=== load_store_aligner_flat ===
$ cat config.mk
export PLATFORM = sky130hd
export DESIGN_NAME = load_store_aligner_flat
export DESIGN_NICKNAME = d
export VERILOG_FILES = /design/src/rtl/load_store_aligner_if.sv /design/src/rtl/load_store_aligner.sv /design/src/flat_wrapper.sv
export SDC_FILE = /design/constraint.sdc
export NUM_CORES = 1
export LEC_CHECK = 0
export ABC_AREA = 1
export CAP_MARGIN = 0
export CORE_MARGIN = 4
export CORE_UTILIZATION = 45
export CTS_CLUSTER_SIZE = 30
export DETAILED_ROUTE_END_ITERATION = 7
export PLACE_DENSITY = 0.78
export SLEW_MARGIN = 20
export SYNTH_ARGS = -nofsm -noshare
export SYNTH_HDL_FRONTEND = slang
export SYNTH_SLANG_ARGS = --single-unit
$ cat constraint.sdc
create_clock -name clk -period 5.4 [get_ports clk]
set_input_delay 0.81 -clock clk [delete_from_list [all_inputs] [get_ports clk]]
set_output_delay 0.81 -clock clk [all_outputs]
set_load 0.01 [all_outputs]
$ cat src/rtl/load_store_aligner_if.sv
// CPU request and memory beat signals of the load/store aligner.
// The slave side is the aligner; the master side is the CPU and memory model.
interface load_store_aligner_if #(
   parameter int DATA_W = 32
);
   logic                  ReqValid;
   logic                  ReqReady;
   logic                  ReqWrite;
   logic [31:0]           Address;
   logic [1:0]            DataType;
   logic                  Unsigned;
   logic [DATA_W-1:0]     WriteData;
   logic                  MemValid;
   logic                  MemReady;
   logic [31:0]           MemAddr;
   logic                  MemWrite;
   logic [DATA_W/8-1:0]   ByteEnable;
   logic [DATA_W-1:0]     MemWData;
   logic [DATA_W-1:0]     MemRData;
   logic                  RespValid;
   logic [DATA_W-1:0]     ReadData;
   logic                  Error;

   modport slave (
      input  ReqValid, ReqWrite, Address, DataType, Unsigned, WriteData,
      input  MemReady, MemRData,
      output ReqReady, MemValid, MemAddr, MemWrite, ByteEnable, MemWData,
      output RespValid, ReadData, Error
   );

   modport master (
      output ReqValid, ReqWrite, Address, DataType, Unsigned, WriteData,
      output MemReady, MemRData,
      input  ReqReady, MemValid, MemAddr, MemWrite, ByteEnable, MemWData,
      input  RespValid, ReadData, Error
   );
endinterface

$ cat src/rtl/load_store_aligner.sv
// Turns byte/half/word/dword CPU accesses into lane-aligned memory beats,
// splitting line-crossing accesses into two beats or rejecting them.
module load_store_aligner #(
   parameter int DATA_W           = 32,
   parameter int ALLOW_MISALIGNED = 1
) (
   input logic                 clk,
   input logic                 rst_n,
   load_store_aligner_if.slave bus
);
   localparam int B    = DATA_W / 8;
   localparam int OFFW = $clog2(B);
   localparam int LW   = 2 * DATA_W;

   typedef enum logic [1:0] {IDLE, BEAT0, BEAT1, RESP} state_t;

   state_t              state_q;
   logic [31:0]         lineAddr_q;
   logic [OFFW-1:0]     off_q;
   logic [1:0]          size_q;
   logic                unsExt_q;
   logic                write_q;
   logic                split_q;
   logic [2*B-1:0]      mask_q;
   logic [LW-1:0]       wdata_q;
   logic [DATA_W-1:0]   beat0Data_q;
   logic [DATA_W-1:0]   readData_q;
   logic                error_q;

   logic [1:0]          reqSize;
   logic [OFFW-1:0]     reqOff;
   logic [2*B-1:0]      reqMask;
   logic                reqSplit;
   logic [LW-1:0]       reqWide;
   logic [LW-1:0]       lineData;
   logic [DATA_W-1:0]   loadResult;
   logic                inBeat;
   logic                beatDone;

   // A dword request on a 32-bit bus degrades to a word access.
   function automatic logic [1:0] effSize(input logic [1:0] dt);
      if (DATA_W == 32 && dt == 2'b11) return 2'b10;
      return dt;
   endfunction

   function automatic logic [2*B-1:0] laneMask(input logic [1:0] sz, input logic [OFFW-1:0] off);
      logic [2*B-1:0] m;
      int nb;
      nb = 1 << sz;
      m  = '0;
      for (int i = 0; i < 2*B; i++) begin
         if (i >= int'(off) && i < int'(off) + nb) m[i] = 1'b1;
      end
      return m;
   endfunction

   function automatic logic [DATA_W-1:0] alignLoad(input logic [LW-1:0] line, input logic [OFFW-1:0] off,
                                                   input logic [1:0] sz, input logic uns);
      logic [LW-1:0]     sh;
      logic [DATA_W-1:0] r;
      logic              sign;
      int                nbits;
      sh    = line >> {off, 3'b000};
      nbits = 8 << sz;
      sign  = sh[nbits-1];
      for (int i = 0; i < DATA_W; i++) begin
         r[i] = (i < nbits) ? sh[i] : (uns ? 1'b0 : sign);
      end
      return r;
   endfunction

   // Request decode happens on the live inputs so the IDLE decision is immediate.
   always_comb begin
      reqSize  = effSize(bus.DataType);
      reqOff   = bus.Address[OFFW-1:0];
      reqMask  = laneMask(reqSize, reqOff);
      reqSplit = |reqMask[2*B-1:B];
      reqWide  = {{DATA_W{1'b0}}, bus.WriteData} << {reqOff, 3'b000};
   end

   // The second beat's data sits above the first when assembling a split load.
   always_comb begin
      lineData = {{DATA_W{1'b0}}, bus.MemRData};
      if (state_q == BEAT1) lineData = {bus.MemRData, beat0Data_q};
      loadResult = write_q ? '0 : alignLoad(lineData, off_q, size_q, unsExt_q);
   end

   assign inBeat   = (state_q == BEAT0) || (state_q == BEAT1);
   assign beatDone = inBeat && bus.MemReady;

   assign bus.ReqReady   = (state_q == IDLE);
   assign bus.MemValid   = inBeat;
   assign bus.MemWrite   = inBeat && write_q;
   assign bus.MemAddr    = (state_q == BEAT0) ? lineAddr_q :
                           (state_q == BEAT1) ? lineAddr_q + 32'(B) : 32'h0;
   assign bus.ByteEnable = (state_q == BEAT0) ? mask_q[B-1:0] :
                           (state_q == BEAT1) ? mask_q[2*B-1:B] : '0;
   assign bus.MemWData   = (state_q == BEAT0) ? wdata_q[DATA_W-1:0] :
                           (state_q == BEAT1) ? wdata_q[LW-1:DATA_W] : '0;
   assign bus.RespValid  = (state_q == RESP);
   assign bus.ReadData   = readData_q;
   assign bus.Error      = error_q;

   // Request fields are captured once at accept and stay put for both beats.
   always_ff @(posedge clk or negedge rst_n) begin
      if (!rst_n) begin
         state_q     <= IDLE;
         lineAddr_q  <= '0;
         off_q       <= '0;
         size_q      <= '0;
         unsExt_q    <= 1'b0;
         write_q     <= 1'b0;
         split_q     <= 1'b0;
         mask_q      <= '0;
         wdata_q     <= '0;
         beat0Data_q <= '0;
         readData_q  <= '0;
         error_q     <= 1'b0;
      end else begin
         case (state_q)
            IDLE: begin
               if (bus.ReqValid) begin
                  lineAddr_q <= {bus.Address[31:OFFW], {OFFW{1'b0}}};
                  off_q      <= reqOff;
                  size_q     <= reqSize;
                  unsExt_q   <= bus.Unsigned;
                  write_q    <= bus.ReqWrite;
                  split_q    <= reqSplit;
                  mask_q     <= reqMask;
                  wdata_q    <= reqWide;
                  if (reqSplit && ALLOW_MISALIGNED == 0) begin
                     readData_q <= '0;
                     error_q    <= 1'b1;
                     state_q    <= RESP;
                  end else begin
                     state_q    <= BEAT0;
                  end
               end
            end
            BEAT0: begin
               if (beatDone) begin
                  beat0Data_q <= bus.MemRData;
                  if (split_q) begin
                     state_q <= BEAT1;
                  end else begin
                     readData_q <= loadResult;
                     error_q    <= 1'b0;
                     state_q    <= RESP;
                  end
               end
            end
            BEAT1: begin
               if (beatDone) begin
                  readData_q <= loadResult;
                  error_q    <= 1'b0;
                  state_q    <= RESP;
               end
            end
            default: state_q <= IDLE;
         endcase
      end
   end
endmodule

$ cat src/flat_wrapper.sv
// flat-port wrapper written by rule: the top's interface ports become plain ports
module load_store_aligner_flat 
#(
   parameter int DATA_W           = 32,
   parameter int ALLOW_MISALIGNED = 1
)
  (clk, rst_n, bus_ReqValid, bus_ReqWrite, bus_Address, bus_DataType, bus_Unsigned, bus_WriteData, bus_MemReady, bus_MemRData, bus_ReqReady, bus_MemValid, bus_MemAddr, bus_MemWrite, bus_ByteEnable, bus_MemWData, bus_RespValid, bus_ReadData, bus_Error);
  load_store_aligner_if #(.DATA_W(DATA_W)) bus_i ();
  input logic clk;
  input logic rst_n;
  input wire logic [$bits(bus_i.ReqValid)-1:0] bus_ReqValid;
  input wire logic [$bits(bus_i.ReqWrite)-1:0] bus_ReqWrite;
  input wire logic [$bits(bus_i.Address)-1:0] bus_Address;
  input wire logic [$bits(bus_i.DataType)-1:0] bus_DataType;
  input wire logic [$bits(bus_i.Unsigned)-1:0] bus_Unsigned;
  input wire logic [$bits(bus_i.WriteData)-1:0] bus_WriteData;
  input wire logic [$bits(bus_i.MemReady)-1:0] bus_MemReady;
  input wire logic [$bits(bus_i.MemRData)-1:0] bus_MemRData;
  output wire logic [$bits(bus_i.ReqReady)-1:0] bus_ReqReady;
  output wire logic [$bits(bus_i.MemValid)-1:0] bus_MemValid;
  output wire logic [$bits(bus_i.MemAddr)-1:0] bus_MemAddr;
  output wire logic [$bits(bus_i.MemWrite)-1:0] bus_MemWrite;
  output wire logic [$bits(bus_i.ByteEnable)-1:0] bus_ByteEnable;
  output wire logic [$bits(bus_i.MemWData)-1:0] bus_MemWData;
  output wire logic [$bits(bus_i.RespValid)-1:0] bus_RespValid;
  output wire logic [$bits(bus_i.ReadData)-1:0] bus_ReadData;
  output wire logic [$bits(bus_i.Error)-1:0] bus_Error;
  assign bus_i.ReqValid = bus_ReqValid;
  assign bus_i.ReqWrite = bus_ReqWrite;
  assign bus_i.Address = bus_Address;
  assign bus_i.DataType = bus_DataType;
  assign bus_i.Unsigned = bus_Unsigned;
  assign bus_i.WriteData = bus_WriteData;
  assign bus_i.MemReady = bus_MemReady;
  assign bus_i.MemRData = bus_MemRData;
  assign bus_ReqReady = bus_i.ReqReady;
  assign bus_MemValid = bus_i.MemValid;
  assign bus_MemAddr = bus_i.MemAddr;
  assign bus_MemWrite = bus_i.MemWrite;
  assign bus_ByteEnable = bus_i.ByteEnable;
  assign bus_MemWData = bus_i.MemWData;
  assign bus_RespValid = bus_i.RespValid;
  assign bus_ReadData = bus_i.ReadData;
  assign bus_Error = bus_i.Error;
  load_store_aligner #(.DATA_W(DATA_W), .ALLOW_MISALIGNED(ALLOW_MISALIGNED)) u_core (.clk(clk), .rst_n(rst_n), .bus(bus_i));
endmodule
Fig. 1: load_store_aligner_flat, signal wires on met1
Drawn at 2 px/um.
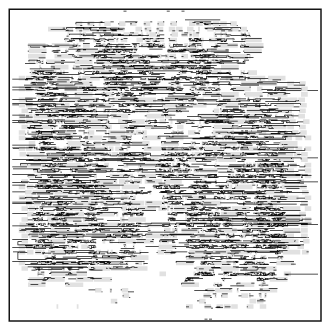
nets with wire on the layer: 1439
wire length on this layer: 12500 um
share of all routed wire: 41%
longest straight run: 35.4 um

Fig. 2: load_store_aligner_flat, met2 routing
Drawn at 3 px/um.
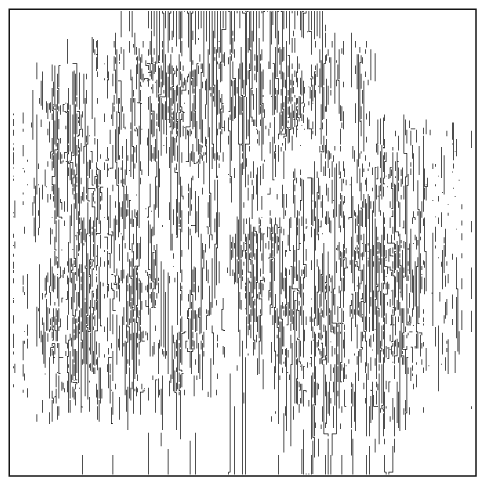
share of all routed wire: 46%
longest straight run: 44.6 um
main direction: vertical
wire length on this layer: 14000 um
nets with wire on the layer: 1320
drt total wl: 30.3 mm
via count: 9858

==> results_dict.tcl <==
# flow metrics
set metrics [dict create \
    r2r-start "u_core.state_q[0]" \
    cp.arrival_ns 3.28 \
    grt_pass1_vias 9684 \
    vias_per_cell 5.49 \
    crit_family "simple AND/OR/NAND/NOR gates" \
    cts_buffers 17 \
    critPathSlowestCell "clkdlybuf4s50_1" \
    total_power_mw 7.31 \
    worst_pin_slew_ns 0.882 \
    dp_slack_ns 1.80 \
    final_core_util 0.587 \
    fmaxAchievable_mhz 244 \
    track_usage 0.253 \
    cp_max_fo 42 \
    coreArea_um2 21200 \
    antenna_found_initial 3 \
    top_area_frac 0.429 \
    p_int_mw 3.96 \
    cts.clk_slew.worst_paths_ns 0.07 \
    postCtsSetupBuffers 0 \
    grt_max_degree 64 \
    start_kind "flop" \
    num_rows 53 \
    criticalPathCategory "reg2out" \
    cts.path.max_buffers 2 \
    timing.critical_path.cells "inv_1 > ha_1 > inv_6 > nand3_4 > nor2_4 > nand2_2 > nor2_2 > nand2_1 > nor2_2 > nand2_1 > nor2_2 > nand2_1 > nand2_1 > nand2_1 > nor2_1 > clkdlybuf4s50_1" \
    hold_slack_ns 0.344 \
    drive_above_1_share 0.0520 \
    wl_met3_mm 2.62 \
    synthArstFlopShare 1.00 \
    synth_top_cell_by_count "nand2_1" \
    r2r_setup_slack_ns 2.21 \
    yosys_warnings 0 \
    pwr-share-clk 0.158 \
    cts_tree "yes" \
    status "completed" \
    edf_count 0 \
    dp.cells 1762 \
    crit_cells 16 \
    area_delta_synth_final_pct 27.6 \
    busiest_layer "met2" \
    cpPeakStageDelay_ns 0.55 \
    switching_share 0.458 \
    postPlaceCellArea_um2 11900 \
    postLayoutCellArea_um2 12400 \
    cp_num_buf_inv 3 \
    first_iter_violations 931 \
    clk_latency_ns 0.43 \
    syn_inst 1350 \
    synth.cell_area_um2 9730 \
    top_register "u_core.wdata_q" \
    grt_setup_unrepaired "false" \
    h-tree-depth 4 \
    ctsResizeCount 0 \
    largest_reg_flops 56 \
    initial_core_util 0.460 \
    topCellsByArea "dfrtp_1 (43%), nand2_1 (17%), o21ai_0 (9.1%), inv_1 (6.1%), o22ai_1 (2.7%)" \
    wire_per_inst_um 16.9 \
]
## layout make-up
| type | count | area, um^2 | area share |
|---|---|---|---|
| inverter | 168 | 638 | 0.0514 |
| tap | 275 | 344 | 0.0277 |
| multi-input combinational | 935 | 4560 | 0.367 |
| timing repair buffer | 217 | 2140 | 0.173 |
| clock inverter | 13 | 111 | 0.00896 |
| sequential | 167 | 4180 | 0.336 |
| clock buffer | 19 | 443 | 0.0357 |

=== bg_write_arbiter ===
Fig. 3: bg_write_arbiter, signal wires on met1
Drawn at 2 px/um.
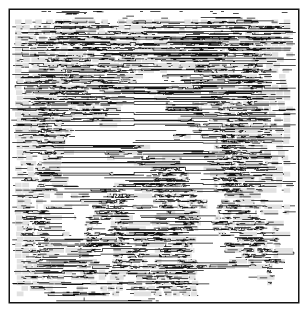
File: src/rtl/bg_arb_pkg.sv
// Shared types and constants for the background tile-RAM write arbiter.
package bg_arb_pkg;

  typedef enum logic [1:0] {
    IDLE  = 2'd0,
    GRANT = 2'd1,
    CLEAR = 2'd2
  } arb_state_e;

  localparam int unsigned TILE_COLS  = 40;
  localparam int unsigned TILE_ROWS  = 30;
  localparam int unsigned TILE_COUNT = TILE_COLS * TILE_ROWS;

  localparam int unsigned REQ_SCORE  = 0;
  localparam int unsigned REQ_GROUND = 1;
  localparam int unsigned REQ_COIN   = 2;
  localparam int unsigned REQ_TEXT   = 3;
  localparam int unsigned REQ_GHOST  = 4;
  localparam int unsigned REQ_SPARE  = 5;

  // Index width that stays at least one bit for a single requester.
  function automatic int unsigned idx_width(input int unsigned n);
    return (n > 1) ? $clog2(n) : 1;
  endfunction

endpackage

File: src/rtl/bg_write_arbiter_rr_pick.sv
// Combinational round-robin picker: first set request above the pointer, with wrap.
module rr_pick
  import bg_arb_pkg::*;
#(
  parameter  int unsigned N_REQ = 6,
  localparam int unsigned IDX_W = idx_width(N_REQ)
) (
  input  logic [N_REQ-1:0] req_i,
  input  logic [IDX_W-1:0] ptr_i,
  output logic [N_REQ-1:0] gnt_o,
  output logic [IDX_W-1:0] idx_o
);

  logic             found;
  logic [IDX_W-1:0] cand;

  always_comb begin
    gnt_o = '0;
    idx_o = '0;
    found = 1'b0;
    cand  = '0;
    for (int unsigned off = 1; off <= N_REQ; off++) begin
      cand = IDX_W'((32'(ptr_i) + off) % N_REQ);
      if (!found && req_i[cand]) begin
        found       = 1'b1;
        gnt_o[cand] = 1'b1;
        idx_o       = cand;
      end
    end
  end

endmodule

File: src/rtl/bg_write_arbiter.sv
// Round-robin owner of the background tile-RAM write port, with a built-in
// full-map zero-fill engine that takes priority over new bursts.
module bg_write_arbiter
  import bg_arb_pkg::*;
#(
  parameter int unsigned N_REQ      = 6,
  parameter int unsigned ADDR_W     = 16,
  parameter int unsigned DATA_W     = 32,
  parameter int unsigned TILE_COUNT = bg_arb_pkg::TILE_COUNT,
  parameter int unsigned MAX_BURST  = 256
) (
  input  logic                    clk,
  input  logic                    reset,
  input  logic                    en,
  input  logic [N_REQ-1:0]        req,
  input  logic [N_REQ*ADDR_W-1:0] req_addr,
  input  logic [N_REQ*DATA_W-1:0] req_data,
  input  logic [N_REQ-1:0]        req_last,
  input  logic                    clear_start,
  output logic [N_REQ-1:0]        grant,
  output logic [N_REQ-1:0]        ack,
  output logic                    clear_busy,
  output logic [ADDR_W-1:0]       bg_ram_addr,
  output logic [DATA_W-1:0]       bg_ram_data,
  output logic                    bg_wea
);

  localparam int unsigned IDX_W = idx_width(N_REQ);
  localparam int unsigned CNT_W = $clog2(MAX_BURST + 1);

  arb_state_e        state_q, state_d;
  logic [N_REQ-1:0]  grant_q, grant_d;
  logic [IDX_W-1:0]  ptr_q, ptr_d;
  logic [CNT_W-1:0]  cnt_q, cnt_d;
  logic [ADDR_W-1:0] clr_addr_q, clr_addr_d;
  logic              pend_q, pend_d;
  logic              wea_q, wea_d;
  logic [ADDR_W-1:0] addr_q, addr_d;
  logic [DATA_W-1:0] data_q, data_d;

  logic [N_REQ-1:0]  ack_c;
  logic [N_REQ-1:0]  pick_gnt;
  logic [IDX_W-1:0]  pick_idx;
  logic              burst_end;
  logic [CNT_W-1:0]  cnt_inc;

  logic [ADDR_W-1:0] addr_arr [N_REQ];
  logic [DATA_W-1:0] data_arr [N_REQ];

  for (genvar g = 0; g < N_REQ; g++) begin : g_unpack
    assign addr_arr[g] = req_addr[g*ADDR_W +: ADDR_W];
    assign data_arr[g] = req_data[g*DATA_W +: DATA_W];
  end

  rr_pick #(.N_REQ(N_REQ)) u_pick (
    .req_i (req),
    .ptr_i (ptr_q),
    .gnt_o (pick_gnt),
    .idx_o (pick_idx)
  );

  assign cnt_inc = cnt_q + CNT_W'(1);

  // Next state; while granted, ptr_q doubles as the owner index.
  always_comb begin
    state_d    = state_q;
    grant_d    = grant_q;
    ptr_d      = ptr_q;
    cnt_d      = cnt_q;
    clr_addr_d = clr_addr_q;
    pend_d     = pend_q;
    wea_d      = 1'b0;
    addr_d     = addr_q;
    data_d     = data_q;
    ack_c      = '0;
    burst_end  = 1'b0;

    if (clear_start && (state_q != CLEAR)) begin
      pend_d = 1'b1;
    end

    if (en) begin
      case (state_q)
        IDLE: begin
          if (pend_q) begin
            state_d = CLEAR;
          end else if (|req) begin
            grant_d = pick_gnt;
            ptr_d   = pick_idx;
            state_d = GRANT;
          end
        end
        GRANT: begin
          if (req[ptr_q]) begin
            ack_c  = grant_q & req;
            wea_d  = 1'b1;
            addr_d = addr_arr[ptr_q];
            data_d = data_arr[ptr_q];
            cnt_d  = cnt_inc;
            burst_end = req_last[ptr_q] || (cnt_inc == CNT_W'(MAX_BURST));
          end else begin
            burst_end = 1'b1;
          end
          if (burst_end) begin
            grant_d = '0;
            cnt_d   = '0;
            state_d = IDLE;
          end
        end
        CLEAR: begin
          wea_d  = 1'b1;
          addr_d = clr_addr_q;
          data_d = '0;
          if (clr_addr_q == ADDR_W'(TILE_COUNT - 1)) begin
            clr_addr_d = '0;
            pend_d     = 1'b0;
            state_d    = IDLE;
          end else begin
            clr_addr_d = clr_addr_q + ADDR_W'(1);
          end
        end
        default: state_d = IDLE;
      endcase
    end
  end

  always_ff @(posedge clk or negedge reset) begin
    if (!reset) begin
      state_q    <= IDLE;
      grant_q    <= '0;
      ptr_q      <= IDX_W'(N_REQ - 1);
      cnt_q      <= '0;
      clr_addr_q <= '0;
      pend_q     <= 1'b0;
      wea_q      <= 1'b0;
      addr_q     <= '0;
      data_q     <= '0;
    end else begin
      state_q    <= state_d;
      grant_q    <= grant_d;
      ptr_q      <= ptr_d;
      cnt_q      <= cnt_d;
      clr_addr_q <= clr_addr_d;
      pend_q     <= pend_d;
      wea_q      <= wea_d;
      addr_q     <= addr_d;
      data_q     <= data_d;
    end
  end

  assign grant       = grant_q;
  assign ack         = ack_c;
  assign clear_busy  = pend_q;
  assign bg_ram_addr = addr_q;
  assign bg_ram_data = data_q;
  assign bg_wea      = wea_q;

endmodule

File: config.mk
export PLATFORM = sky130hd
export DESIGN_NAME = bg_write_arbiter
export DESIGN_NICKNAME = d
export VERILOG_FILES = /design/src/rtl/bg_arb_pkg.sv /design/src/rtl/bg_write_arbiter_rr_pick.sv /design/src/rtl/bg_write_arbiter.sv
export SDC_FILE = /design/constraint.sdc
export NUM_CORES = 1
export LEC_CHECK = 0
export CORE_AREA = 2 2 142 144
export CTS_CLUSTER_DIAMETER = 100
export DETAILED_ROUTE_END_ITERATION = 16
export DIE_AREA = 0 0 144 146
export PLACE_DENSITY = 0.88
export SLEW_MARGIN = 20
export SYNTH_ARGS = -nofsm -noshare
export SYNTH_HDL_FRONTEND = slang
export SYNTH_HIERARCHICAL = 1
export SYNTH_SLANG_ARGS = --single-unit
File: constraint.sdc
create_clock -name clk -period 4.9 [get_ports clk]
set_input_delay 0.49 -clock clk [delete_from_list [all_inputs] [get_ports clk]]
set_output_delay 0.49 -clock clk [all_outputs]
set_load 0.05 [all_outputs]
==> results_dict.tcl <==
# flow metrics
set metrics [dict create \
    status "completed" \
    grt-ovfl-total 0 \
    critPathSlowestCell "dfstp_4" \
    syn_inst 759 \
    seq_power_share 0.203 \
    fin_ws_ns 0.639 \
    end_kind "flop" \
    cts_tree "yes" \
    portBuffers 365 \
    root_buffer "clkbuf_16" \
    final_core_util 0.604 \
    routed.top_layer "met4" \
    p_leak_nw 4.54 \
    post-route-min-period_ns 4.26 \
    clock-sinks 86 \
    warning_count 34 \
    final_common_cell "clkdlybuf4s50_1" \
    finalNetCount 1410 \
    buf_share 0.318 \
    postLayoutCellArea_um2 11700 \
    grt_pass1_wl_mm 48.1 \
    common_cells "nor2_1 (86), dfrtp_1 (84), a21oi_1 (82)" \
    r2r_setup_slack_ns 0.64 \
    die-area_um2 21000 \
    synth_nets 1078 \
    timing_hold_violations_final 0 \
    ctsResizeCount 0 \
    timing.rr.end "ptr_q[1]" \
    setup_viol 0 \
    crit_family "AND-OR/OR-AND gates" \
    dp.cells 1345 \
    ys_seq_frac 0.286 \
    vdd_drop_max_uv 429 \
    cp.arrival_ns 4.49 \
    nNonClkInverters 40 \
    hp-class "in2async" \
    worst_pin_slew_ns 1.02 \
    cpPeakStageDelay_ns 0.81 \
    busiest_layer "met2" \
    adder_share 0.0249 \
    met2WireLength_mm 14.7 \
    postPlaceCellArea_um2 11300 \
    topCombFamilyByArea "multiplexers" \
    topCellsByArea "dfrtp_1 (28%), mux4_2 (15%), mux2i_1 (8.9%), a21oi_1 (5.4%), mux2_2 (4.8%)" \
    final.setup.tns_ns 0 \
    yosys_warnings 6 \
    worstSetupStartpoint "ptr_q[0]" \
    antenna_cells 3 \
    hpwl_mm 27.2 \
    flops 86 \
]
## Picture notes: Fig. 3
main direction: horizontal
nets with wire on the layer: 1241
via count: 7845
drt total wl: 33.9 mm
M1 GR Usage: 0.451

## flip-flops by register name (all words and copies together), names as in the netlist
| name | cells |
|---|---|
| grant | 6 |
| ptr_q | 3 |
| bg_ram_addr | 16 |
| bg_ram_data | 32 |
| cnt_q | 9 |
| bg_wea | 1 |
| clear_busy | 1 |
| clr_addr_q | 16 |
| state_q | 2 |
## power groups by stage
stage	logic [mW]	clock network [mW]	registers, mW
floorplan	2.15	0	1.93
finish	4.15	0.776	1.26
detailed placement	4.12	0	1.25
global route	4.40	0.812	1.29
CTS	4.13	0.786	1.25
global placement	4.08	0	1.24

=== fir_coef_loader ===
**config.mk**
```make
export PLATFORM = sky130hd
export DESIGN_NAME = fir_coef_loader
export DESIGN_NICKNAME = d
export VERILOG_FILES = /design/src/rtl/fir_pkg.sv /design/src/rtl/fir_coef_loader.sv
export SDC_FILE = /design/constraint.sdc
export NUM_CORES = 1
export LEC_CHECK = 0
export ABC_CLOCK_PERIOD_IN_PS = 3700
export CELL_PAD_IN_SITES_DETAIL_PLACEMENT = 1
export CELL_PAD_IN_SITES_GLOBAL_PLACEMENT = 1
export CORE_MARGIN = 2
export CORE_UTILIZATION = 50
export CTS_BUF_LIST = sky130_fd_sc_hd__clkbuf_8
export DETAILED_ROUTE_END_ITERATION = 12
export DONT_BUFFER_PORTS = 1
export PLACE_DENSITY = 0.82
export SYNTH_ARGS = -nofsm -noshare
export SYNTH_HDL_FRONTEND = slang
export SYNTH_SLANG_ARGS = --single-unit
```
**constraint.sdc**
```tcl
create_clock -name clk -period 3.7 [get_ports clk]
set_input_delay 0.37 -clock clk [delete_from_list [all_inputs] [get_ports clk]]
set_output_delay 0.37 -clock clk [all_outputs]
set_load 0.02 [all_outputs]
```
**src/rtl/fir_pkg.sv**
```systemverilog
// Shared types and constants for the FIR coefficient loader.
package fir_pkg;

  localparam int unsigned DataWDefault = 16;
  localparam int unsigned GapCycMin    = 2;

  typedef enum logic [3:0] {
    StIdle,
    StReq,
    StWaitHi,
    StWaitLo,
    StSettle,
    StWrA,
    StWrB,
    StGap,
    StDone
  } fir_state_e;

endpackage

```
**src/rtl/fir_coef_loader.sv**
```systemverilog
// Drives the window generator over half of a symmetric (n+1)-tap FIR and mirrors each
// returned coefficient into coefficient RAM at addresses i and n-i.
module fir_coef_loader
  import fir_pkg::*;
#(
  parameter int unsigned ADDR_W  = 10,
  parameter int unsigned DATA_W  = DataWDefault,
  parameter int unsigned TIMEOUT = 64,
  parameter int unsigned GAP_CYC = 3
) (
  input  logic              clk,
  input  logic              rst_n,
  input  logic              start,
  input  logic [15:0]       n,
  output logic              busy,
  output logic              done,
  output logic              error,
  output logic              gen_en,
  output logic [15:0]       gen_i,
  output logic [15:0]       gen_n,
  input  logic              gen_busy,
  input  logic [DATA_W-1:0] gen_coef,
  output logic              coef_we,
  output logic [ADDR_W-1:0] coef_addr,
  output logic [DATA_W-1:0] coef_data
);

  localparam logic [7:0] TimeoutLoad = 8'(TIMEOUT - 1);
  localparam logic [7:0] GapLoad     = 8'(GAP_CYC - 1);

  fir_state_e        state_q, state_d;
  logic [7:0]        cnt_q, cnt_d;
  logic [15:0]       i_q, i_d;
  logic [15:0]       n_q, n_d;
  logic [DATA_W-1:0] coef_q, coef_d;
  logic              err_q, err_d;

  always_ff @(posedge clk or negedge rst_n) begin
    if (!rst_n) begin
      state_q <= StIdle;
      cnt_q   <= '0;
      i_q     <= '0;
      n_q     <= '0;
      coef_q  <= '0;
      err_q   <= 1'b0;
    end else begin
      state_q <= state_d;
      cnt_q   <= cnt_d;
      i_q     <= i_d;
      n_q     <= n_d;
      coef_q  <= coef_d;
      err_q   <= err_d;
    end
  end

  // One shared down-counter: reloaded on entry to each wait/gap state, expires at zero.
  always_comb begin
    state_d = state_q;
    cnt_d   = cnt_q;
    i_d     = i_q;
    n_d     = n_q;
    coef_d  = coef_q;
    err_d   = err_q;
    unique case (state_q)
      StIdle: begin
        if (start) begin
          n_d     = n;
          i_d     = '0;
          err_d   = 1'b0;
          state_d = StReq;
        end
      end
      StReq: begin
        cnt_d   = TimeoutLoad;
        state_d = StWaitHi;
      end
      StWaitHi: begin
        if (gen_busy) begin
          cnt_d   = TimeoutLoad;
          state_d = StWaitLo;
        end else if (cnt_q == 8'd0) begin
          err_d   = 1'b1;
          state_d = StIdle;
        end else begin
          cnt_d = cnt_q - 8'd1;
        end
      end
      StWaitLo: begin
        if (!gen_busy) begin
          state_d = StSettle;
        end else if (cnt_q == 8'd0) begin
          err_d   = 1'b1;
          state_d = StIdle;
        end else begin
          cnt_d = cnt_q - 8'd1;
        end
      end
      StSettle: begin
        // Generator output lags busy falling by one cycle.
        coef_d  = gen_coef;
        state_d = StWrA;
      end
      StWrA: begin
        if (i_q == n_q - i_q) begin
          cnt_d   = GapLoad;
          state_d = StGap;
        end else begin
          state_d = StWrB;
        end
      end
      StWrB: begin
        cnt_d   = GapLoad;
        state_d = StGap;
      end
      StGap: begin
        if (cnt_q != 8'd0) begin
          cnt_d = cnt_q - 8'd1;
        end else if (i_q >= (n_q >> 1)) begin
          state_d = StDone;
        end else begin
          i_d     = i_q + 16'd1;
          state_d = StReq;
        end
      end
      StDone:  state_d = StIdle;
      default: state_d = StIdle;
    endcase
  end

  always_comb begin
    busy      = (state_q != StIdle) && (state_q != StDone);
    done      = (state_q == StDone);
    error     = err_q;
    gen_en    = (state_q == StReq) || (state_q == StWaitHi);
    gen_i     = i_q;
    gen_n     = n_q;
    coef_we   = (state_q == StWrA) || (state_q == StWrB);
    // Mirror address computed modulo the RAM size; identical to the low bits of n-i.
    coef_addr = (state_q == StWrB) ? (n_q[ADDR_W-1:0] - i_q[ADDR_W-1:0]) : i_q[ADDR_W-1:0];
    coef_data = coef_q;
  end

endmodule
```
Fig. 4: fir_coef_loader, signal wires on met1
Drawn at 4 px/um.
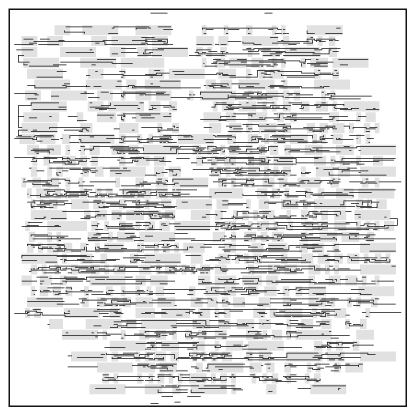
nets with wire on the layer: 556
wire length on this layer: 5520 um
share of all routed wire: 41%
main direction: horizontal
via count: 3972
drt total wl: 13.5 mm

Fig. 5: fir_coef_loader, met2 routing
Drawn at 4 px/um.
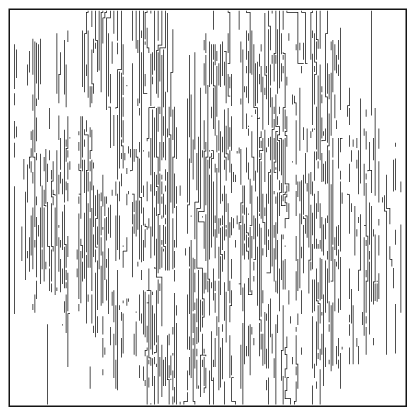
nets with wire on the layer: 544
share of all routed wire: 52%

==> results_dict.tcl <==
# flow metrics
set metrics [dict create \
    status "completed" \
    seq_power_share 0.498 \
    antenna_cells 0 \
    powerSeq_mw 0.666 \
    syn_inst 515 \
    first_iter_violations 128 \
    vias_per_cell 6.23 \
    common_cells "dfrtp_1 (61), nand2_1 (50), nor2_1 (48)" \
    io_pins 99 \
    finalNetCount 596 \
    num-multi-input-gates 392 \
    synth.cell_area_um2 4500 \
    cts.clk_slew.worst_paths_ns 0.09 \
    crit_family "AND-OR/OR-AND gates" \
    cp.required_ns 3.98 \
    setup_viol 0 \
    relSlewSlack 0.216 \
    nNonClkInverters 42 \
    final_core_util 0.561 \
    worst_pin_slew_ns 1.17 \
    hp-start "n[9]" \
    yosys_warnings 0 \
    yosysTopAreaCell "dfrtp_1" \
    pwr-share-clk 0.487 \
    clockNetworkAreaShare 0.0419 \
    portBuffers 0 \
    tapCellCount 108 \
    power_frac_comb 0.014 \
    p_switching_mw 0.346 \
    fp.dieH_um 98.9 \
    topCellsByArea "dfrtp_1 (34%), ha_1 (9.4%), xnor2_1 (5.8%), o21ai_0 (4.8%), nand2_1 (4.2%)" \
    drc_errors 0 \
    grt_pass1_wl_mm 22.3 \
    post-route-min-period_ns 3.49 \
    coreArea_um2 8720 \
]
metal layers:
metal,part of all wire,vias up,track usage
met5,0,-,0
met4,0.024,0,0.105
met3,0.047,28,0.0582
met2,0.52,94,0.510
met1,0.41,1990,0.338
li1,-,1860,-
registers in the layout (all words and copies together) (netlist names):
name	count
cnt_q	8
coef_data	16
error	1
gen_i	16
gen_n	16
state_q	4
logic make-up after synthesis:
kind of cell,after synthesis,synth area share
AOI/OAI and AO/OA,129,0.193
muxes,16,0.0400
buffers and inverters,62,0.0623
DFF,61,0.339
xor gates and xnor gates,38,0.0770
adders and majority gates,35,0.0989
and+or+nand+nor,174,0.190

=== uart_rx ===
## src/rtl/uart_pkg.sv

```systemverilog
// Shared types and helpers for the UART receive path.
// Frame format is 8N1, LSB first.
package uart_pkg;

  typedef enum logic [2:0] {
    IDLE,
    START,
    DATA,
    STOP,
    WAIT_IDLE
  } state_t;

  localparam int DATA_BITS = 8;

  function automatic int cpb(input int clk_freq, input int baud);
    return clk_freq / baud;
  endfunction

endpackage

```

## src/rtl/uart_sync2.sv

```systemverilog
// Two-flop synchronizer for the asynchronous serial line.
// Resets to 1 so an idle line never looks like a start bit.
module uart_sync2 (
  input  logic clk,
  input  logic rst,
  input  logic d,
  output logic q
);

  logic meta;

  always_ff @(posedge clk or posedge rst) begin
    if (rst) begin
      meta <= 1'b1;
      q    <= 1'b1;
    end else begin
      meta <= d;
      q    <= meta;
    end
  end

endmodule

```

## src/rtl/uart_rx.sv

```systemverilog
// 8N1 UART receiver: mid-bit sampling, one-cycle valid
// and frame_err strobes, data held until the next good frame.
module uart_rx
  import uart_pkg::*;
#(
  parameter int CLK_FREQ = 50_000_000,
  parameter int BAUD     = 115200
) (
  input  logic       clk,
  input  logic       rst,
  input  logic       rxd,
  output logic [7:0] data,
  output logic       valid,
  output logic       frame_err,
  output logic       busy
);

  localparam int CPB = cpb(CLK_FREQ, BAUD);
  localparam int CW  = $clog2(CPB);
  localparam logic [CW-1:0] HALF = CW'(CPB / 2 - 1);
  localparam logic [CW-1:0] FULL = CW'(CPB - 1);

  generate
    if (CPB < 4) begin : g_cpb_check
      $error("uart_rx: CLK_FREQ/BAUD must be at least 4");
    end
  endgenerate

  state_t                 state;
  logic                   rxs;
  logic [CW-1:0]          cnt;
  logic [2:0]             idx;
  logic [DATA_BITS-1:0]   shift;

  uart_sync2 u_sync (
    .clk (clk),
    .rst (rst),
    .d   (rxd),
    .q   (rxs)
  );

  // busy is held through the valid cycle so a consumer sees
  // the frame as in progress until its byte is presented.
  always_ff @(posedge clk or posedge rst) begin
    if (rst) begin
      state     <= IDLE;
      cnt       <= '0;
      idx       <= '0;
      shift     <= '0;
      data      <= '0;
      valid     <= 1'b0;
      frame_err <= 1'b0;
      busy      <= 1'b0;
    end else begin
      valid     <= 1'b0;
      frame_err <= 1'b0;
      unique case (state)
        IDLE: begin
          cnt  <= '0;
          busy <= ~rxs;
          if (!rxs) state <= START;
        end
        START: begin
          if (cnt == HALF) begin
            cnt <= '0;
            idx <= '0;
            if (rxs) begin
              state <= IDLE;
              busy  <= 1'b0;
            end else begin
              state <= DATA;
            end
          end else begin
            cnt <= cnt + CW'(1);
          end
        end
        DATA: begin
          if (cnt == FULL) begin
            cnt        <= '0;
            shift[idx] <= rxs;
            if (idx == 3'(DATA_BITS - 1)) state <= STOP;
            else idx <= idx + 3'd1;
          end else begin
            cnt <= cnt + CW'(1);
          end
        end
        STOP: begin
          if (cnt == FULL) begin
            cnt <= '0;
            if (rxs) begin
              data  <= shift;
              valid <= 1'b1;
              state <= IDLE;
            end else begin
              frame_err <= 1'b1;
              state     <= WAIT_IDLE;
            end
          end else begin
            cnt <= cnt + CW'(1);
          end
        end
        WAIT_IDLE: begin
          if (rxs) begin
            state <= IDLE;
            busy  <= 1'b0;
          end
        end
        default: state <= IDLE;
      endcase
    end
  end

endmodule

```

## config.mk

```make
export PLATFORM = sky130hd
export DESIGN_NAME = uart_rx
export DESIGN_NICKNAME = d
export VERILOG_FILES = /design/src/rtl/uart_pkg.sv /design/src/rtl/uart_sync2.sv /design/src/rtl/uart_rx.sv
export SDC_FILE = /design/constraint.sdc
export NUM_CORES = 1
export LEC_CHECK = 0
export CAP_MARGIN = 20
export CORE_ASPECT_RATIO = 1.4
export CORE_MARGIN = 1.5
export CORE_UTILIZATION = 25
export DETAILED_ROUTE_END_ITERATION = 8
export SYNTH_ARGS = -nofsm -noshare
export SYNTH_HDL_FRONTEND = slang
export SYNTH_SLANG_ARGS = --single-unit
```

## constraint.sdc

```tcl
create_clock -name clk -period 1.9 [get_ports clk]
set_clock_uncertainty 0.1 [all_clocks]
set_input_delay 0.38 -clock clk [delete_from_list [all_inputs] [get_ports clk]]
set_output_delay 0.38 -clock clk [all_outputs]
set_load 0.01 [all_outputs]
```

Fig. 6: uart_rx, signal wires on met1
Drawn at 4 px/um.
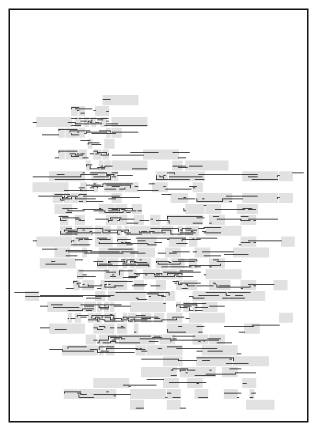
wire length on this layer: 1530 um
longest straight run: 18.4 um
share of all routed wire: 43%
main direction: horizontal
M1 GR Usage: 0.113
drt total wl: 3.55 mm
via count: 1305

==> results_dict.tcl <==
# flow metrics
set metrics [dict create \
    clk_latency_ns 0.29 \
    drv_cap 0 \
    power_frac_comb 0.020 \
    cp_max_fo 3 \
    drc_errors 0 \
    die_x_um 74.3 \
    wl_met3_um 80 \
    cts_buffers 5 \
    ant_nets 0 \
    cpPeakStageDelay_ns 0.39 \
    top_register "cnt" \
    vias_per_cell 4.52 \
    tapCellCount 95 \
    aoi_share 0.0929 \
    p_switching_mw 0.285 \
    buf_share 0.131 \
    wire_per_inst_um 12.3 \
    start_kind "flop" \
    grt-ovfl-total 0 \
    finalNetCount 201 \
    synth_nets 165 \
    cts.clk_slew.worst_paths_ns 0.07 \
    clock_power_mw 0.654 \
    num-multi-input-gates 108 \
    yosysUniqueCellTypes 44 \
    cp_num_buf_inv 1 \
    busiest_layer "met2" \
    synthArstFlopShare 1.00 \
    crit_cells 6 \
    synth-simple-area-share 0.196 \
    p_int_mw 1.17 \
    clockNetworkAreaShare 0.0460 \
    p_comb_mw 0.0295 \
    crit_family "simple AND/OR/NAND/NOR gates" \
    end_kind "flop" \
    fp.dieH_um 103 \
    coreArea_um2 6940 \
    edf_count 0 \
    grt_pass1_wl_mm 6.04 \
    sh_seq_area 0.386 \
    drive_above_1_share 0.273 \
    first_pass_iters 4 \
    status "completed" \
    min_to "u_sync.q" \
    fmaxAchievable_mhz 536 \
    fillCellCount 746 \
    crit_end "shift[3]" \
    final.setup.tns_ns 0 \
    hp-start "u_sync.meta" \
    synth_flop_count 36 \
    grtUsageMet2 0.184 \
    topCellsByArea "dfrtp_1 (48%), mux2_1 (8.9%), ha_1 (3.5%), dfstp_2 (3.0%), a21oi_1 (2.5%)" \
    seq_power_share 0.530 \
    dp_slack_ns 0.00540 \
    met2WireLength_mm 1.86 \
    fin_cells 289 \
    warning_count 29 \
    worst_pin_slew_ns 0.292 \
    hold_slack_ns 0.269 \
    top_area_frac 0.479 \
    grt_max_degree 37 \
    track_usage 0.104 \
    postSynthAreaPerCell_um2 11.3 \
    final_common_cell "dfrtp_1" \
    flops 36 \
    cp.required_ns 1.97 \
    antenna_found_initial 0 \
    grt_pass1_vias 1337 \
]
-- cell usage after synthesis (2+ instances only) --
library cell and instances:
mux2i_1 2, nand4_1 3, a22o_1 5, nor3_1 4, nand2_1 9, dfrtp_1 34
mux2_2 4, a21oi_1 9, nand3_1 6, xnor2_1 2, and4b_1 2, o21ai_1 4
nor2_1 11, nand4b_1 2, nand4bb_1 2, buf_2 2, ha_1 5, and3_1 2
dfstp_2 2, inv_1 6, clkbuf_1 3, nor4_1 2, mux2_1 14, or3_1 2

=== led_stretch ===
Fig. 7: led_stretch, signal wires on met1
Drawn at 8 px/um.
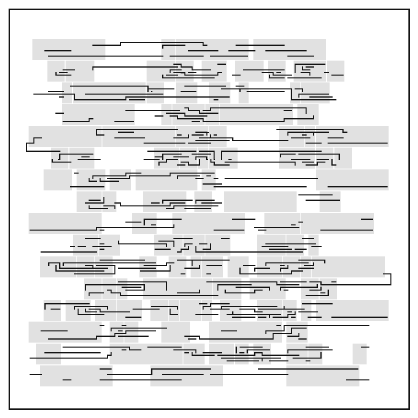
--- config.mk ---
export PLATFORM = sky130hd
export DESIGN_NAME = led_stretch
export DESIGN_NICKNAME = d
export VERILOG_FILES = /design/src/rtl/prbs_pkg.sv /design/src/rtl/led_stretch.sv
export SDC_FILE = /design/constraint.sdc
export NUM_CORES = 1
export LEC_CHECK = 0
export CORE_MARGIN = 2
export CORE_UTILIZATION = 60
export DETAILED_ROUTE_END_ITERATION = 6
export HOLD_SLACK_MARGIN = 0.1
export PLACE_DENSITY = 0.78
export SLEW_MARGIN = 20
export SYNTH_ARGS = -nofsm -noshare
export SYNTH_HDL_FRONTEND = slang
export SYNTH_SLANG_ARGS = --single-unit
--- constraint.sdc ---
create_clock -name clk160 -period 6.85 [get_ports clk160]
set_input_delay 1.37 -clock clk160 [delete_from_list [all_inputs] [get_ports clk160]]
set_output_delay 1.37 -clock clk160 [all_outputs]
set_load 0.01 [all_outputs]
--- src/rtl/prbs_pkg.sv ---
// prbs_pkg: shared PRBS-7 definitions for the GTX link-test RX checker and
// the TX generator.
//   - state_e              : checker FSM states (ST_HUNT, ST_LOCKED)
//   - DEF_*                : default lock/loss thresholds and LED stretch width
//   - prbs7_next_word(prev): next 16-bit word of the x^7+x^6+1 sequence.
//                            Bit 15 is the oldest bit and bit 0 the newest.
package prbs_pkg;

  typedef enum logic {
    ST_HUNT   = 1'b0,
    ST_LOCKED = 1'b1
  } state_e;

  localparam int unsigned DEF_LOCK_CNT  = 64;
  localparam int unsigned DEF_LOSS_ERRS = 8;
  localparam int unsigned DEF_STRETCH_W = 22;

  // b(n) = b(n-6) ^ b(n-7). Only prev[6:0] matter; they are the newest seven
  // serial bits, with prev[6] the oldest of them. The window keeps b(n-7) in
  // bit 6 and b(n-1) in bit 0.
  function automatic logic [15:0] prbs7_next_word(input logic [15:0] prev);
    logic [6:0]  s;
    logic [15:0] w;
    logic        nb;
    s = prev[6:0];
    w = '0;
    for (int i = 0; i < 16; i++) begin
      nb = s[6] ^ s[5];
      s  = {s[5:0], nb};
      w  = {w[14:0], nb};
    end
    return w;
  endfunction

endpackage

--- src/rtl/led_stretch.sv ---
// led_stretch: stretches a one-cycle trigger into a visible LED pulse.
//   clk160  : clock
//   reset_n : async active-low reset
//   trig    : reloads the stretch counter to all-ones
//   led     : high while the trigger is present or the counter is non-zero.
//             The pulse lasts 2^STRETCH_W cycles from the trigger cycle.
module led_stretch
  import prbs_pkg::*;
#(
  parameter int unsigned STRETCH_W = DEF_STRETCH_W
) (
  input  logic clk160,
  input  logic reset_n,
  input  logic trig,
  output logic led
);

  logic [STRETCH_W-1:0] cnt_q, cnt_d;

  always_comb begin
    cnt_d = cnt_q;
    if (trig)              cnt_d = '1;
    else if (cnt_q != '0)  cnt_d = cnt_q - STRETCH_W'(1);
  end

  always_ff @(posedge clk160 or negedge reset_n) begin
    if (!reset_n) cnt_q <= '0;
    else          cnt_q <= cnt_d;
  end

  // The trigger cycle is included so the LED rises together with the error
  // flag. The counter then covers the remaining 2^STRETCH_W - 1 cycles.
  assign led = trig | (cnt_q != '0);

endmodule

==> results_dict.tcl <==
# flow metrics
set metrics [dict create \
    logic_area_um2 678 \
    relSlewSlack 0.451 \
    topCombFamilyByArea "simple AND/OR/NAND/NOR gates" \
    cts_buffers 3 \
    topCellsByArea "dfrtp_1 (44%), nand2b_1 (3.5%), mux2i_1 (3.2%), or3b_1 (2.8%), xor2_1 (2.8%)" \
    antenna_found_initial 0 \
    criticalPathCategory "in2out" \
    critPathSlowestCell "clkdlybuf4s50_1" \
    vias_per_cell 6.29 \
    buf_share 0.0189 \
    clockNetworkAreaShare 0.0170 \
    cpMostUsedCell "clkdlybuf4s50_1" \
    start_kind "input pin" \
    p_switching_mw 0.0472 \
    grt_setup_unrepaired "false" \
    postPlaceCellArea_um2 1300 \
    postLayoutCellArea_um2 1320 \
    adder_share 0.00994 \
    num-multi-input-gates 88 \
    comb_share 0.513 \
    slew_violations 0 \
    first_iter_violations 6 \
    cp_num_buf_inv 2 \
    top_area_frac 0.437 \
    cts.path.max_buffers 2 \
    area_delta_synth_final_pct 4.97 \
    die_x_um 49.8 \
    antenna_cells 0 \
    total_power_mw 0.203 \
    postSynthAreaPerCell_um2 10.9 \
    synth.cell_area_um2 1260 \
    coreArea_um2 1960 \
    grt_pass1_wl_mm 4.42 \
    crit_end "led" \
    vdd_drop_max_uv 110 \
    place.gp.congestion 0.734 \
    syn_inst 116 \
    top_register "cnt_q" \
    fillCellCount 179 \
    min_path_cells 1 \
    final_core_util 0.673 \
    fin_ws_ns 2.31 \
    timing.rr.end "cnt_q[13]" \
    cts_tree "yes" \
    seq_area_um2 551 \
    drt-total-wl_mm 2.40 \
    hold_buffers 0 \
    p_leak_nw 0.373 \
    dp_slack_ns 2.31 \
    ys_chip_area_um2 1260 \
    timing_hold_violations_final 0 \
    pwr-share-clk 0.296 \
    fin_cells 146 \
    powerSeq_mw 0.132 \
    sh_seq_area 0.417 \
    track_usage 0.236 \
    status "completed" \
    yosysUniqueCellTypes 46 \
]
About Fig. 7:
nets with wire on the layer: 113
longest straight run: 14.3 um
main direction: horizontal
via count: 918
M1 GR Usage: 0.321

-- cells in the final DEF (no fill, tap or decap), types with 4 or more instances in the layout --
master and n:
a21oi_1 4, dfrtp_1 22, mux2i_1 4, nand2b_1 7, nor2_1 7, nor2b_1 4
nor4_1 5, or3b_1 4, xor2_1 4
-- layer usage --
layer | track usage | vias to the layer above | wire length, um
met3 | 0.0273 | 4 | 46
met2 | 0.373 | 12 | 1150
met4 | 0.111 | 0 | 45
met1 | 0.321 | 454 | 1160
li1 | - | 448 | -
met5 | 0 | - | 0

=== rect_fill ===
$ cat src/rtl/rect_pkg.sv
// rect_pkg: shared FSM state type, screen geometry defaults and colour constants for rect_fill
package rect_pkg;

    typedef enum logic [1:0] {IDLE, SETUP, PLOT, DONE} state_t;

    localparam int SCREEN_W = 160;
    localparam int SCREEN_H = 120;

    localparam logic [2:0] BLACK = 3'b000;
    localparam logic [2:0] GREEN = 3'b010;
    localparam logic [2:0] WHITE = 3'b111;

endpackage

$ cat src/rtl/rect_clip.sv
// rect_clip: orders two corners into lo/hi, clips hi to the screen edge and flags fully off-screen rectangles
// Ports: x0,x1,y0,y1 raw corners in; xlo,xhi,ylo,yhi normalised and clipped bounds out; offscreen out
module rect_clip
    import rect_pkg::*;
#(
    parameter int SW = SCREEN_W,
    parameter int SH = SCREEN_H,
    parameter int XW = 8,
    parameter int YW = 7
) (
    input  logic [XW-1:0] x0,
    input  logic [XW-1:0] x1,
    input  logic [YW-1:0] y0,
    input  logic [YW-1:0] y1,
    output logic [XW-1:0] xlo,
    output logic [XW-1:0] xhi,
    output logic [YW-1:0] ylo,
    output logic [YW-1:0] yhi,
    output logic          offscreen
);

    localparam logic [XW-1:0] XMAX = XW'(SW - 1);
    localparam logic [YW-1:0] YMAX = YW'(SH - 1);

    logic [XW-1:0] xmx;
    logic [YW-1:0] ymx;

    always_comb begin
        xlo       = x0 < x1 ? x0 : x1;
        xmx       = x0 < x1 ? x1 : x0;
        ylo       = y0 < y1 ? y0 : y1;
        ymx       = y0 < y1 ? y1 : y0;
        xhi       = xmx > XMAX ? XMAX : xmx;
        yhi       = ymx > YMAX ? YMAX : ymx;
        offscreen = xlo > XMAX || ylo > YMAX;
    end

endmodule

$ cat src/rtl/rect_fill.sv
// rect_fill: plots a clipped solid or outlined rectangle into the VGA framebuffer, one pixel per clock
// Ports: clk, rst (async active-high); start/done handshake; x0,x1,y0,y1 corners, colour, outline job inputs;
//        vga_x, vga_y, vga_colour, vga_plot pixel write port
module rect_fill
    import rect_pkg::*;
#(
    parameter int SCREEN_W = rect_pkg::SCREEN_W,
    parameter int SCREEN_H = rect_pkg::SCREEN_H,
    parameter int XW       = 8,
    parameter int YW       = 7,
    parameter int CW       = 3
) (
    input  logic          clk,
    input  logic          rst,
    input  logic          start,
    input  logic [XW-1:0] x0,
    input  logic [XW-1:0] x1,
    input  logic [YW-1:0] y0,
    input  logic [YW-1:0] y1,
    input  logic [CW-1:0] colour,
    input  logic          outline,
    output logic          done,
    output logic [XW-1:0] vga_x,
    output logic [YW-1:0] vga_y,
    output logic [CW-1:0] vga_colour,
    output logic          vga_plot
);

    state_t        state;
    logic [XW-1:0] lx0, lx1, xlo, xhi;
    logic [YW-1:0] ly0, ly1, ylo, yhi;
    logic [CW-1:0] lcol;
    logic          lout, offscreen, last, skip;

    // Bounds are derived from the latched corners, so they stay stable for the whole job.
    rect_clip #(.SW(SCREEN_W), .SH(SCREEN_H), .XW(XW), .YW(YW)) u_clip (
        .x0(lx0), .x1(lx1), .y0(ly0), .y1(ly1),
        .xlo(xlo), .xhi(xhi), .ylo(ylo), .yhi(yhi),
        .offscreen(offscreen)
    );

    // vga_x/vga_y double as the scan counters cx/cy.
    assign last = vga_x == xhi && vga_y == yhi;
    // Interior outline columns only need their top and bottom pixel.
    assign skip = lout && vga_x > xlo && vga_x < xhi;

    always_ff @(posedge clk or posedge rst) begin
        if (rst) begin
            state      <= IDLE;
            done       <= 1'b0;
            vga_plot   <= 1'b0;
            vga_x      <= '0;
            vga_y      <= '0;
            vga_colour <= '0;
            lx0        <= '0;
            lx1        <= '0;
            ly0        <= '0;
            ly1        <= '0;
            lcol       <= '0;
            lout       <= 1'b0;
        end else begin
            case (state)
                IDLE: if (start) begin
                    lx0   <= x0;
                    lx1   <= x1;
                    ly0   <= y0;
                    ly1   <= y1;
                    lcol  <= colour;
                    lout  <= outline;
                    state <= SETUP;
                end
                SETUP: if (offscreen) begin
                    done  <= 1'b1;
                    state <= DONE;
                end else begin
                    vga_x      <= xlo;
                    vga_y      <= ylo;
                    vga_colour <= lcol;
                    vga_plot   <= 1'b1;
                    state      <= PLOT;
                end
                PLOT: if (last) begin
                    vga_plot <= 1'b0;
                    done     <= 1'b1;
                    state    <= DONE;
                end else if (vga_y == yhi) begin
                    vga_x <= vga_x + 1'b1;
                    vga_y <= ylo;
                end else begin
                    vga_y <= skip ? yhi : vga_y + 1'b1;
                end
                DONE: if (!start) begin
                    done  <= 1'b0;
                    state <= IDLE;
                end
                default: state <= IDLE;
            endcase
        end
    end

endmodule

$ cat config.mk
export PLATFORM = sky130hd
export DESIGN_NAME = rect_fill
export DESIGN_NICKNAME = d
export VERILOG_FILES = /design/src/rtl/rect_pkg.sv /design/src/rtl/rect_clip.sv /design/src/rtl/rect_fill.sv
export SDC_FILE = /design/constraint.sdc
export NUM_CORES = 1
export LEC_CHECK = 0
export CAP_MARGIN = 20
export CORE_AREA = 2 2 127 129
export DETAILED_ROUTE_END_ITERATION = 16
export DIE_AREA = 0 0 129 131
export MAX_ROUTING_LAYER = met4
export PLACE_DENSITY = 0.49
export SETUP_SLACK_MARGIN = 0.5
export SKIP_CTS_REPAIR_TIMING = 1
export SYNTH_ARGS = -nofsm -noshare
export SYNTH_HDL_FRONTEND = slang
export SYNTH_SLANG_ARGS = --single-unit
export TNS_END_PERCENT = 100
$ cat constraint.sdc
create_clock -name clk -period 6.58 [get_ports clk]
set_input_delay 1.316 -clock clk [delete_from_list [all_inputs] [get_ports clk]]
set_output_delay 1.316 -clock clk [all_outputs]
set_load 0.01 [all_outputs]
Fig. 8: rect_fill, signal wires on met1
Drawn at 3 px/um.
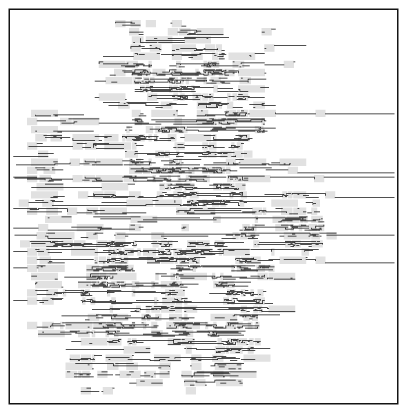
main direction: horizontal
nets with wire on the layer: 509

Fig. 9: rect_fill, met2 routing
Drawn at 4 px/um.
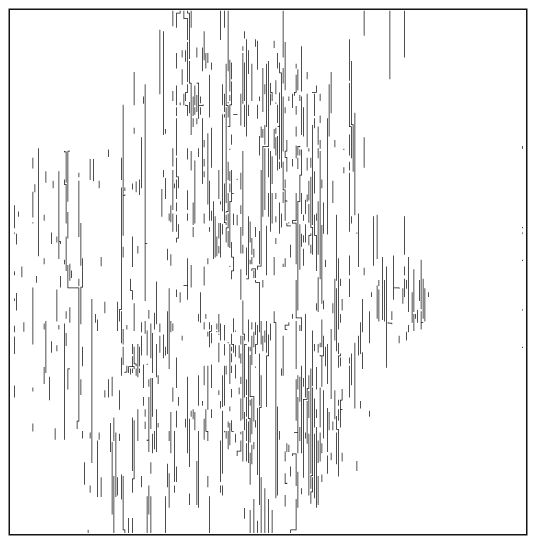
wire length on this layer: 4590 um
nets with wire on the layer: 444

Fig. 10: rect_fill, M3 wires
Drawn at 2 px/um.
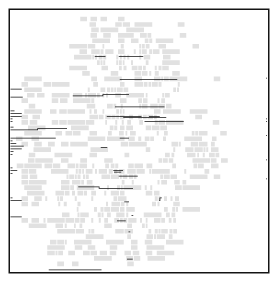
nets with wire on the layer: 44
longest straight run: 28.5 um
via count: 3363
GR Layer Usage met3: 0.0200
drt total wl: 10.3 mm

==> results_dict.tcl <==
# flow metrics
set metrics [dict create \
    finalCritPeriodShare 0.722 \
    hpwl_mm 7.73 \
    met1_usage 0.183 \
    post-route-min-period_ns 4.75 \
    cp_num_buf_inv 2 \
    warning_count 30 \
    common_cells "dfrtp_1 (56), mux2_2 (45), nor2_1 (43)" \
    grt_setup_unrepaired "false" \
    postLayoutCellArea_um2 5050 \
    clock-sinks 56 \
    syn_inst 433 \
    crit_cells 20 \
    tapCellCount 216 \
    first_pass_iters 4 \
    synth_top_flop_cell "dfrtp_1" \
    largest_cell_class "logic gates" \
    postSynthAreaPerCell_um2 9.44 \
    grtUsageMet2 0.196 \
    met2WireLength_mm 4.59 \
    start_kind "flop" \
    criticalPathCategory "reg2reg" \
    h-tree-depth 2 \
    cp.arrival_ns 4.94 \
    edf_count 0 \
    status "completed" \
    yosysTopAreaCell "dfrtp_1" \
    timing.rr.end "vga_y[4]" \
    synthArstFlopShare 1.00 \
    routed.top_layer "met4" \
    fmaxAchievable_mhz 211 \
    drc_errors 0 \
    ys_seq_frac 0.343 \
    critPathSlowestCell "a311oi_1" \
    cp.required_ns 6.77 \
    cts.path.max_buffers 2 \
    grt_pass1_vias 3311 \
    buf_share 0.121 \
    synth-simple-area-share 0.166 \
    num-nonclk-buffers 63 \
    flops 56 \
    end_kind "flop" \
    ys_chip_area_um2 4090 \
    min_to "done" \
    antenna_cells 0 \
    crit_family "AND-OR/OR-AND gates" \
    drv_cap 0 \
    busiest_layer "met2" \
]
==> flip-flops by register name, summed over array words and instances, names as in the netlist <==
signal and count:
vga_y 7, done 1, ly1 7, ly0 7, lout 1, vga_plot 1, vga_x 8, lx1 8
vga_colour 3, lx0 8, state 2, lcol 3

=== melody_player ===
**config.mk**
```make
export PLATFORM = sky130hd
export DESIGN_NAME = melody_player
export DESIGN_NICKNAME = d
export VERILOG_FILES = /design/src/rtl/melody_pkg.sv /design/src/rtl/melody_player_tone_gen.sv /design/src/rtl/melody_player.sv
export SDC_FILE = /design/constraint.sdc
export NUM_CORES = 1
export LEC_CHECK = 0
export ABC_AREA = 1
export CAP_MARGIN = 20
export CORE_ASPECT_RATIO = 1.75
export CORE_UTILIZATION = 59
export CTS_CLUSTER_DIAMETER = 60
export DETAILED_ROUTE_END_ITERATION = 16
export GPL_ROUTABILITY_DRIVEN = 0
export PLACE_DENSITY = 0.78
export SYNTH_ARGS = -nofsm -noshare
export SYNTH_HDL_FRONTEND = slang
export SYNTH_HIERARCHICAL = 1
export SYNTH_SLANG_ARGS = --single-unit
```
**constraint.sdc**
```tcl
create_clock -name clk -period 2.3 [get_ports clk]
set_input_delay 0.69 -clock clk [delete_from_list [all_inputs] [get_ports clk]]
set_output_delay 0.69 -clock clk [all_outputs]
set_load 0.005 [all_outputs]
```
**src/rtl/melody_pkg.sv**
```systemverilog
// ============================================================================
// Module   : melody_pkg
// Brief    : Shared widths, rest threshold and FSM encoding for melody_player.
// Revision : 1.0
// ============================================================================
`default_nettype none

package melody_pkg;

  localparam int INDEX_W  = 10;
  localparam int NOTE_W   = 20;
  localparam int DUR_W    = 5;
  localparam int REST_MAX = 1;

  typedef enum logic [1:0] {
    IDLE = 2'd0,
    LOAD = 2'd1,
    PLAY = 2'd2
  } state_e;

  // A zero-length entry still plays for one unit so the unit count never underflows.
  function automatic logic [DUR_W-1:0] load_units(input logic [DUR_W-1:0] dur);
    return (dur == '0) ? DUR_W'(1) : dur;
  endfunction

endpackage

`default_nettype wire

```
**src/rtl/melody_player_tone_gen.sv**
```systemverilog
// ============================================================================
// Module   : tone_gen
// Brief    : Half-period counter producing the square-wave speaker signal.
// Revision : 1.0
// ============================================================================
`default_nettype none

module tone_gen
  import melody_pkg::*;
(
  input  logic              clk,
  input  logic              rst_n,
  input  logic              clear,
  input  logic              enable,
  input  logic [NOTE_W-1:0] half_period,
  output logic              speaker
);

  logic [NOTE_W-1:0] half_cnt_q, half_cnt_d;
  logic              speaker_q, speaker_d;

  always_comb begin
    half_cnt_d = half_cnt_q;
    speaker_d  = speaker_q;
    if (clear || !enable || (half_period <= NOTE_W'(REST_MAX))) begin
      half_cnt_d = '0;
      speaker_d  = 1'b0;
    end else if (half_cnt_q == half_period - NOTE_W'(1)) begin
      half_cnt_d = '0;
      speaker_d  = ~speaker_q;
    end else begin
      half_cnt_d = half_cnt_q + NOTE_W'(1);
    end
  end

  always_ff @(posedge clk or negedge rst_n) begin
    if (!rst_n) begin
      half_cnt_q <= '0;
      speaker_q  <= 1'b0;
    end else begin
      half_cnt_q <= half_cnt_d;
      speaker_q  <= speaker_d;
    end
  end

  assign speaker = speaker_q;

endmodule

`default_nettype wire

```
**src/rtl/melody_player.sv**
```systemverilog
// ============================================================================
// Module   : melody_player
// Brief    : Steps through a melody lookup, holding each note for its duration
//            and driving the speaker. Optional macro MELODY_ARTICULATION_EN
//            silences the last GAP_CYCLES of every note.
// Revision : 1.0
// ============================================================================
`default_nettype none

module melody_player
  import melody_pkg::*;
#(
  parameter int UNIT_CYCLES = 6_250_000,
  parameter int LAST_INDEX  = 48,
  parameter int GAP_CYCLES  = 500_000
) (
  input  logic               clk,
  input  logic               rst_n,
  input  logic               start,
  input  logic               stop,
  input  logic               loop_en,
  output logic [INDEX_W-1:0] number,
  input  logic [NOTE_W-1:0]  note,
  input  logic [DUR_W-1:0]   duration,
  output logic               speaker,
  output logic               playing,
  output logic               done
);

  localparam int UW = (UNIT_CYCLES > 1) ? $clog2(UNIT_CYCLES) : 1;
  localparam logic [UW-1:0]      UNIT_LAST = UW'(UNIT_CYCLES - 1);
  localparam logic [UW-1:0]      GAP_START = UW'(UNIT_CYCLES - GAP_CYCLES);
  localparam logic [INDEX_W-1:0] LAST_IDX  = INDEX_W'(LAST_INDEX);
`ifdef MELODY_ARTICULATION_EN
  localparam bit GAP_EN = 1'b1;
`else
  localparam bit GAP_EN = 1'b0;
`endif

  state_e             state_q, state_d;
  logic [INDEX_W-1:0] number_q, number_d;
  logic [NOTE_W-1:0]  note_q, note_d;
  logic [DUR_W-1:0]   units_q, units_d;
  logic [UW-1:0]      unit_cnt_q, unit_cnt_d;
  logic               done_q, done_d;
  logic               gap_d;
  logic               tone_clear;

  always_comb begin
    state_d    = state_q;
    number_d   = number_q;
    note_d     = note_q;
    units_d    = units_q;
    unit_cnt_d = unit_cnt_q;
    done_d     = 1'b0;
    if (stop) begin
      state_d    = IDLE;
      number_d   = '0;
      unit_cnt_d = '0;
    end else begin
      case (state_q)
        IDLE: begin
          number_d = '0;
          if (start) state_d = LOAD;
        end
        LOAD: begin
          note_d     = note;
          units_d    = load_units(duration);
          unit_cnt_d = '0;
          state_d    = PLAY;
        end
        PLAY: begin
          if (unit_cnt_q == UNIT_LAST) begin
            unit_cnt_d = '0;
            if (units_q == DUR_W'(1)) begin
              if (number_q < LAST_IDX) begin
                number_d = number_q + INDEX_W'(1);
                state_d  = LOAD;
              end else if (loop_en) begin
                number_d = '0;
                state_d  = LOAD;
              end else begin
                number_d = '0;
                state_d  = IDLE;
                done_d   = 1'b1;
              end
            end else begin
              units_d = units_q - DUR_W'(1);
            end
          end else begin
            unit_cnt_d = unit_cnt_q + UW'(1);
          end
        end
        default: state_d = IDLE;
      endcase
    end
  end

  // Silence is decided from next-cycle values so the registered speaker is
  // already low on the first cycle of the gap and on the LOAD cycle.
  always_comb begin
    gap_d      = GAP_EN && (state_d == PLAY) && (units_d == DUR_W'(1)) &&
                 (unit_cnt_d >= GAP_START);
    tone_clear = (state_d != PLAY) || gap_d;
  end

  always_ff @(posedge clk or negedge rst_n) begin
    if (!rst_n) begin
      state_q    <= IDLE;
      number_q   <= '0;
      note_q     <= '0;
      units_q    <= '0;
      unit_cnt_q <= '0;
      done_q     <= 1'b0;
    end else begin
      state_q    <= state_d;
      number_q   <= number_d;
      note_q     <= note_d;
      units_q    <= units_d;
      unit_cnt_q <= unit_cnt_d;
      done_q     <= done_d;
    end
  end

  tone_gen u_tone_gen (
    .clk         (clk),
    .rst_n       (rst_n),
    .clear       (tone_clear),
    .enable      (state_q == PLAY),
    .half_period (note_q),
    .speaker     (speaker)
  );

  assign number  = number_q;
  assign playing = (state_q != IDLE);
  assign done    = done_q;

endmodule

`default_nettype wire

```
Fig. 11: melody_player, signal wires on met1
Drawn at 4 px/um.
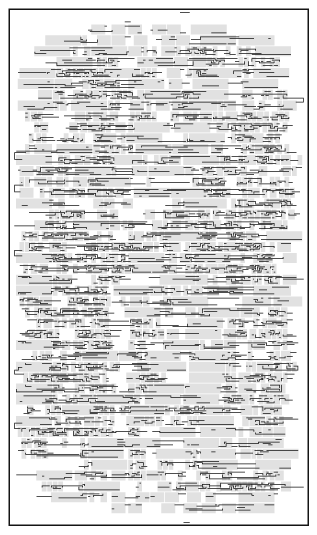
share of all routed wire: 37%
main direction: horizontal
wire length on this layer: 5300 um

==> results_dict.tcl <==
# flow metrics
set metrics [dict create \
    status "completed" \
    postPlaceCellArea_um2 6060 \
    cpPeakStageDelay_ns 0.47 \
    logic_area_um2 2950 \
    postLayoutCellArea_um2 6380 \
    fin_ws_ns 0.106 \
    nNonClkInverters 95 \
    finalNetCount 882 \
    seq_area_um2 2050 \
    grtUsageMet2 0.583 \
    drt-total-wl_mm 14.3 \
    fillCellCount 722 \
    grt_pass1_wl_mm 23.4 \
    die_x_um 74.4 \
    ys_seq_frac 0.380 \
    synth_stat.cells 785 \
    crit_end "u_tone_gen/half_cnt_q[5]" \
    met1_usage 0.349 \
    worst_pin_slew_ns 0.416 \
    top_area_frac 0.380 \
    cts_tree "yes" \
    busiest_layer "met2" \
    drv_cap 0 \
    crit_family "buffers and inverters" \
    flops 82 \
    postCtsSetupBuffers 0 \
    criticalPathCategory "in2reg" \
    cp.arrival_ns 2.46 \
    yosysUniqueCellTypes 34 \
    drc_errors 0 \
    fp.dieH_um 129 \
    reg.largest.list "unit_cnt_q (23), note_q (20), u_tone_gen/half_cnt_q (20)" \
    num_rows 45 \
    hp-class "in2async" \
    ys_sh_xor 0.0697 \
    clk_latency_ns 0.34 \
    fin_cells 967 \
    grt_setup_unrepaired "false" \
    wire_per_inst_um 14.8 \
    synth_flop_count 82 \
    layout_top_cells "nand2_1 (253), nor2_1 (106), inv_1 (89)" \
    routed.top_layer "met4" \
    initial_core_util 0.616 \
    num-nonclk-buffers 63 \
    cp_num_buf_inv 6 \
    vdd_drop_max_uv 471 \
    postSynthAreaPerCell_um2 6.89 \
]
Fig. 12: melody_player, met2 routing
Drawn at 4 px/um.
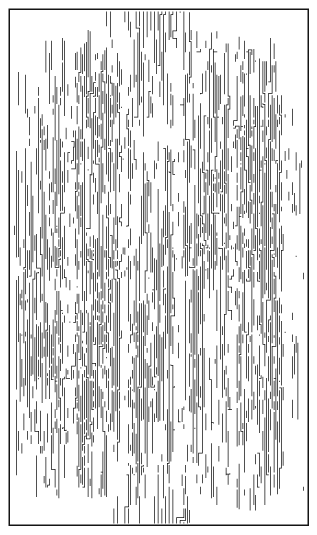
nets with wire on the layer: 710
wire length on this layer: 7710 um
longest straight run: 62.7 um

[cell usage after synthesis, drive strengths merged]
master,count
nand2,261
nor2,134
inv,94
dfrtp,82
nand3,68
xor2,27
o21ai,25
nand4,20
xnor2,16
nor3,12
nand3b,9
buf,7
clkbuf,7
ha,7
a21oi,6
o21bai,3
a22oi,2
a41oi,1
clkinv,1
mux2i,1
nor4,1
or2,1
[where the power goes]
| group | internal (mW) | switching (mW) |
|---|---|---|
| combinational | 0.824 | 1.35 |
| sequential | 1.68 | 0.344 |
| clock | 0.838 | 0.582 |
| total | 3.34 | 2.28 |

=== control_multiciclo ===
Fig. 13: control_multiciclo, routing congestion map
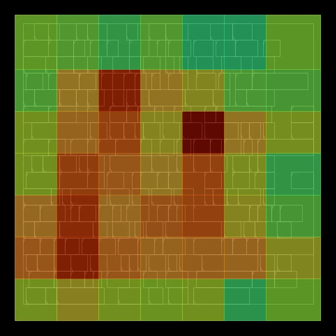
### src/rtl/riscv_ctrl_pkg.sv
// Shared encodings for the multi-cycle RV32I control unit: opcodes, FSM states,
// immediate formats, ALU/PC/writeback select codes and error codes.
package riscv_ctrl_pkg;

  localparam logic [6:0] OPC_LOAD   = 7'b0000011;
  localparam logic [6:0] OPC_STORE  = 7'b0100011;
  localparam logic [6:0] OPC_OPIMM  = 7'b0010011;
  localparam logic [6:0] OPC_OP     = 7'b0110011;
  localparam logic [6:0] OPC_BRANCH = 7'b1100011;
  localparam logic [6:0] OPC_JAL    = 7'b1101111;
  localparam logic [6:0] OPC_JALR   = 7'b1100111;
  localparam logic [6:0] OPC_LUI    = 7'b0110111;
  localparam logic [6:0] OPC_AUIPC  = 7'b0010111;

  typedef enum logic [2:0] {
    S_RST    = 3'd0,
    S_FETCH  = 3'd1,
    S_DECODE = 3'd2,
    S_EXEC   = 3'd3,
    S_MEM    = 3'd4,
    S_WB     = 3'd5,
    S_TRAP   = 3'd6
  } state_e;

  localparam logic [1:0] IMM_I = 2'b00;
  localparam logic [1:0] IMM_J = 2'b01;
  localparam logic [1:0] IMM_B = 2'b10;
  localparam logic [1:0] IMM_S = 2'b11;

  localparam logic [3:0] ALU_ADD    = 4'b0000;
  localparam logic [3:0] ALU_PASS_B = 4'b1111;

  localparam logic [1:0] PC_PLUS4     = 2'b00;
  localparam logic [1:0] PC_ALU       = 2'b01;
  localparam logic [1:0] PC_ALU_ALIGN = 2'b10;

  localparam logic [1:0] WB_ALU = 2'b00;
  localparam logic [1:0] WB_MEM = 2'b01;
  localparam logic [1:0] WB_PC4 = 2'b10;

  localparam logic [1:0] ERR_OK      = 2'b00;
  localparam logic [1:0] ERR_ILLEGAL = 2'b01;
  localparam logic [1:0] ERR_TIMEOUT = 2'b10;

  function automatic logic is_known_opcode(input logic [6:0] op);
    case (op)
      OPC_LOAD, OPC_STORE, OPC_OPIMM, OPC_OP, OPC_BRANCH,
      OPC_JAL, OPC_JALR, OPC_LUI, OPC_AUIPC: return 1'b1;
      default:                               return 1'b0;
    endcase
  endfunction

endpackage

### src/rtl/branch_eval.sv
// Branch condition evaluation from funct3 and the datapath comparator flags.
// funct3 010/011 are not branch encodings and are flagged illegal.
module branch_eval (
  input  logic [2:0] funct3,
  input  logic       br_eq,
  input  logic       br_lt,
  input  logic       br_ltu,
  output logic       taken,
  output logic       illegal
);

  always_comb begin
    taken   = 1'b0;
    illegal = 1'b0;
    case (funct3)
      3'b000:  taken = br_eq;
      3'b001:  taken = ~br_eq;
      3'b100:  taken = br_lt;
      3'b101:  taken = ~br_lt;
      3'b110:  taken = br_ltu;
      3'b111:  taken = ~br_ltu;
      default: illegal = 1'b1;
    endcase
  end

endmodule

### src/rtl/control_multiciclo.sv
// Multi-cycle RV32I control FSM: sequences fetch, decode, execute, memory and
// writeback over a shared datapath, with memory wait timeout and sticky error code.
module control_multiciclo
  import riscv_ctrl_pkg::*;
#(
  parameter int MEM_WAIT_MAX = 15,
  parameter int CNT_W        = 4
) (
  input  logic       clk,
  input  logic       rst_n,
  input  logic [6:0] opcode,
  input  logic [2:0] funct3,
  input  logic       funct7_5,
  input  logic       br_eq,
  input  logic       br_lt,
  input  logic       br_ltu,
  input  logic       mem_ready,
  output logic [1:0] ImmSel,
  output logic       ImmUSel,
  output logic       IRWrite,
  output logic       PCWrite,
  output logic [1:0] PCSel,
  output logic       RegWrite,
  output logic       MemReq,
  output logic       MemWE,
  output logic       ASel,
  output logic       BSel,
  output logic [3:0] ALUOp,
  output logic [1:0] WBSel,
  output logic [1:0] err_code,
  output logic [2:0] state_dbg
);

  state_e           state_q, state_d;
  logic [CNT_W-1:0] cnt_q, cnt_d;
  logic [1:0]       err_q, err_d;
  logic             br_taken, br_illegal;
  logic             wait_expired;

  branch_eval u_branch_eval (
    .funct3 (funct3),
    .br_eq  (br_eq),
    .br_lt  (br_lt),
    .br_ltu (br_ltu),
    .taken  (br_taken),
    .illegal(br_illegal)
  );

  assign wait_expired = (cnt_q == CNT_W'(MEM_WAIT_MAX));
  assign err_code     = err_q;
  assign state_dbg    = state_q;

  always_ff @(posedge clk or negedge rst_n) begin
    if (!rst_n) begin
      state_q <= S_RST;
      cnt_q   <= '0;
      err_q   <= ERR_OK;
    end else begin
      state_q <= state_d;
      cnt_q   <= cnt_d;
      err_q   <= err_d;
    end
  end

  // Immediate format is held for the whole life of the decoded instruction.
  always_comb begin
    ImmSel  = IMM_I;
    ImmUSel = 1'b0;
    if (state_q inside {S_DECODE, S_EXEC, S_MEM, S_WB}) begin
      case (opcode)
        OPC_JAL:            ImmSel = IMM_J;
        OPC_BRANCH:         ImmSel = IMM_B;
        OPC_STORE:          ImmSel = IMM_S;
        OPC_LUI, OPC_AUIPC: ImmUSel = 1'b1;
        default:            ImmSel = IMM_I;
      endcase
    end
  end

  always_comb begin
    state_d  = state_q;
    cnt_d    = cnt_q;
    err_d    = err_q;
    IRWrite  = 1'b0;
    PCWrite  = 1'b0;
    PCSel    = PC_PLUS4;
    RegWrite = 1'b0;
    MemReq   = 1'b0;
    MemWE    = 1'b0;
    ASel     = 1'b0;
    BSel     = 1'b0;
    ALUOp    = ALU_ADD;
    WBSel    = WB_ALU;

    case (state_q)
      S_RST: begin
        state_d = S_FETCH;
        cnt_d   = '0;
      end

      S_FETCH: begin
        MemReq = 1'b1;
        if (mem_ready) begin
          IRWrite = 1'b1;
          cnt_d   = '0;
          state_d = S_DECODE;
        end else if (wait_expired) begin
          cnt_d   = '0;
          err_d   = ERR_TIMEOUT;
          state_d = S_TRAP;
        end else begin
          cnt_d = cnt_q + CNT_W'(1);
        end
      end

      S_DECODE: begin
        if (!is_known_opcode(opcode) || (opcode == OPC_BRANCH && br_illegal)) begin
          err_d   = ERR_ILLEGAL;
          state_d = S_TRAP;
        end else begin
          state_d = S_EXEC;
        end
      end

      S_EXEC: begin
        state_d = S_WB;
        case (opcode)
          OPC_OP:    ALUOp = {funct7_5, funct3};
          OPC_OPIMM: begin
            BSel  = 1'b1;
            // Only shifts use funct7_5 (SRLI/SRAI); SUBI does not exist.
            ALUOp = {(funct3 == 3'b101) ? funct7_5 : 1'b0, funct3};
          end
          OPC_LOAD, OPC_STORE: begin
            BSel    = 1'b1;
            state_d = S_MEM;
          end
          OPC_LUI: begin
            BSel  = 1'b1;
            ALUOp = ALU_PASS_B;
          end
          OPC_AUIPC, OPC_JAL: begin
            ASel = 1'b1;
            BSel = 1'b1;
          end
          OPC_JALR:  BSel = 1'b1;
          OPC_BRANCH: begin
            ASel    = 1'b1;
            BSel    = 1'b1;
            PCWrite = 1'b1;
            PCSel   = br_taken ? PC_ALU : PC_PLUS4;
            state_d = S_FETCH;
          end
          default:   state_d = S_FETCH;
        endcase
      end

      S_MEM: begin
        MemReq = 1'b1;
        MemWE  = (opcode == OPC_STORE);
        if (mem_ready) begin
          cnt_d = '0;
          if (opcode == OPC_STORE) begin
            PCWrite = 1'b1;
            PCSel   = PC_PLUS4;
            state_d = S_FETCH;
          end else begin
            state_d = S_WB;
          end
        end else if (wait_expired) begin
          cnt_d   = '0;
          err_d   = ERR_TIMEOUT;
          state_d = S_TRAP;
        end else begin
          cnt_d = cnt_q + CNT_W'(1);
        end
      end

      S_WB: begin
        RegWrite = 1'b1;
        PCWrite  = 1'b1;
        state_d  = S_FETCH;
        case (opcode)
          OPC_LOAD: WBSel = WB_MEM;
          OPC_JAL: begin
            WBSel = WB_PC4;
            PCSel = PC_ALU;
          end
          OPC_JALR: begin
            WBSel = WB_PC4;
            PCSel = PC_ALU_ALIGN;
          end
          default: WBSel = WB_ALU;
        endcase
      end

      S_TRAP:  state_d = S_TRAP;
      default: state_d = S_RST;
    endcase
  end

endmodule
### config.mk
export PLATFORM = sky130hd
export DESIGN_NAME = control_multiciclo
export DESIGN_NICKNAME = d
export VERILOG_FILES = /design/src/rtl/riscv_ctrl_pkg.sv /design/src/rtl/branch_eval.sv /design/src/rtl/control_multiciclo.sv
export SDC_FILE = /design/constraint.sdc
export NUM_CORES = 1
export LEC_CHECK = 0
export CAP_MARGIN = 20
export CORE_UTILIZATION = 42
export DETAILED_ROUTE_END_ITERATION = 10
export MAX_ROUTING_LAYER = met4
export PLACE_DENSITY = 0.77
export SYNTH_ARGS = -nofsm -noshare
export SYNTH_HDL_FRONTEND = slang
export SYNTH_SLANG_ARGS = --single-unit
export TNS_END_PERCENT = 10
### constraint.sdc
create_clock -name clk -period 2.1 [get_ports clk]
set_input_delay 0.525 -clock clk [delete_from_list [all_inputs] [get_ports clk]]
set_output_delay 0.525 -clock clk [all_outputs]
set_load 0.01 [all_outputs]
==> results_dict.tcl <==
# flow metrics
set metrics [dict create \
    hpwl_mm 2.73 \
    start_kind "input pin" \
    status "complete, but fails checks" \
    place.gp.congestion 0.852 \
    slew_violations 0 \
    finalCritPeriodShare 1.11 \
    relSlewSlack 0.711 \
    die_x_um 50.4 \
    violations "setup timing" \
    synth_top_flop_cell "dfrtp_1" \
    clockNetworkAreaShare 0.0157 \
    num_rows 17 \
    setup_viol 15 \
    finClkSkew_ns 0.00777 \
    h-tree-depth 1 \
    criticalPathCategory "in2out" \
    sh_seq_area 0.128 \
    fin_ws_ns -0.238 \
    worst_pin_slew_ns 0.423 \
    grt_setup_unrepaired "true" \
    r2r_setup_slack_ns 0.53 \
    postSynthAreaPerCell_um2 7.87 \
    cp.required_ns 1.57 \
]
About Fig. 13:
GRT Util Overall: 0.321
M1 GR Usage: 0.363
GR peak layer: met2
final core occ: 0.792

==> through the flow <==
step	hold slack, ns	worst slack, ns	util	std cells
after floorplan	0.229	0.0293	-	125
after global placement	0.500	-0.915	0.749	225
after detailed placement	0.522	-0.977	0.749	225
after CTS	0.535	-0.196	0.779	237
after global routing	0.574	-0.340	0.792	237
final	0.529	-0.238	0.792	237
==> critical path, delay by kind of cell <==
kind	cells	cell delay (ns)
buffers and inverters	4	0.55
AND/OR/NAND/NOR	2	0.52
AND-OR/OR-AND	2	0.22
==> registers in the layout, indices dropped and copies added (netlist names) <==
name / count
state_dbg: 3
cnt_q: 4
err_code: 2

=== alert_scheduler ===
[src/rtl/watch_alert_pkg.sv]
// watch_alert_pkg: shared state encoding and alert source codes for the alert scheduler
package watch_alert_pkg;
    typedef enum logic [1:0] {
        IDLE        = 2'd0,
        ALERT_ALARM = 2'd1,
        ALERT_TIMER = 2'd2,
        SNOOZE      = 2'd3
    } state_t;
    localparam logic [1:0] SRC_NONE  = 2'b00;
    localparam logic [1:0] SRC_ALARM = 2'b01;
    localparam logic [1:0] SRC_TIMER = 2'b10;
endpackage

[src/rtl/beep_pattern_gen.sv]
// beep_pattern_gen: free-running on/off beep pattern advanced by tick, restarted high by clr
module beep_pattern_gen #(
    parameter int BEEP_ON  = 25,
    parameter int BEEP_OFF = 25
) (
    input  logic clk,
    input  logic rst,
    input  logic clr,
    input  logic tick,
    output logic beep
);
    localparam int P = BEEP_ON + BEEP_OFF;
    localparam int W = $clog2(P + 1);
    logic [W-1:0] cnt;
    always_ff @(posedge clk or negedge rst)
        if (!rst) cnt <= '0;
        else if (clr) cnt <= '0;
        else if (tick) cnt <= (cnt == W'(P - 1)) ? '0 : cnt + 1'b1;
    assign beep = cnt < W'(BEEP_ON);
endmodule

[src/rtl/alert_scheduler.sv]
// alert_scheduler: arbitrates alarm/timer alerts onto the shared LED/piezo with ack, timeout, snooze.
// Snooze support is built only when ALERT_SNOOZE_EN is defined.
module alert_scheduler
    import watch_alert_pkg::*;
#(
    parameter int TICK_HZ   = 100,
    parameter int TIMEOUT_S = 60,
    parameter int SNOOZE_S  = 300,
    parameter int BEEP_ON   = 25,
    parameter int BEEP_OFF  = 25
) (
    input  logic       rst,
    input  logic       clk,
    input  logic       tick_100hz,
    input  logic       alarm_en,
    input  logic       alarm_match,
    input  logic       timer_end,
    input  logic       ack_btn,
    input  logic       snooze_btn,
    output logic       alert_active,
    output logic       beep,
    output logic [1:0] alert_src,
    output logic [1:0] pending,
    output logic       snoozing
);
    localparam int SMAX = (TIMEOUT_S > SNOOZE_S) ? TIMEOUT_S : SNOOZE_S;
    localparam int TW   = $clog2(TICK_HZ + 1);
    localparam int SW   = $clog2(SMAX + 1);
    state_t state, state_n;
    logic prev_a, prev_t, prev_k, ev_a, ev_t, ev_k, ev_s;
    logic [1:0] pend, pend_n;
    logic [TW-1:0] tick_cnt;
    logic [SW-1:0] sec_cnt, sec_nx;
    logic wrap, to_hit, sn_hit, req_a, req_t, pa, pt, clr, pat;
`ifdef ALERT_SNOOZE_EN
    logic prev_s;
    always_ff @(posedge clk or negedge rst)
        if (!rst) {prev_s, ev_s} <= '0;
        else {prev_s, ev_s} <= {snooze_btn, snooze_btn & ~prev_s};
    assign snoozing = state == SNOOZE;
`else
    logic unused_snooze;
    assign unused_snooze = snooze_btn;
    assign ev_s = 1'b0;
    assign snoozing = 1'b0;
`endif
    // edge events are registered pulses; a held level never retriggers
    always_ff @(posedge clk or negedge rst)
        if (!rst) begin
            {prev_a, prev_t, prev_k, ev_a, ev_t, ev_k} <= '0;
            pend <= '0;
            state <= IDLE;
        end else begin
            {prev_a, prev_t, prev_k} <= {alarm_match, timer_end, ack_btn};
            ev_a <= alarm_match & ~prev_a & alarm_en;
            ev_t <= timer_end & ~prev_t;
            ev_k <= ack_btn & ~prev_k;
            pend <= pend_n;
            state <= state_n;
        end
    assign wrap   = tick_100hz && tick_cnt == TW'(TICK_HZ - 1);
    assign sec_nx = (wrap && sec_cnt != SW'(SMAX)) ? sec_cnt + 1'b1 : sec_cnt;
    assign to_hit = sec_nx == SW'(TIMEOUT_S);
    assign sn_hit = sec_nx == SW'(SNOOZE_S);
    // a source that is already being served drops its own new requests
    assign req_a = ev_a & (state == IDLE || state == ALERT_TIMER);
    assign req_t = ev_t & (state != ALERT_TIMER);
    assign pa = pend[0] | req_a;
    assign pt = pend[1] | req_t;
    always_comb begin
        state_n = state;
        pend_n  = {pt, pa};
        case (state)
            IDLE:
                if (pa) begin
                    state_n   = ALERT_ALARM;
                    pend_n[0] = 1'b0;
                end else if (pt) begin
                    state_n   = ALERT_TIMER;
                    pend_n[1] = 1'b0;
                end
            ALERT_ALARM:
                if (!alarm_en) begin
                    state_n   = IDLE;
                    pend_n[0] = 1'b0;
                end else if (ev_k) state_n = IDLE;
                else if (ev_s) state_n = SNOOZE;
                else if (to_hit) state_n = IDLE;
            ALERT_TIMER:
                state_n = (ev_k || to_hit) ? IDLE : ALERT_TIMER;
`ifdef ALERT_SNOOZE_EN
            SNOOZE:
                if (!alarm_en) begin
                    state_n   = IDLE;
                    pend_n[0] = 1'b0;
                end else if (ev_k) state_n = IDLE;
                else if (pt) begin
                    state_n   = ALERT_TIMER;
                    pend_n[1] = 1'b0;
                end else if (sn_hit) state_n = ALERT_ALARM;
`endif
            default: state_n = IDLE;
        endcase
    end
    // every state change restarts the second, tick and beep counters
    assign clr = state_n != state || state == IDLE;
    always_ff @(posedge clk or negedge rst)
        if (!rst) begin
            tick_cnt <= '0;
            sec_cnt  <= '0;
        end else if (clr) begin
            tick_cnt <= '0;
            sec_cnt  <= '0;
        end else begin
            if (tick_100hz) tick_cnt <= wrap ? '0 : tick_cnt + 1'b1;
            sec_cnt <= sec_nx;
        end
    beep_pattern_gen #(.BEEP_ON(BEEP_ON), .BEEP_OFF(BEEP_OFF)) u_beep (
        .clk(clk), .rst(rst), .clr(clr), .tick(tick_100hz), .beep(pat)
    );
    assign alert_active = state == ALERT_ALARM || state == ALERT_TIMER;
    assign beep         = alert_active & pat;
    assign alert_src    = (state == ALERT_TIMER) ? SRC_TIMER : (state == IDLE) ? SRC_NONE : SRC_ALARM;
    assign pending      = pend;
endmodule

[config.mk]
export PLATFORM = sky130hd
export DESIGN_NAME = alert_scheduler
export DESIGN_NICKNAME = d
export VERILOG_FILES = /design/src/rtl/watch_alert_pkg.sv /design/src/rtl/beep_pattern_gen.sv /design/src/rtl/alert_scheduler.sv
export SDC_FILE = /design/constraint.sdc
export NUM_CORES = 1
export LEC_CHECK = 0
export CORE_ASPECT_RATIO = 2
export CORE_UTILIZATION = 45
export DETAILED_ROUTE_END_ITERATION = 8
export SLEW_MARGIN = 20
export SYNTH_ARGS = -nofsm -noshare
export SYNTH_HDL_FRONTEND = slang
export SYNTH_SLANG_ARGS = --single-unit
[constraint.sdc]
create_clock -name clk -period 5.3 [get_ports clk]
set_clock_uncertainty 0.15 [all_clocks]
set_input_delay 1.06 -clock clk [delete_from_list [all_inputs] [get_ports clk]]
set_output_delay 1.06 -clock clk [all_outputs]
set_load 0.05 [all_outputs]
Fig. 14: alert_scheduler, signal wires on met1
Drawn at 4 px/um.
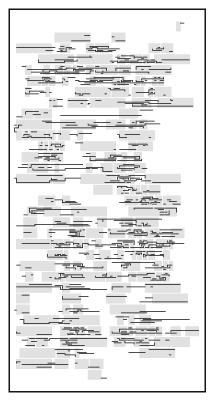
wire length on this layer: 1590 um
nets with wire on the layer: 199
share of all routed wire: 39%
drt total wl: 4.11 mm
M1 GR Usage: 0.195
via count: 1534

==> results_dict.tcl <==
# flow metrics
set metrics [dict create \
    nNonClkInverters 9 \
    root_buffer "clkbuf_8" \
    timing.critical_path.cells "clkdlybuf4s50_1 > nand3_1 > nor2_4 > a21oi_2 > or3_4 > a2111oi_4 > o21bai_2 > buf_4 > a2111oi_2" \
    first_pass_iters 4 \
    synthArstFlopShare 1.00 \
    aoi_share 0.134 \
    status "completed" \
    cp.arrival_ns 3.92 \
    busiest_layer "met2" \
    cts.clk_slew.worst_paths_ns 0.07 \
    synth_flop_count 32 \
    track_usage 0.197 \
    yosys_warnings 0 \
    p_switching_mw 0.390 \
    pwr-share-clk 0.228 \
    synth_nets 219 \
    drv_cap 0 \
    yosysTopAreaCell "dfrtp_1" \
    fin_ws_ns 1.40 \
    seq_area_um2 801 \
    postLayoutCellArea_um2 2200 \
    sh_seq_area 0.364 \
    post-route-min-period_ns 3.90 \
    initial_core_util 0.474 \
    finalCritPeriodShare 0.736 \
    hold_buffers 0 \
    postPlaceCellArea_um2 2100 \
    clockNetworkAreaShare 0.0438 \
    critPathSlowestCell "clkdlybuf4s50_1" \
    reg.largest.list "sec_cnt (9), tick_cnt (7), u_beep.cnt (6)" \
    dp_slack_ns 1.11 \
    p_comb_mw 0.412 \
    switching_share 0.432 \
    p_int_mw 0.514 \
    cpPeakStageDelay_ns 0.82 \
    crit_family "buffers and inverters" \
    worst_pin_slew_ns 0.561 \
    total_power_mw 0.904 \
    num_rows 33 \
    hp-class "reg2reg" \
    io_pins 15 \
    logic_area_um2 1060 \
    min_path_cells 1 \
    crit_cells 9 \
    drive_above_1_share 0.123 \
    layout_top_cells "dfrtp_1 (32), nor3_1 (20), nor2_1 (15), nand2_1 (15), clkdlybuf4s50_1 (12)" \
    seq_power_share 0.316 \
    die-area_um2 4630 \
    criticalPathCategory "in2reg" \
    synth.cell_area_um2 1960 \
    ys_sh_xor 0.0582 \
    largest_reg_flops 9 \
    postCtsSetupBuffers 0 \
    tapCellCount 52 \
    start_kind "input pin" \
    vias_per_cell 5.81 \
    area_delta_synth_final_pct 12.3 \
    antenna_found_initial 0 \
    cp_max_fo 22 \
    fmaxAchievable_mhz 256 \
    grt-ovfl-total 0 \
    grt_max_degree 33 \
    final.setup.tns_ns 0 \
]
Fig. 15: alert_scheduler, routing congestion map
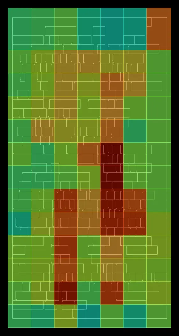
GR Layer Usage met3: 0.0399
final core occ: 0.532

## final timing paths
| path | slack [ns] | end | from |
|---|---|---|---|
| max | 1.40 | u_beep.cnt[5] | tick_100hz |
| max in group asynchronous | 3.67 | tick_cnt[5] | rst |
| min reg2reg | 0.25 | ev_k | prev_k |
| min | 0.25 | ev_k | prev_k |
| max reg2reg | 2.30 | u_beep.cnt[5] | tick_cnt[2] |
| min in group asynchronous | 1.03 | sec_cnt[0] | rst |

=== approx_adder_pipe ===
Fig. 16: approx_adder_pipe, signal wires on met1
Drawn at 6 px/um.
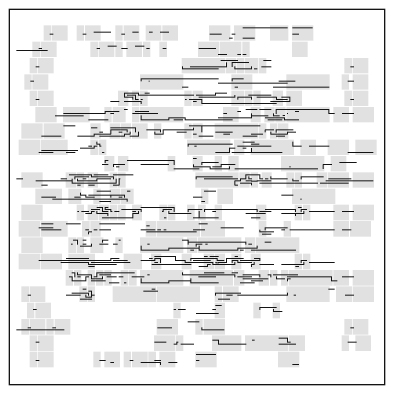
Fig. 17: approx_adder_pipe, met2 routing
Drawn at 8 px/um.
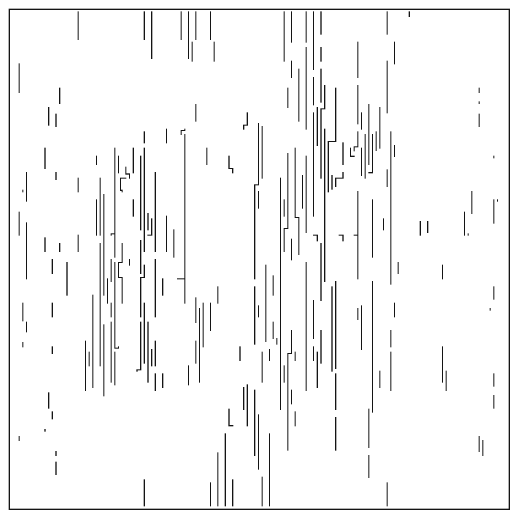
File: src/rtl/approx_adder_pipe.sv
// approx_adder_pipe -- pipelined lower-part-OR approximate adder.
//
// The low APPROX_BITS of the sum are the bitwise OR of the operand LSBs.
// The upper part is an exact add, with a carry-in guessed from the top
// approximated bit pair. The sum is formed in the first stage. The remaining
// stages are an elastic valid/ready carry chain of STAGES entries in total.
//
// Optional feature: define APPROX_ERR_MONITOR_EN to compile in the runtime
// error monitor (exact adder, per-result error, err_count/err_max/err_clr).
// Without it, err_count/err_max read 0, err_clr is ignored, and the datapath
// is identical.

// One elastic stage: a valid bit plus a payload register.
module approx_adder_pipe_stage #(
    parameter int DW = 9
) (
    input  logic          clk,
    input  logic          rst,
    input  logic          load,
    input  logic          in_vld,
    input  logic [DW-1:0] in_data,
    output logic          vld,
    output logic [DW-1:0] data
);

    // The payload is captured only for a real item, so a drained stage keeps
    // showing its last value instead of bubble garbage.
    always_ff @(posedge clk) begin
        if (rst) begin
            vld  <= 1'b0;
            data <= '0;
        end else if (load) begin
            vld <= in_vld;
            if (in_vld)
                data <= in_data;
        end
    end

endmodule

module approx_adder_pipe #(
    parameter int WIDTH       = 8,
    parameter int APPROX_BITS = 2,
    parameter int STAGES      = 2,
    parameter int ET          = 1
) (
    input  logic             clk,
    input  logic             rst,
    input  logic [WIDTH-1:0] in_a,
    input  logic [WIDTH-1:0] in_b,
    input  logic             in_valid,
    output logic             in_ready,
    output logic [WIDTH:0]   out_sum,
    output logic             out_valid,
    input  logic             out_ready,
    input  logic             err_clr,
    output logic [15:0]      err_count,
    output logic [WIDTH:0]   err_max
);

    localparam int K  = APPROX_BITS;
    localparam int SW = WIDTH + 1;       // sum width
    localparam int HW = WIDTH - K + 1;   // exact upper-part width incl. carry out
`ifdef APPROX_ERR_MONITOR_EN
    localparam int DW = 3 * SW;          // {err, exact, approx}
`else
    localparam int DW = SW;              // {approx}
`endif

    // vld_pipe[0]/dat_pipe[0] is the incoming item; index i+1 is stage i.
    logic [STAGES:0]         vld_pipe;
    logic [STAGES:0][DW-1:0] dat_pipe;
    logic [STAGES-1:0]       load;

    // ---------------------------------------------------------------
    // First-stage arithmetic
    // ---------------------------------------------------------------
    logic [K-1:0]  sum_low;
    logic          sum_cin;
    logic [HW-1:0] sum_high;
    logic [SW-1:0] sum_approx;

    // Lower-part OR, carry guessed from the top approximated bit pair.
    always_comb begin
        sum_low    = in_a[K-1:0] | in_b[K-1:0];
        sum_cin    = in_a[K-1] & in_b[K-1];
        sum_high   = HW'(in_a[WIDTH-1:K]) + HW'(in_b[WIDTH-1:K]) + HW'(sum_cin);
        sum_approx = {sum_high, sum_low};
    end

`ifdef APPROX_ERR_MONITOR_EN
    logic [SW-1:0] sum_exact;
    logic [SW-1:0] sum_err;

    // Exact reference and absolute error, carried alongside the result.
    always_comb begin
        sum_exact = SW'(in_a) + SW'(in_b);
        if (sum_exact >= sum_approx)
            sum_err = sum_exact - sum_approx;
        else
            sum_err = sum_approx - sum_exact;
    end

    assign dat_pipe[0] = {sum_err, sum_exact, sum_approx};
`else
    assign dat_pipe[0] = sum_approx;
`endif

    assign vld_pipe[0] = in_valid;

    // ---------------------------------------------------------------
    // Elastic control
    // ---------------------------------------------------------------
    // A stage loads when empty or when the next one takes its item this cycle.
    // Walking back from the output makes a full pipe stall in the same cycle
    // as out_ready drops, and lets a full pipe accept while it delivers.
    always_comb begin
        logic ld;
        ld   = out_ready;
        load = '0;
        for (int i = STAGES - 1; i >= 0; i--) begin
            ld      = ~vld_pipe[i+1] | ld;
            load[i] = ld;
        end
    end

    assign in_ready = load[0] & ~rst;

    genvar g;
    generate
        for (g = 0; g < STAGES; g++) begin : g_stage
            approx_adder_pipe_stage #(.DW(DW)) u_stage (
                .clk     (clk),
                .rst     (rst),
                .load    (load[g]),
                .in_vld  (vld_pipe[g]),
                .in_data (dat_pipe[g]),
                .vld     (vld_pipe[g+1]),
                .data    (dat_pipe[g+1])
            );
        end
    endgenerate

    assign out_valid = vld_pipe[STAGES];
    assign out_sum   = dat_pipe[STAGES][SW-1:0];

    // ---------------------------------------------------------------
    // Error monitor
    // ---------------------------------------------------------------
`ifdef APPROX_ERR_MONITOR_EN
    logic          deliver;
    logic [SW-1:0] out_err;
    logic [SW-1:0] unused_exact;
    logic [15:0]   cnt_q;
    logic [SW-1:0] max_q;

    assign deliver      = vld_pipe[STAGES] & out_ready;
    assign out_err      = dat_pipe[STAGES][3*SW-1:2*SW];
    assign unused_exact = dat_pipe[STAGES][2*SW-1:SW];

    // Statistics update on delivery; a clear beats a coinciding sample.
    always_ff @(posedge clk) begin
        if (rst || err_clr) begin
            cnt_q <= '0;
            max_q <= '0;
        end else if (deliver) begin
            if (out_err > SW'(ET) && cnt_q != 16'hFFFF)
                cnt_q <= cnt_q + 16'd1;
            if (out_err > max_q)
                max_q <= out_err;
        end
    end

    assign err_count = cnt_q;
    assign err_max   = max_q;
`else
    logic unused_clr;
    assign unused_clr = err_clr;
    assign err_count  = '0;
    assign err_max    = '0;
`endif

endmodule

File: config.mk
export PLATFORM = sky130hd
export DESIGN_NAME = approx_adder_pipe
export DESIGN_NICKNAME = d
export VERILOG_FILES = /design/src/rtl/approx_adder_pipe.sv
export SDC_FILE = /design/constraint.sdc
export NUM_CORES = 1
export LEC_CHECK = 0
export ABC_AREA = 1
export CORE_UTILIZATION = 35
export DETAILED_ROUTE_END_ITERATION = 10
export GPL_TIMING_DRIVEN = 0
export PLACE_DENSITY_LB_ADDON = 0.1
export SYNTH_ARGS = -nofsm -noshare
export SYNTH_HDL_FRONTEND = slang
export SYNTH_SLANG_ARGS = --single-unit
File: constraint.sdc
create_clock -name clk -period 3 [get_ports clk]
set_input_delay 0.45 -clock clk [delete_from_list [all_inputs] [get_ports clk]]
set_output_delay 0.45 -clock clk [all_outputs]
set_load 0.1 [all_outputs]
==> results_dict.tcl <==
# flow metrics
set metrics [dict create \
    status "completed" \
    cts_tree "yes" \
    reg2reg_depth 6 \
    dp_slack_ns -0.0516 \
    yosysTopAreaCell "dfxtp_1" \
    top_register "g_stage.u_stage.data" \
    seq_power_share 0.351 \
    total_power_mw 0.843 \
    grt_max_degree 12 \
    relSlewSlack 0.355 \
    area_delta_synth_final_pct 37.9 \
    crit_family "buffers and inverters" \
    cp.arrival_ns 2.31 \
    clock_power_mw 0.156 \
    start_kind "input pin" \
    power_frac_comb 0.463 \
    first_pass_iters 4 \
    powerSeq_mw 0.296 \
    r2r-start "g_stage[0].u_stage.vld" \
    fin_ws_ns 0.243 \
    synth_stat.cells 174 \
    syn_inst 174 \
    worst_pin_slew_ns 0.965 \
    wl_met3_um 116 \
    antenna_cells 0 \
    final_core_util 0.514 \
    synth_top_cell_by_count "buf_4" \
    cpPeakStageDelay_ns 0.84 \
    adder_share 0.0806 \
    worstSetupStartpoint "rst" \
    fmaxAchievable_mhz 363 \
    num_vias 1070 \
    timing_hold_violations_final 0 \
    ys_sh_xor 0.00688 \
]
Notes on Fig. 16 above:
longest straight run: 13.8 um
wire length on this layer: 1050 um
main direction: horizontal
share of all routed wire: 49%

Notes on Fig. 17 above:
longest straight run: 28.9 um
share of all routed wire: 45%

[final cells by class]
cell class              instances  area (um^2)  area share
plain buffers                  37          279       0.159
clock buffers                   4         36.3      0.0207
inverters                      21         78.8      0.0449
multi-input cells             120          606       0.345
flip-flops and latches         20          400       0.228
well taps                      46         57.6      0.0328
repair buffers                 30          299       0.170
[routing by layer]
layer / GRT usage / vias to the layer above
li1: - / 610
met5: 0 / -
met3: 0.0110 / 2
met4: 0.0698 / 0
met1: 0.145 / 422
met2: 0.199 / 36
[repair_timing]
action | 4_1_cts | 5_1_grt
setup endpoints to repair | 1 | 0
resized | 1 | 0
hold endpoints to repair | 0 | 0

=== fifo_rd_stream ===
===== src/rtl/fifo_rd_stream.sv =====
`default_nettype none
// ============================================================================
//  Module      : fifo_rd_stream
//  Description : Read-side drain stage for a synchronous FIFO with one-cycle
//                read latency. Issues reads while the FIFO is non-empty and
//                space remains, captures returning words into a 2-entry
//                skid buffer and presents them in order on a valid/ready
//                stream at up to one word per clock. Counts delivered words.
//  Revision    : 1.0  initial release
// ----------------------------------------------------------------------------
//  Parameters
//    DATA_WIDTH        width of FIFO words and stream data
//    CNT_WIDTH         width of the delivered-word counter
//  Ports
//    clk               clock, rising edge
//    rst               asynchronous active-high reset
//    fifo_empty_i      FIFO empty flag
//    fifo_data_out_i   FIFO read data, valid the cycle after a read request
//    fifo_underflow_i  FIFO underflow flag, same timing as read data
//    fifo_rd_en_o      read request to the FIFO
//    m_valid_o         stream data valid
//    m_ready_i         downstream accepts
//    m_data_o          stream data (head of buffer)
//    xfer_cnt_o        count of words accepted downstream (wraps)
//    rd_err_o          sticky read error
//  Build option
//    FIFO_RD_UNDERFLOW_CHK_EN  when defined, an in-flight word flagged by
//                              fifo_underflow_i is dropped and rd_err_o
//                              latches high until reset; otherwise the flag
//                              is ignored and rd_err_o is tied low.
// ============================================================================
module fifo_rd_stream #(
    parameter int DATA_WIDTH = 16,
    parameter int CNT_WIDTH  = 16
) (
    input  logic                  clk,
    input  logic                  rst,
    input  logic                  fifo_empty_i,
    input  logic [DATA_WIDTH-1:0] fifo_data_out_i,
    input  logic                  fifo_underflow_i,
    output logic                  fifo_rd_en_o,
    output logic                  m_valid_o,
    input  logic                  m_ready_i,
    output logic [DATA_WIDTH-1:0] m_data_o,
    output logic [CNT_WIDTH-1:0]  xfer_cnt_o,
    output logic                  rd_err_o
);

    localparam logic [CNT_WIDTH-1:0] C_CNT_ONE = {{(CNT_WIDTH-1){1'b0}}, 1'b1};

    logic [1:0]            occ_q;
    logic [1:0]            occ_d;
    logic                  inflight_q;
    logic [DATA_WIDTH-1:0] buf0_q;
    logic [DATA_WIDTH-1:0] buf0_d;
    logic [DATA_WIDTH-1:0] buf1_q;
    logic [DATA_WIDTH-1:0] buf1_d;
    logic [CNT_WIDTH-1:0]  cnt_q;

    logic                  w_pop;
    logic                  w_capture;
    logic                  w_uf_hit;
    logic [2:0]            w_level;

    assign w_pop = (occ_q != 2'd0) && m_ready_i;

    // Words that will still occupy the buffer after this edge, counting the
    // one already in flight from the FIFO. A pop only happens with occ>=1,
    // so the subtraction cannot wrap.
    assign w_level = {1'b0, occ_q} + {2'b00, inflight_q} - {2'b00, w_pop};

    assign fifo_rd_en_o = !rst && !fifo_empty_i && (w_level < 3'd2);

`ifdef FIFO_RD_UNDERFLOW_CHK_EN
    logic rd_err_q;

    assign w_uf_hit = inflight_q && fifo_underflow_i;
    assign rd_err_o = rd_err_q;

    always_ff @(posedge clk or posedge rst) begin
        if (rst) begin
            rd_err_q <= 1'b0;
        end else if (w_uf_hit) begin
            rd_err_q <= 1'b1;
        end
    end
`else
    logic w_unused_underflow;

    assign w_unused_underflow = fifo_underflow_i;
    assign w_uf_hit           = 1'b0;
    assign rd_err_o           = 1'b0;
`endif

    assign w_capture = inflight_q && !w_uf_hit;

    // Shift first, then write the captured word at the first free slot of
    // the shifted buffer. This covers capture-with-pop at occ=1 (new word
    // lands in entry 0) and at occ=2 (entry 1 moves down, new word in 1).
    always_comb begin
        buf0_d = buf0_q;
        buf1_d = buf1_q;
        occ_d  = occ_q;
        if (w_pop) begin
            buf0_d = buf1_q;
            occ_d  = occ_q - 2'd1;
        end
        if (w_capture) begin
            if (occ_d == 2'd0) begin
                buf0_d = fifo_data_out_i;
            end else begin
                buf1_d = fifo_data_out_i;
            end
            occ_d = occ_d + 2'd1;
        end
    end

    always_ff @(posedge clk or posedge rst) begin
        if (rst) begin
            occ_q      <= 2'd0;
            inflight_q <= 1'b0;
            buf0_q     <= '0;
            buf1_q     <= '0;
            cnt_q      <= '0;
        end else begin
            occ_q      <= occ_d;
            inflight_q <= fifo_rd_en_o;
            buf0_q     <= buf0_d;
            buf1_q     <= buf1_d;
            if (w_pop) begin
                cnt_q <= cnt_q + C_CNT_ONE;
            end
        end
    end

    assign m_valid_o  = (occ_q != 2'd0);
    assign m_data_o   = buf0_q;
    assign xfer_cnt_o = cnt_q;

endmodule
`default_nettype wire


===== config.mk =====
export PLATFORM = sky130hd
export DESIGN_NAME = fifo_rd_stream
export DESIGN_NICKNAME = d
export VERILOG_FILES = /design/src/rtl/fifo_rd_stream.sv
export SDC_FILE = /design/constraint.sdc
export NUM_CORES = 1
export LEC_CHECK = 0
export CAP_MARGIN = 20
export CORE_AREA = 8 8 75 77
export CTS_CLUSTER_DIAMETER = 120
export DETAILED_ROUTE_END_ITERATION = 16
export DIE_AREA = 0 0 83 85
export GPL_ROUTABILITY_DRIVEN = 0
export PLACE_DENSITY = 0.94
export SYNTH_ARGS = -nofsm -noshare
export SYNTH_HDL_FRONTEND = slang
export SYNTH_SLANG_ARGS = --single-unit

===== constraint.sdc =====
create_clock -name clk -period 6.3 [get_ports clk]
set_input_delay 0.63 -clock clk [delete_from_list [all_inputs] [get_ports clk]]
set_output_delay 0.63 -clock clk [all_outputs]
set_load 0.01 [all_outputs]

Fig. 18: fifo_rd_stream, signal wires on met1
Drawn at 4 px/um.
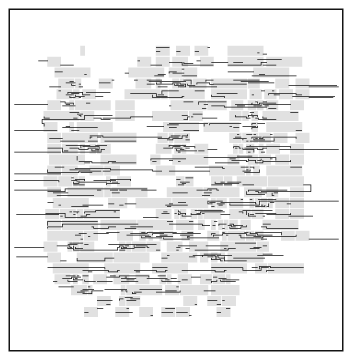
main direction: horizontal
longest straight run: 20.5 um
share of all routed wire: 43%
wire length on this layer: 1870 um
nets with wire on the layer: 242
via count: 1510
M1 GR Usage: 0.135
drt total wl: 4.35 mm

==> results_dict.tcl <==
# flow metrics
set metrics [dict create \
    status "completed" \
    finalCritPeriodShare 0.627 \
    grt-ovfl-total 0 \
    sh_seq_area 0.433 \
    routed.top_layer "met4" \
    top_area_frac 0.561 \
    end_kind "output port" \
    r2r-start "occ_q[1]" \
    clk_latency_ns 0.29 \
    drv_cap 0 \
    ys_chip_area_um2 2280 \
    synth_stat.cells 190 \
    cp.required_ns 5.67 \
    total_power_mw 1.24 \
    hold_buffers 0 \
    hp-class "reg2reg" \
    die_x_um 83 \
    track_usage 0.122 \
    synthArstFlopShare 1.00 \
    num-multi-input-gates 125 \
    topCombFamilyByArea "multiplexers" \
    comb_share 0.315 \
    dp_slack_ns 2.33 \
    synth.cell_area_um2 2280 \
    post-route-min-period_ns 3.95 \
    cts_tree "yes" \
    setup_viol 0 \
    grtUsageMet2 0.205 \
    h-tree-depth 2 \
    final_common_cell "clkdlybuf4s50_1" \
    antenna_found_initial 0 \
    criticalPathCategory "in2out" \
    fin_ws_ns 2.35 \
    cp.arrival_ns 3.32 \
    ant_nets 0 \
    postLayoutCellArea_um2 2950 \
    ys_sh_mux 0.150 \
    crit_end "fifo_rd_en_o" \
    postSynthAreaPerCell_um2 12.0 \
    warning_count 27 \
    drc_errors 0 \
    met2WireLength_mm 2.23 \
    synth_nets 215 \
    vdd_drop_max_uv 268 \
    vias_per_cell 5.07 \
    timing.rr.end "buf1_q[6]" \
    cts_buffers 5 \
    yosysTopAreaCell "dfrtp_1" \
    hpwl_mm 3.21 \
    ctsResizeCount 0 \
    syn_inst 190 \
]
[critical path, cell delays in order]
cell and delay (ns):
clkdlybuf4s50_1 0.54, nand2b_1 0.08, buf_4 0.24, nor2_1 0.20, o21ai_0 0.15, fa_1 0.39
xor2_1 0.15, nor4b_1 0.33, clkdlybuf4s50_1 0.61
[power breakdown]
part	switching [mW]	internal (mW)
clock	0.0968	0.0863
sequential	0.0957	0.459
combinational	0.210	0.298
[state kept, by name, indices dropped and copies added, names as in the netlist]
signal / count
m_data_o: 16
occ_q: 2
buf1_q: 16
xfer_cnt_o: 16
inflight_q: 1

=== uart_tx_flat ===
Fig. 19: uart_tx_flat, signal wires on met1
Drawn at 4 px/um.
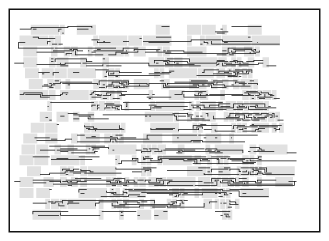
Fig. 20: uart_tx_flat, met2 routing
Drawn at 6 px/um.
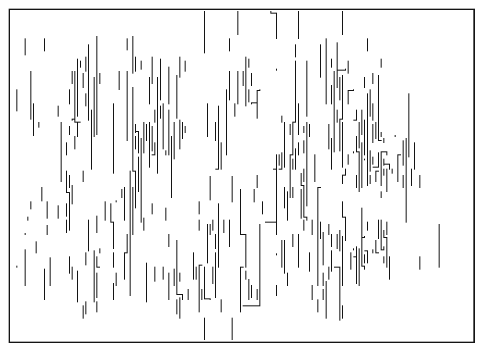
### src/rtl/uart_tx_if.sv
// Transmit-side handshake for uart_tx: parallel request and frame settings in,
// registered serial line and status out.
interface uart_tx_if #(
  parameter int DATA_WIDTH = 8
);
  logic [DATA_WIDTH-1:0] P_DATA;
  logic                  DATA_VALID;
  logic                  PAR_EN;
  logic                  PAR_TYP;
  logic [4:0]            Prescale;
  logic                  TX_OUT;
  logic                  busy;
  logic                  tx_done;

  modport master (
    output P_DATA, DATA_VALID, PAR_EN, PAR_TYP, Prescale,
    input  TX_OUT, busy, tx_done
  );

  modport slave (
    input  P_DATA, DATA_VALID, PAR_EN, PAR_TYP, Prescale,
    output TX_OUT, busy, tx_done
  );
endinterface

### src/rtl/uart_tx.sv
// UART transmitter: start bit, DATA_WIDTH data bits LSB first, optional parity,
// one stop bit; every bit lasts max(Prescale,2) clk cycles latched at accept.
module uart_tx #(
  parameter int DATA_WIDTH = 8
) (
  input  logic      clk,
  input  logic      rst,
  uart_tx_if.slave  bus
);

  localparam int IDX_W = (DATA_WIDTH > 1) ? $clog2(DATA_WIDTH) : 1;
  localparam logic [IDX_W-1:0] LAST_IDX = IDX_W'(DATA_WIDTH - 1);

  typedef enum logic [2:0] {
    S_IDLE,
    S_START,
    S_DATA,
    S_PARITY,
    S_STOP
  } state_t;

  state_t                state, state_nx;
  logic [4:0]            cnt, cnt_nx;
  logic [IDX_W-1:0]      bit_idx, bit_idx_nx;
  logic [DATA_WIDTH-1:0] data_q;
  logic                  par_en_q;
  logic                  par_bit_q;
  logic [4:0]            presc_q;
  logic                  tx_nx, busy_nx, done_nx;
  logic                  accept, bit_end;

  assign accept  = (state == S_IDLE) && bus.DATA_VALID;
  assign bit_end = (cnt == presc_q - 5'd1);

  // NOTE: every signal gets a default before the case so no path leaves one
  // unassigned; otherwise synthesis infers a latch.
  always_comb begin
    state_nx   = state;
    cnt_nx     = cnt;
    bit_idx_nx = bit_idx;

    case (state)
      S_IDLE: begin
        if (accept) begin
          state_nx   = S_START;
          cnt_nx     = 5'd0;
          bit_idx_nx = '0;
        end
      end
      S_START, S_DATA, S_PARITY, S_STOP: begin
        cnt_nx = bit_end ? 5'd0 : cnt + 5'd1;
        if (bit_end) begin
          case (state)
            S_START: begin
              state_nx   = S_DATA;
              bit_idx_nx = '0;
            end
            S_DATA: begin
              if (bit_idx == LAST_IDX) state_nx = par_en_q ? S_PARITY : S_STOP;
              else                     bit_idx_nx = bit_idx + 1'b1;
            end
            S_PARITY: state_nx = S_STOP;
            default:  state_nx = S_IDLE;
          endcase
        end
      end
      default: state_nx = S_IDLE;
    endcase

    // Outputs are a function of the next state so that, once registered, they
    // line up with the state they describe and only move on bit boundaries.
    case (state_nx)
      S_START:  tx_nx = 1'b0;
      S_DATA:   tx_nx = data_q[bit_idx_nx];
      S_PARITY: tx_nx = par_bit_q;
      default:  tx_nx = 1'b1;
    endcase
    busy_nx = (state_nx != S_IDLE);
    done_nx = (state == S_STOP) && bit_end;
  end

  // NOTE: sequential state uses non-blocking assignments so every register
  // samples the pre-edge values regardless of statement order.
  always_ff @(posedge clk) begin
    if (rst) begin
      state       <= S_IDLE;
      cnt         <= 5'd0;
      bit_idx     <= '0;
      data_q      <= '0;
      par_en_q    <= 1'b0;
      par_bit_q   <= 1'b0;
      presc_q     <= 5'd0;
      bus.TX_OUT  <= 1'b1;
      bus.busy    <= 1'b0;
      bus.tx_done <= 1'b0;
    end else begin
      state       <= state_nx;
      cnt         <= cnt_nx;
      bit_idx     <= bit_idx_nx;
      bus.TX_OUT  <= tx_nx;
      bus.busy    <= busy_nx;
      bus.tx_done <= done_nx;
      if (accept) begin
        data_q    <= bus.P_DATA;
        par_en_q  <= bus.PAR_EN;
        par_bit_q <= (^bus.P_DATA) ^ bus.PAR_TYP;
        presc_q   <= (bus.Prescale < 5'd2) ? 5'd2 : bus.Prescale;
      end
    end
  end

endmodule

### src/flat_wrapper.sv
// flat-port wrapper written by rule: the top's interface ports become plain ports
module uart_tx_flat 
#(
  parameter int DATA_WIDTH = 8
)
  (clk, rst, bus_P_DATA, bus_DATA_VALID, bus_PAR_EN, bus_PAR_TYP, bus_Prescale, bus_TX_OUT, bus_busy, bus_tx_done);
  uart_tx_if #(.DATA_WIDTH(DATA_WIDTH)) bus_i ();
  input  logic clk;
  input  logic rst;
  input wire logic [$bits(bus_i.P_DATA)-1:0] bus_P_DATA;
  input wire logic [$bits(bus_i.DATA_VALID)-1:0] bus_DATA_VALID;
  input wire logic [$bits(bus_i.PAR_EN)-1:0] bus_PAR_EN;
  input wire logic [$bits(bus_i.PAR_TYP)-1:0] bus_PAR_TYP;
  input wire logic [$bits(bus_i.Prescale)-1:0] bus_Prescale;
  output wire logic [$bits(bus_i.TX_OUT)-1:0] bus_TX_OUT;
  output wire logic [$bits(bus_i.busy)-1:0] bus_busy;
  output wire logic [$bits(bus_i.tx_done)-1:0] bus_tx_done;
  assign bus_i.P_DATA = bus_P_DATA;
  assign bus_i.DATA_VALID = bus_DATA_VALID;
  assign bus_i.PAR_EN = bus_PAR_EN;
  assign bus_i.PAR_TYP = bus_PAR_TYP;
  assign bus_i.Prescale = bus_Prescale;
  assign bus_TX_OUT = bus_i.TX_OUT;
  assign bus_busy = bus_i.busy;
  assign bus_tx_done = bus_i.tx_done;
  uart_tx #(.DATA_WIDTH(DATA_WIDTH)) u_core (.clk(clk), .rst(rst), .bus(bus_i));
endmodule
### config.mk
export PLATFORM = sky130hd
export DESIGN_NAME = uart_tx_flat
export DESIGN_NICKNAME = d
export VERILOG_FILES = /design/src/rtl/uart_tx_if.sv /design/src/rtl/uart_tx.sv /design/src/flat_wrapper.sv
export SDC_FILE = /design/constraint.sdc
export NUM_CORES = 1
export LEC_CHECK = 0
export ABC_AREA = 1
export CORE_ASPECT_RATIO = 0.7
export CORE_MARGIN = 2
export CORE_UTILIZATION = 45
export DETAILED_ROUTE_END_ITERATION = 6
export PLACE_DENSITY = 0.64
export SLEW_MARGIN = 10
export SYNTH_ARGS = -nofsm -noshare
export SYNTH_HDL_FRONTEND = slang
export SYNTH_SLANG_ARGS = --single-unit
### constraint.sdc
create_clock -name clk -period 4.7 [get_ports clk]
set_input_delay 0.94 -clock clk [delete_from_list [all_inputs] [get_ports clk]]
set_output_delay 0.94 -clock clk [all_outputs]
set_load 0.005 [all_outputs]
==> results_dict.tcl <==
# flow metrics
set metrics [dict create \
    status "completed" \
    track_usage 0.184 \
    clockNetworkAreaShare 0.0398 \
    clk_latency_ns 0.28 \
    num-nonclk-buffers 20 \
    comb_share 0.473 \
    worst_pin_slew_ns 0.874 \
    dp.cells 312 \
    postSynthAreaPerCell_um2 6.84 \
    crit_family "simple AND/OR/NAND/NOR gates" \
    cp.required_ns 4.88 \
    dp_slack_ns 1.77 \
    grt_setup_unrepaired "false" \
    initial_core_util 0.475 \
    post-route-min-period_ns 2.62 \
    cpPeakStageDelay_ns 0.50 \
    grt-ovfl-total 0 \
    critPathSlowestCell "nand2_1" \
    aoi_share 0.165 \
    p_switching_mw 0.168 \
    antenna_found_initial 0 \
    finalNetCount 290 \
    fp.dieH_um 55.3 \
    pwr-share-clk 0.335 \
    hp-start "u_core.data_q[6]" \
    timing_hold_violations_final 0 \
    hold_slack_ns 0.464 \
]
About Fig. 19:
nets with wire on the layer: 261
main direction: horizontal
share of all routed wire: 57%
M1 GR Usage: 0.275
drt total wl: 3.55 mm

About Fig. 20:
nets with wire on the layer: 209
longest straight run: 20.7 um
main direction: vertical
share of all routed wire: 37%
wire length on this layer: 1300 um

-- power groups by stage --
stage / Sequential [mW] / Clock, mW / Combinational, mW
final: 0.271 / 0.196 / 0.118
after global routing: 0.273 / 0.209 / 0.135
after CTS: 0.270 / 0.199 / 0.118
after detailed placement: 0.276 / 0 / 0.118
after global placement: 0.276 / 0 / 0.117
after floorplan: 0.274 / 0 / 0.0834
-- tightest hold or removal path, stage by stage (launching register included) --
cell,delay [ns]
dfxtp_1,0.30
inv_1,0.06
a21oi_1,0.06

=== fetch_sequencer32 ===
Fig. 21: fetch_sequencer32, signal wires on met1
Drawn at 2 px/um.
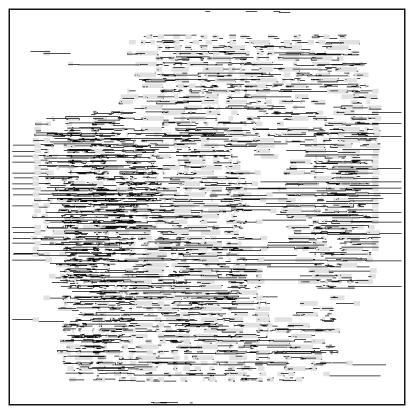
Fig. 22: fetch_sequencer32, met2 routing
Drawn at 2 px/um.
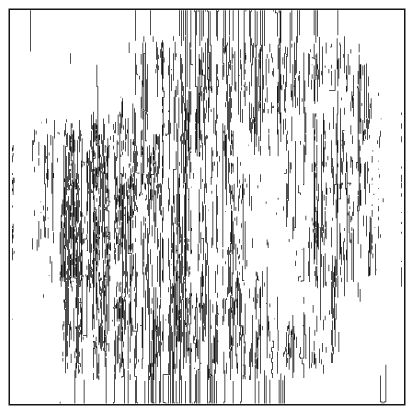
**src/rtl/fetch_sequencer32.sv**
```systemverilog
// Instruction-fetch controller: owns the PC, reads a combinational instruction memory and
// buffers fetched words in a 2-entry prefetch FIFO handed to decode over valid/ready.
module fetch_sequencer32 #(
  parameter logic [31:0] RESET_PC = 32'h0000_0000,
  parameter int unsigned DEPTH    = 2
) (
  input  logic        clk,
  input  logic        rst,
  output logic [31:0] imem_addr,
  input  logic [31:0] imem_inst,
  output logic        out_valid,
  input  logic        out_ready,
  output logic [31:0] out_inst,
  output logic [31:0] out_pc,
  input  logic        redirect_valid,
  input  logic [31:0] redirect_pc,
  input  logic        halt,
  output logic        fetch_fault,
  output logic [1:0]  fetch_state
);

  typedef enum logic [1:0] {
    StRun    = 2'd0,
    StHalted = 2'd1,
    StFault  = 2'd2
  } state_e;

  localparam logic [1:0] Full = 2'(DEPTH);

  state_e      state_q, state_d;
  logic [31:0] pc_q, pc_d;
  logic        fault_q, fault_d;
  logic [1:0]  cnt_q, cnt_d;
  logic        head_q, head_d;
  logic        tail_q, tail_d;
  logic [31:0] ent_inst_q [2];
  logic [31:0] ent_inst_d [2];
  logic [31:0] ent_pc_q   [2];
  logic [31:0] ent_pc_d   [2];
  logic [31:0] last_inst_q, last_inst_d;
  logic [31:0] last_pc_q, last_pc_d;

  logic pop;
  logic push;
  logic redirect_aligned;

  assign imem_addr        = {2'b00, pc_q[31:2]};
  assign out_valid        = (cnt_q != 2'd0);
  assign pop              = out_valid & out_ready;
  assign redirect_aligned = (redirect_pc[1:0] == 2'b00);
  assign fetch_fault      = fault_q;
  assign fetch_state      = state_q;

  // Once empty, the outputs keep presenting the most recent head entry.
  assign out_inst = out_valid ? ent_inst_q[head_q] : last_inst_q;
  assign out_pc   = out_valid ? ent_pc_q[head_q]   : last_pc_q;

  always_comb begin
    push = 1'b0;
    if (state_q == StRun && !halt && !redirect_valid) begin
      push = (cnt_q < Full) || pop;
    end
  end

  always_comb begin
    state_d     = state_q;
    pc_d        = pc_q;
    fault_d     = fault_q;
    cnt_d       = cnt_q;
    head_d      = head_q;
    tail_d      = tail_q;
    last_inst_d = last_inst_q;
    last_pc_d   = last_pc_q;
    ent_inst_d  = ent_inst_q;
    ent_pc_d    = ent_pc_q;

    if (out_valid) begin
      last_inst_d = ent_inst_q[head_q];
      last_pc_d   = ent_pc_q[head_q];
    end

    if (redirect_valid) begin
      // Flush wins over any same-cycle pop; decode drops that beat itself.
      cnt_d  = 2'd0;
      head_d = 1'b0;
      tail_d = 1'b0;
      if (redirect_aligned) begin
        pc_d    = redirect_pc;
        fault_d = 1'b0;
        state_d = halt ? StHalted : StRun;
      end else begin
        fault_d = 1'b1;
        state_d = StFault;
      end
    end else begin
      case (state_q)
        StRun:    if (halt)  state_d = StHalted;
        StHalted: if (!halt) state_d = StRun;
        StFault:  state_d = StFault;
        default:  state_d = StRun;
      endcase

      if (push) begin
        ent_inst_d[tail_q] = imem_inst;
        ent_pc_d[tail_q]   = pc_q;
        tail_d             = ~tail_q;
        pc_d               = pc_q + 32'd4;
      end
      if (pop) begin
        head_d = ~head_q;
      end
      cnt_d = cnt_q + {1'b0, push} - {1'b0, pop};
    end
  end

  always_ff @(posedge clk) begin
    if (rst) begin
      state_q     <= StRun;
      pc_q        <= RESET_PC;
      fault_q     <= 1'b0;
      cnt_q       <= 2'd0;
      head_q      <= 1'b0;
      tail_q      <= 1'b0;
      last_inst_q <= 32'd0;
      last_pc_q   <= 32'd0;
    end else begin
      state_q     <= state_d;
      pc_q        <= pc_d;
      fault_q     <= fault_d;
      cnt_q       <= cnt_d;
      head_q      <= head_d;
      tail_q      <= tail_d;
      last_inst_q <= last_inst_d;
      last_pc_q   <= last_pc_d;
    end
  end

  // Payload storage needs no reset: it is only observed through a valid count.
  always_ff @(posedge clk) begin
    ent_inst_q <= ent_inst_d;
    ent_pc_q   <= ent_pc_d;
  end

endmodule
```
**config.mk**
```make
export PLATFORM = sky130hd
export DESIGN_NAME = fetch_sequencer32
export DESIGN_NICKNAME = d
export VERILOG_FILES = /design/src/rtl/fetch_sequencer32.sv
export SDC_FILE = /design/constraint.sdc
export NUM_CORES = 1
export LEC_CHECK = 0
export ABC_AREA = 0
export CAP_MARGIN = 30
export CELL_PAD_IN_SITES_DETAIL_PLACEMENT = 2
export CELL_PAD_IN_SITES_GLOBAL_PLACEMENT = 2
export CORE_MARGIN = 10
export CORE_UTILIZATION = 31
export CTS_CLUSTER_SIZE = 8
export DETAILED_ROUTE_END_ITERATION = 10
export GPL_TIMING_DRIVEN = 0
export PLACE_DENSITY = 0.81
export SLEW_MARGIN = 20
export SYNTH_ARGS = -nofsm -noshare
export SYNTH_HDL_FRONTEND = slang
export SYNTH_SLANG_ARGS = --single-unit
```
**constraint.sdc**
```tcl
create_clock -name clk -period 5.04 [get_ports clk]
set_input_delay 1.008 -clock clk [delete_from_list [all_inputs] [get_ports clk]]
set_output_delay 1.008 -clock clk [all_outputs]
set_load 0.01 [all_outputs]
```
==> results_dict.tcl <==
# flow metrics
set metrics [dict create \
    status "completed" \
    powerSeq_mw 2.10 \
    final_common_cell "clkdlybuf4s50_1" \
    timing.critical_path.cells "nor2_1 > clkbuf_1 > clkbuf_1 > buf_2 > nand2_1 > o21ai_0 > clkdlybuf4s50_1" \
    busiest_layer "met2" \
    yosys_warnings 0 \
    min_to "ent_pc_q[33]" \
    synth_top_flop_cell "edfxtp_1" \
    fp.dieH_um 197 \
    num-nonclk-buffers 255 \
    synth_flop_count 231 \
    fin_ws_ns 0.604 \
    fin_cells 1455 \
    area_delta_synth_final_pct 33.5 \
    crit_family "buffers and inverters" \
    cp_num_buf_inv 4 \
    coreArea_um2 30700 \
    routed.top_layer "met4" \
    clk_latency_ns 0.50 \
    antenna_found_initial 0 \
    cts.clk_slew.worst_paths_ns 0.05 \
    grt_setup_unrepaired "false" \
    comb_share 0.252 \
    min_path_cells 0 \
    sh_seq_area 0.455 \
    switching_share 0.234 \
]
About Fig. 21:
share of all routed wire: 42%
nets with wire on the layer: 1036
wire length on this layer: 13900 um
main direction: horizontal
longest straight run: 73.1 um
M1 GR Usage: 0.204
drt total wl: 33.0 mm
via count: 7426

About Fig. 22:
share of all routed wire: 51%
main direction: vertical
grt met2 use: 0.298

-- cells by family after synthesis --
kind of cell | count (synthesis) | share of synthesized area
multiplexers | 66 | 0.0680
AND/OR/NAND/NOR | 273 | 0.157
adder cells (fa/ha/maj) | 3 | 0.00387
buffers and inverters | 95 | 0.0568
other | 1 | 0.000386
AND-OR/OR-AND | 153 | 0.102
XOR/XNOR | 4 | 0.00361
flip-flops | 231 | 0.608
-- registers in the layout, summed over array words and instances (netlist names) --
signal       count
fetch_state      2
head_q           1
ent_pc_q        64
tail_q           1
ent_inst_q      64
fetch_fault      1
cnt_q            2
last_pc_q       32
pc_q            32
last_inst_q     32


==> screenshots <==
Met2 routing.
(a)
Drawn at 10 px/um.
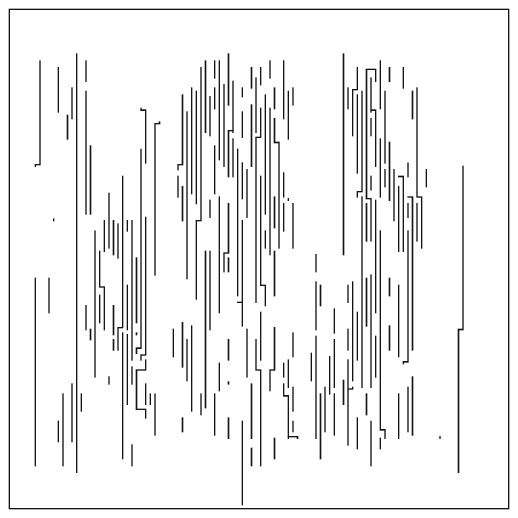
(b)
Drawn at 3 px/um.
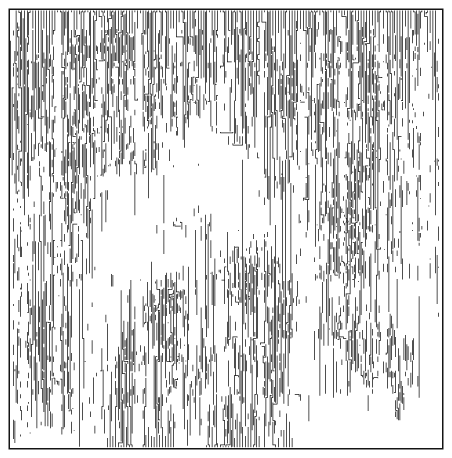
(c)
Drawn at 10 px/um.
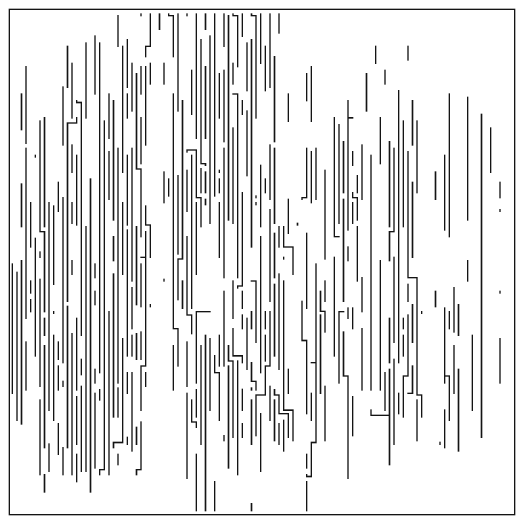
(d)
Drawn at 4 px/um.
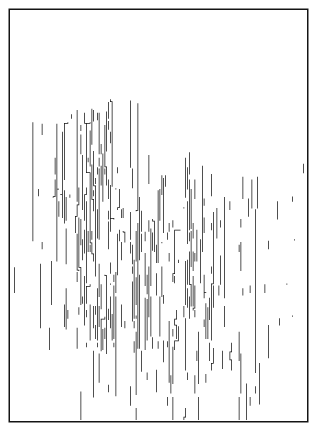
(e)
Drawn at 6 px/um.
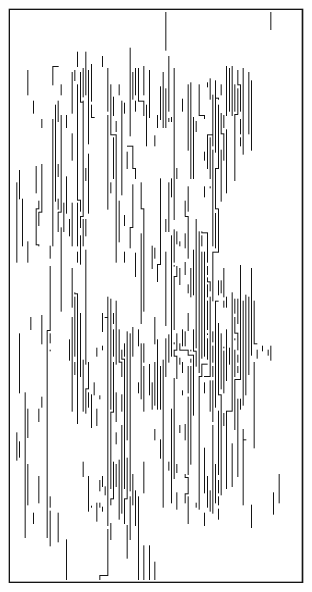
(f)
Drawn at 6 px/um.
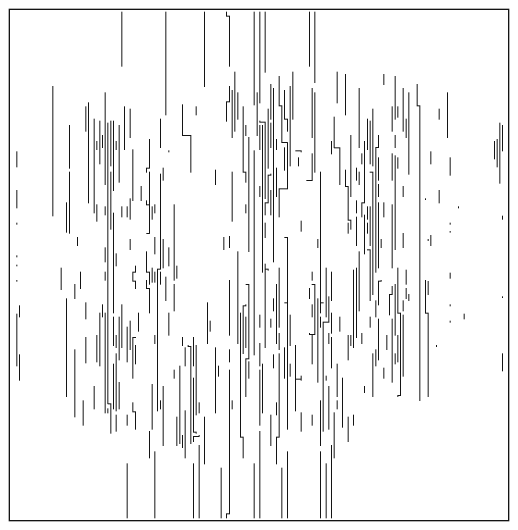
- largest die: (b)
led_stretch -> (a)
uart_rx -> (d)
fifo_rd_stream -> (f)
control_multiciclo -> (c)
bg_write_arbiter -> (b)
alert_scheduler -> (e)


==> notes/layouts.md <==
Pictures saved along the way, in no particular order.

M3 wires.
panel A
Drawn at 6 px/um.
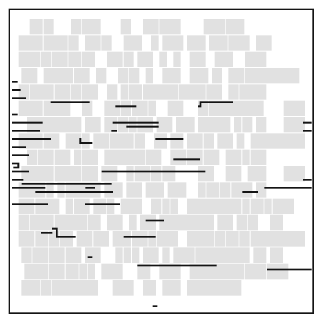
panel B
Drawn at 3 px/um.
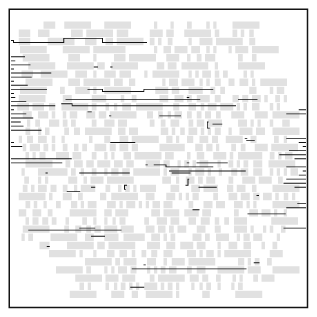
panel C
Drawn at 4 px/um.
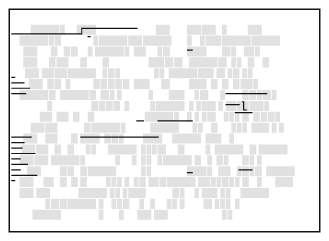
panel D
Drawn at 1.5 px/um.
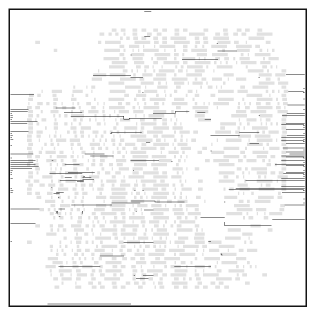
panel E
Drawn at 3 px/um.
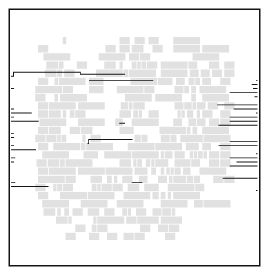
panel F
Drawn at 2 px/um.
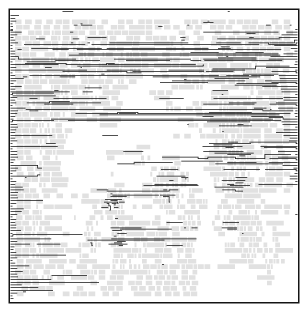
Panel A is control_multiciclo.
Panel C is uart_tx_flat.
Panel F is bg_write_arbiter.
Panel E is fifo_rd_stream.
Panel D is fetch_sequencer32.
Panel B is fir_coef_loader.
- smallest die: panel A
- largest die: panel D

No activity file was given, so power comes from the tool's default toggle rates.
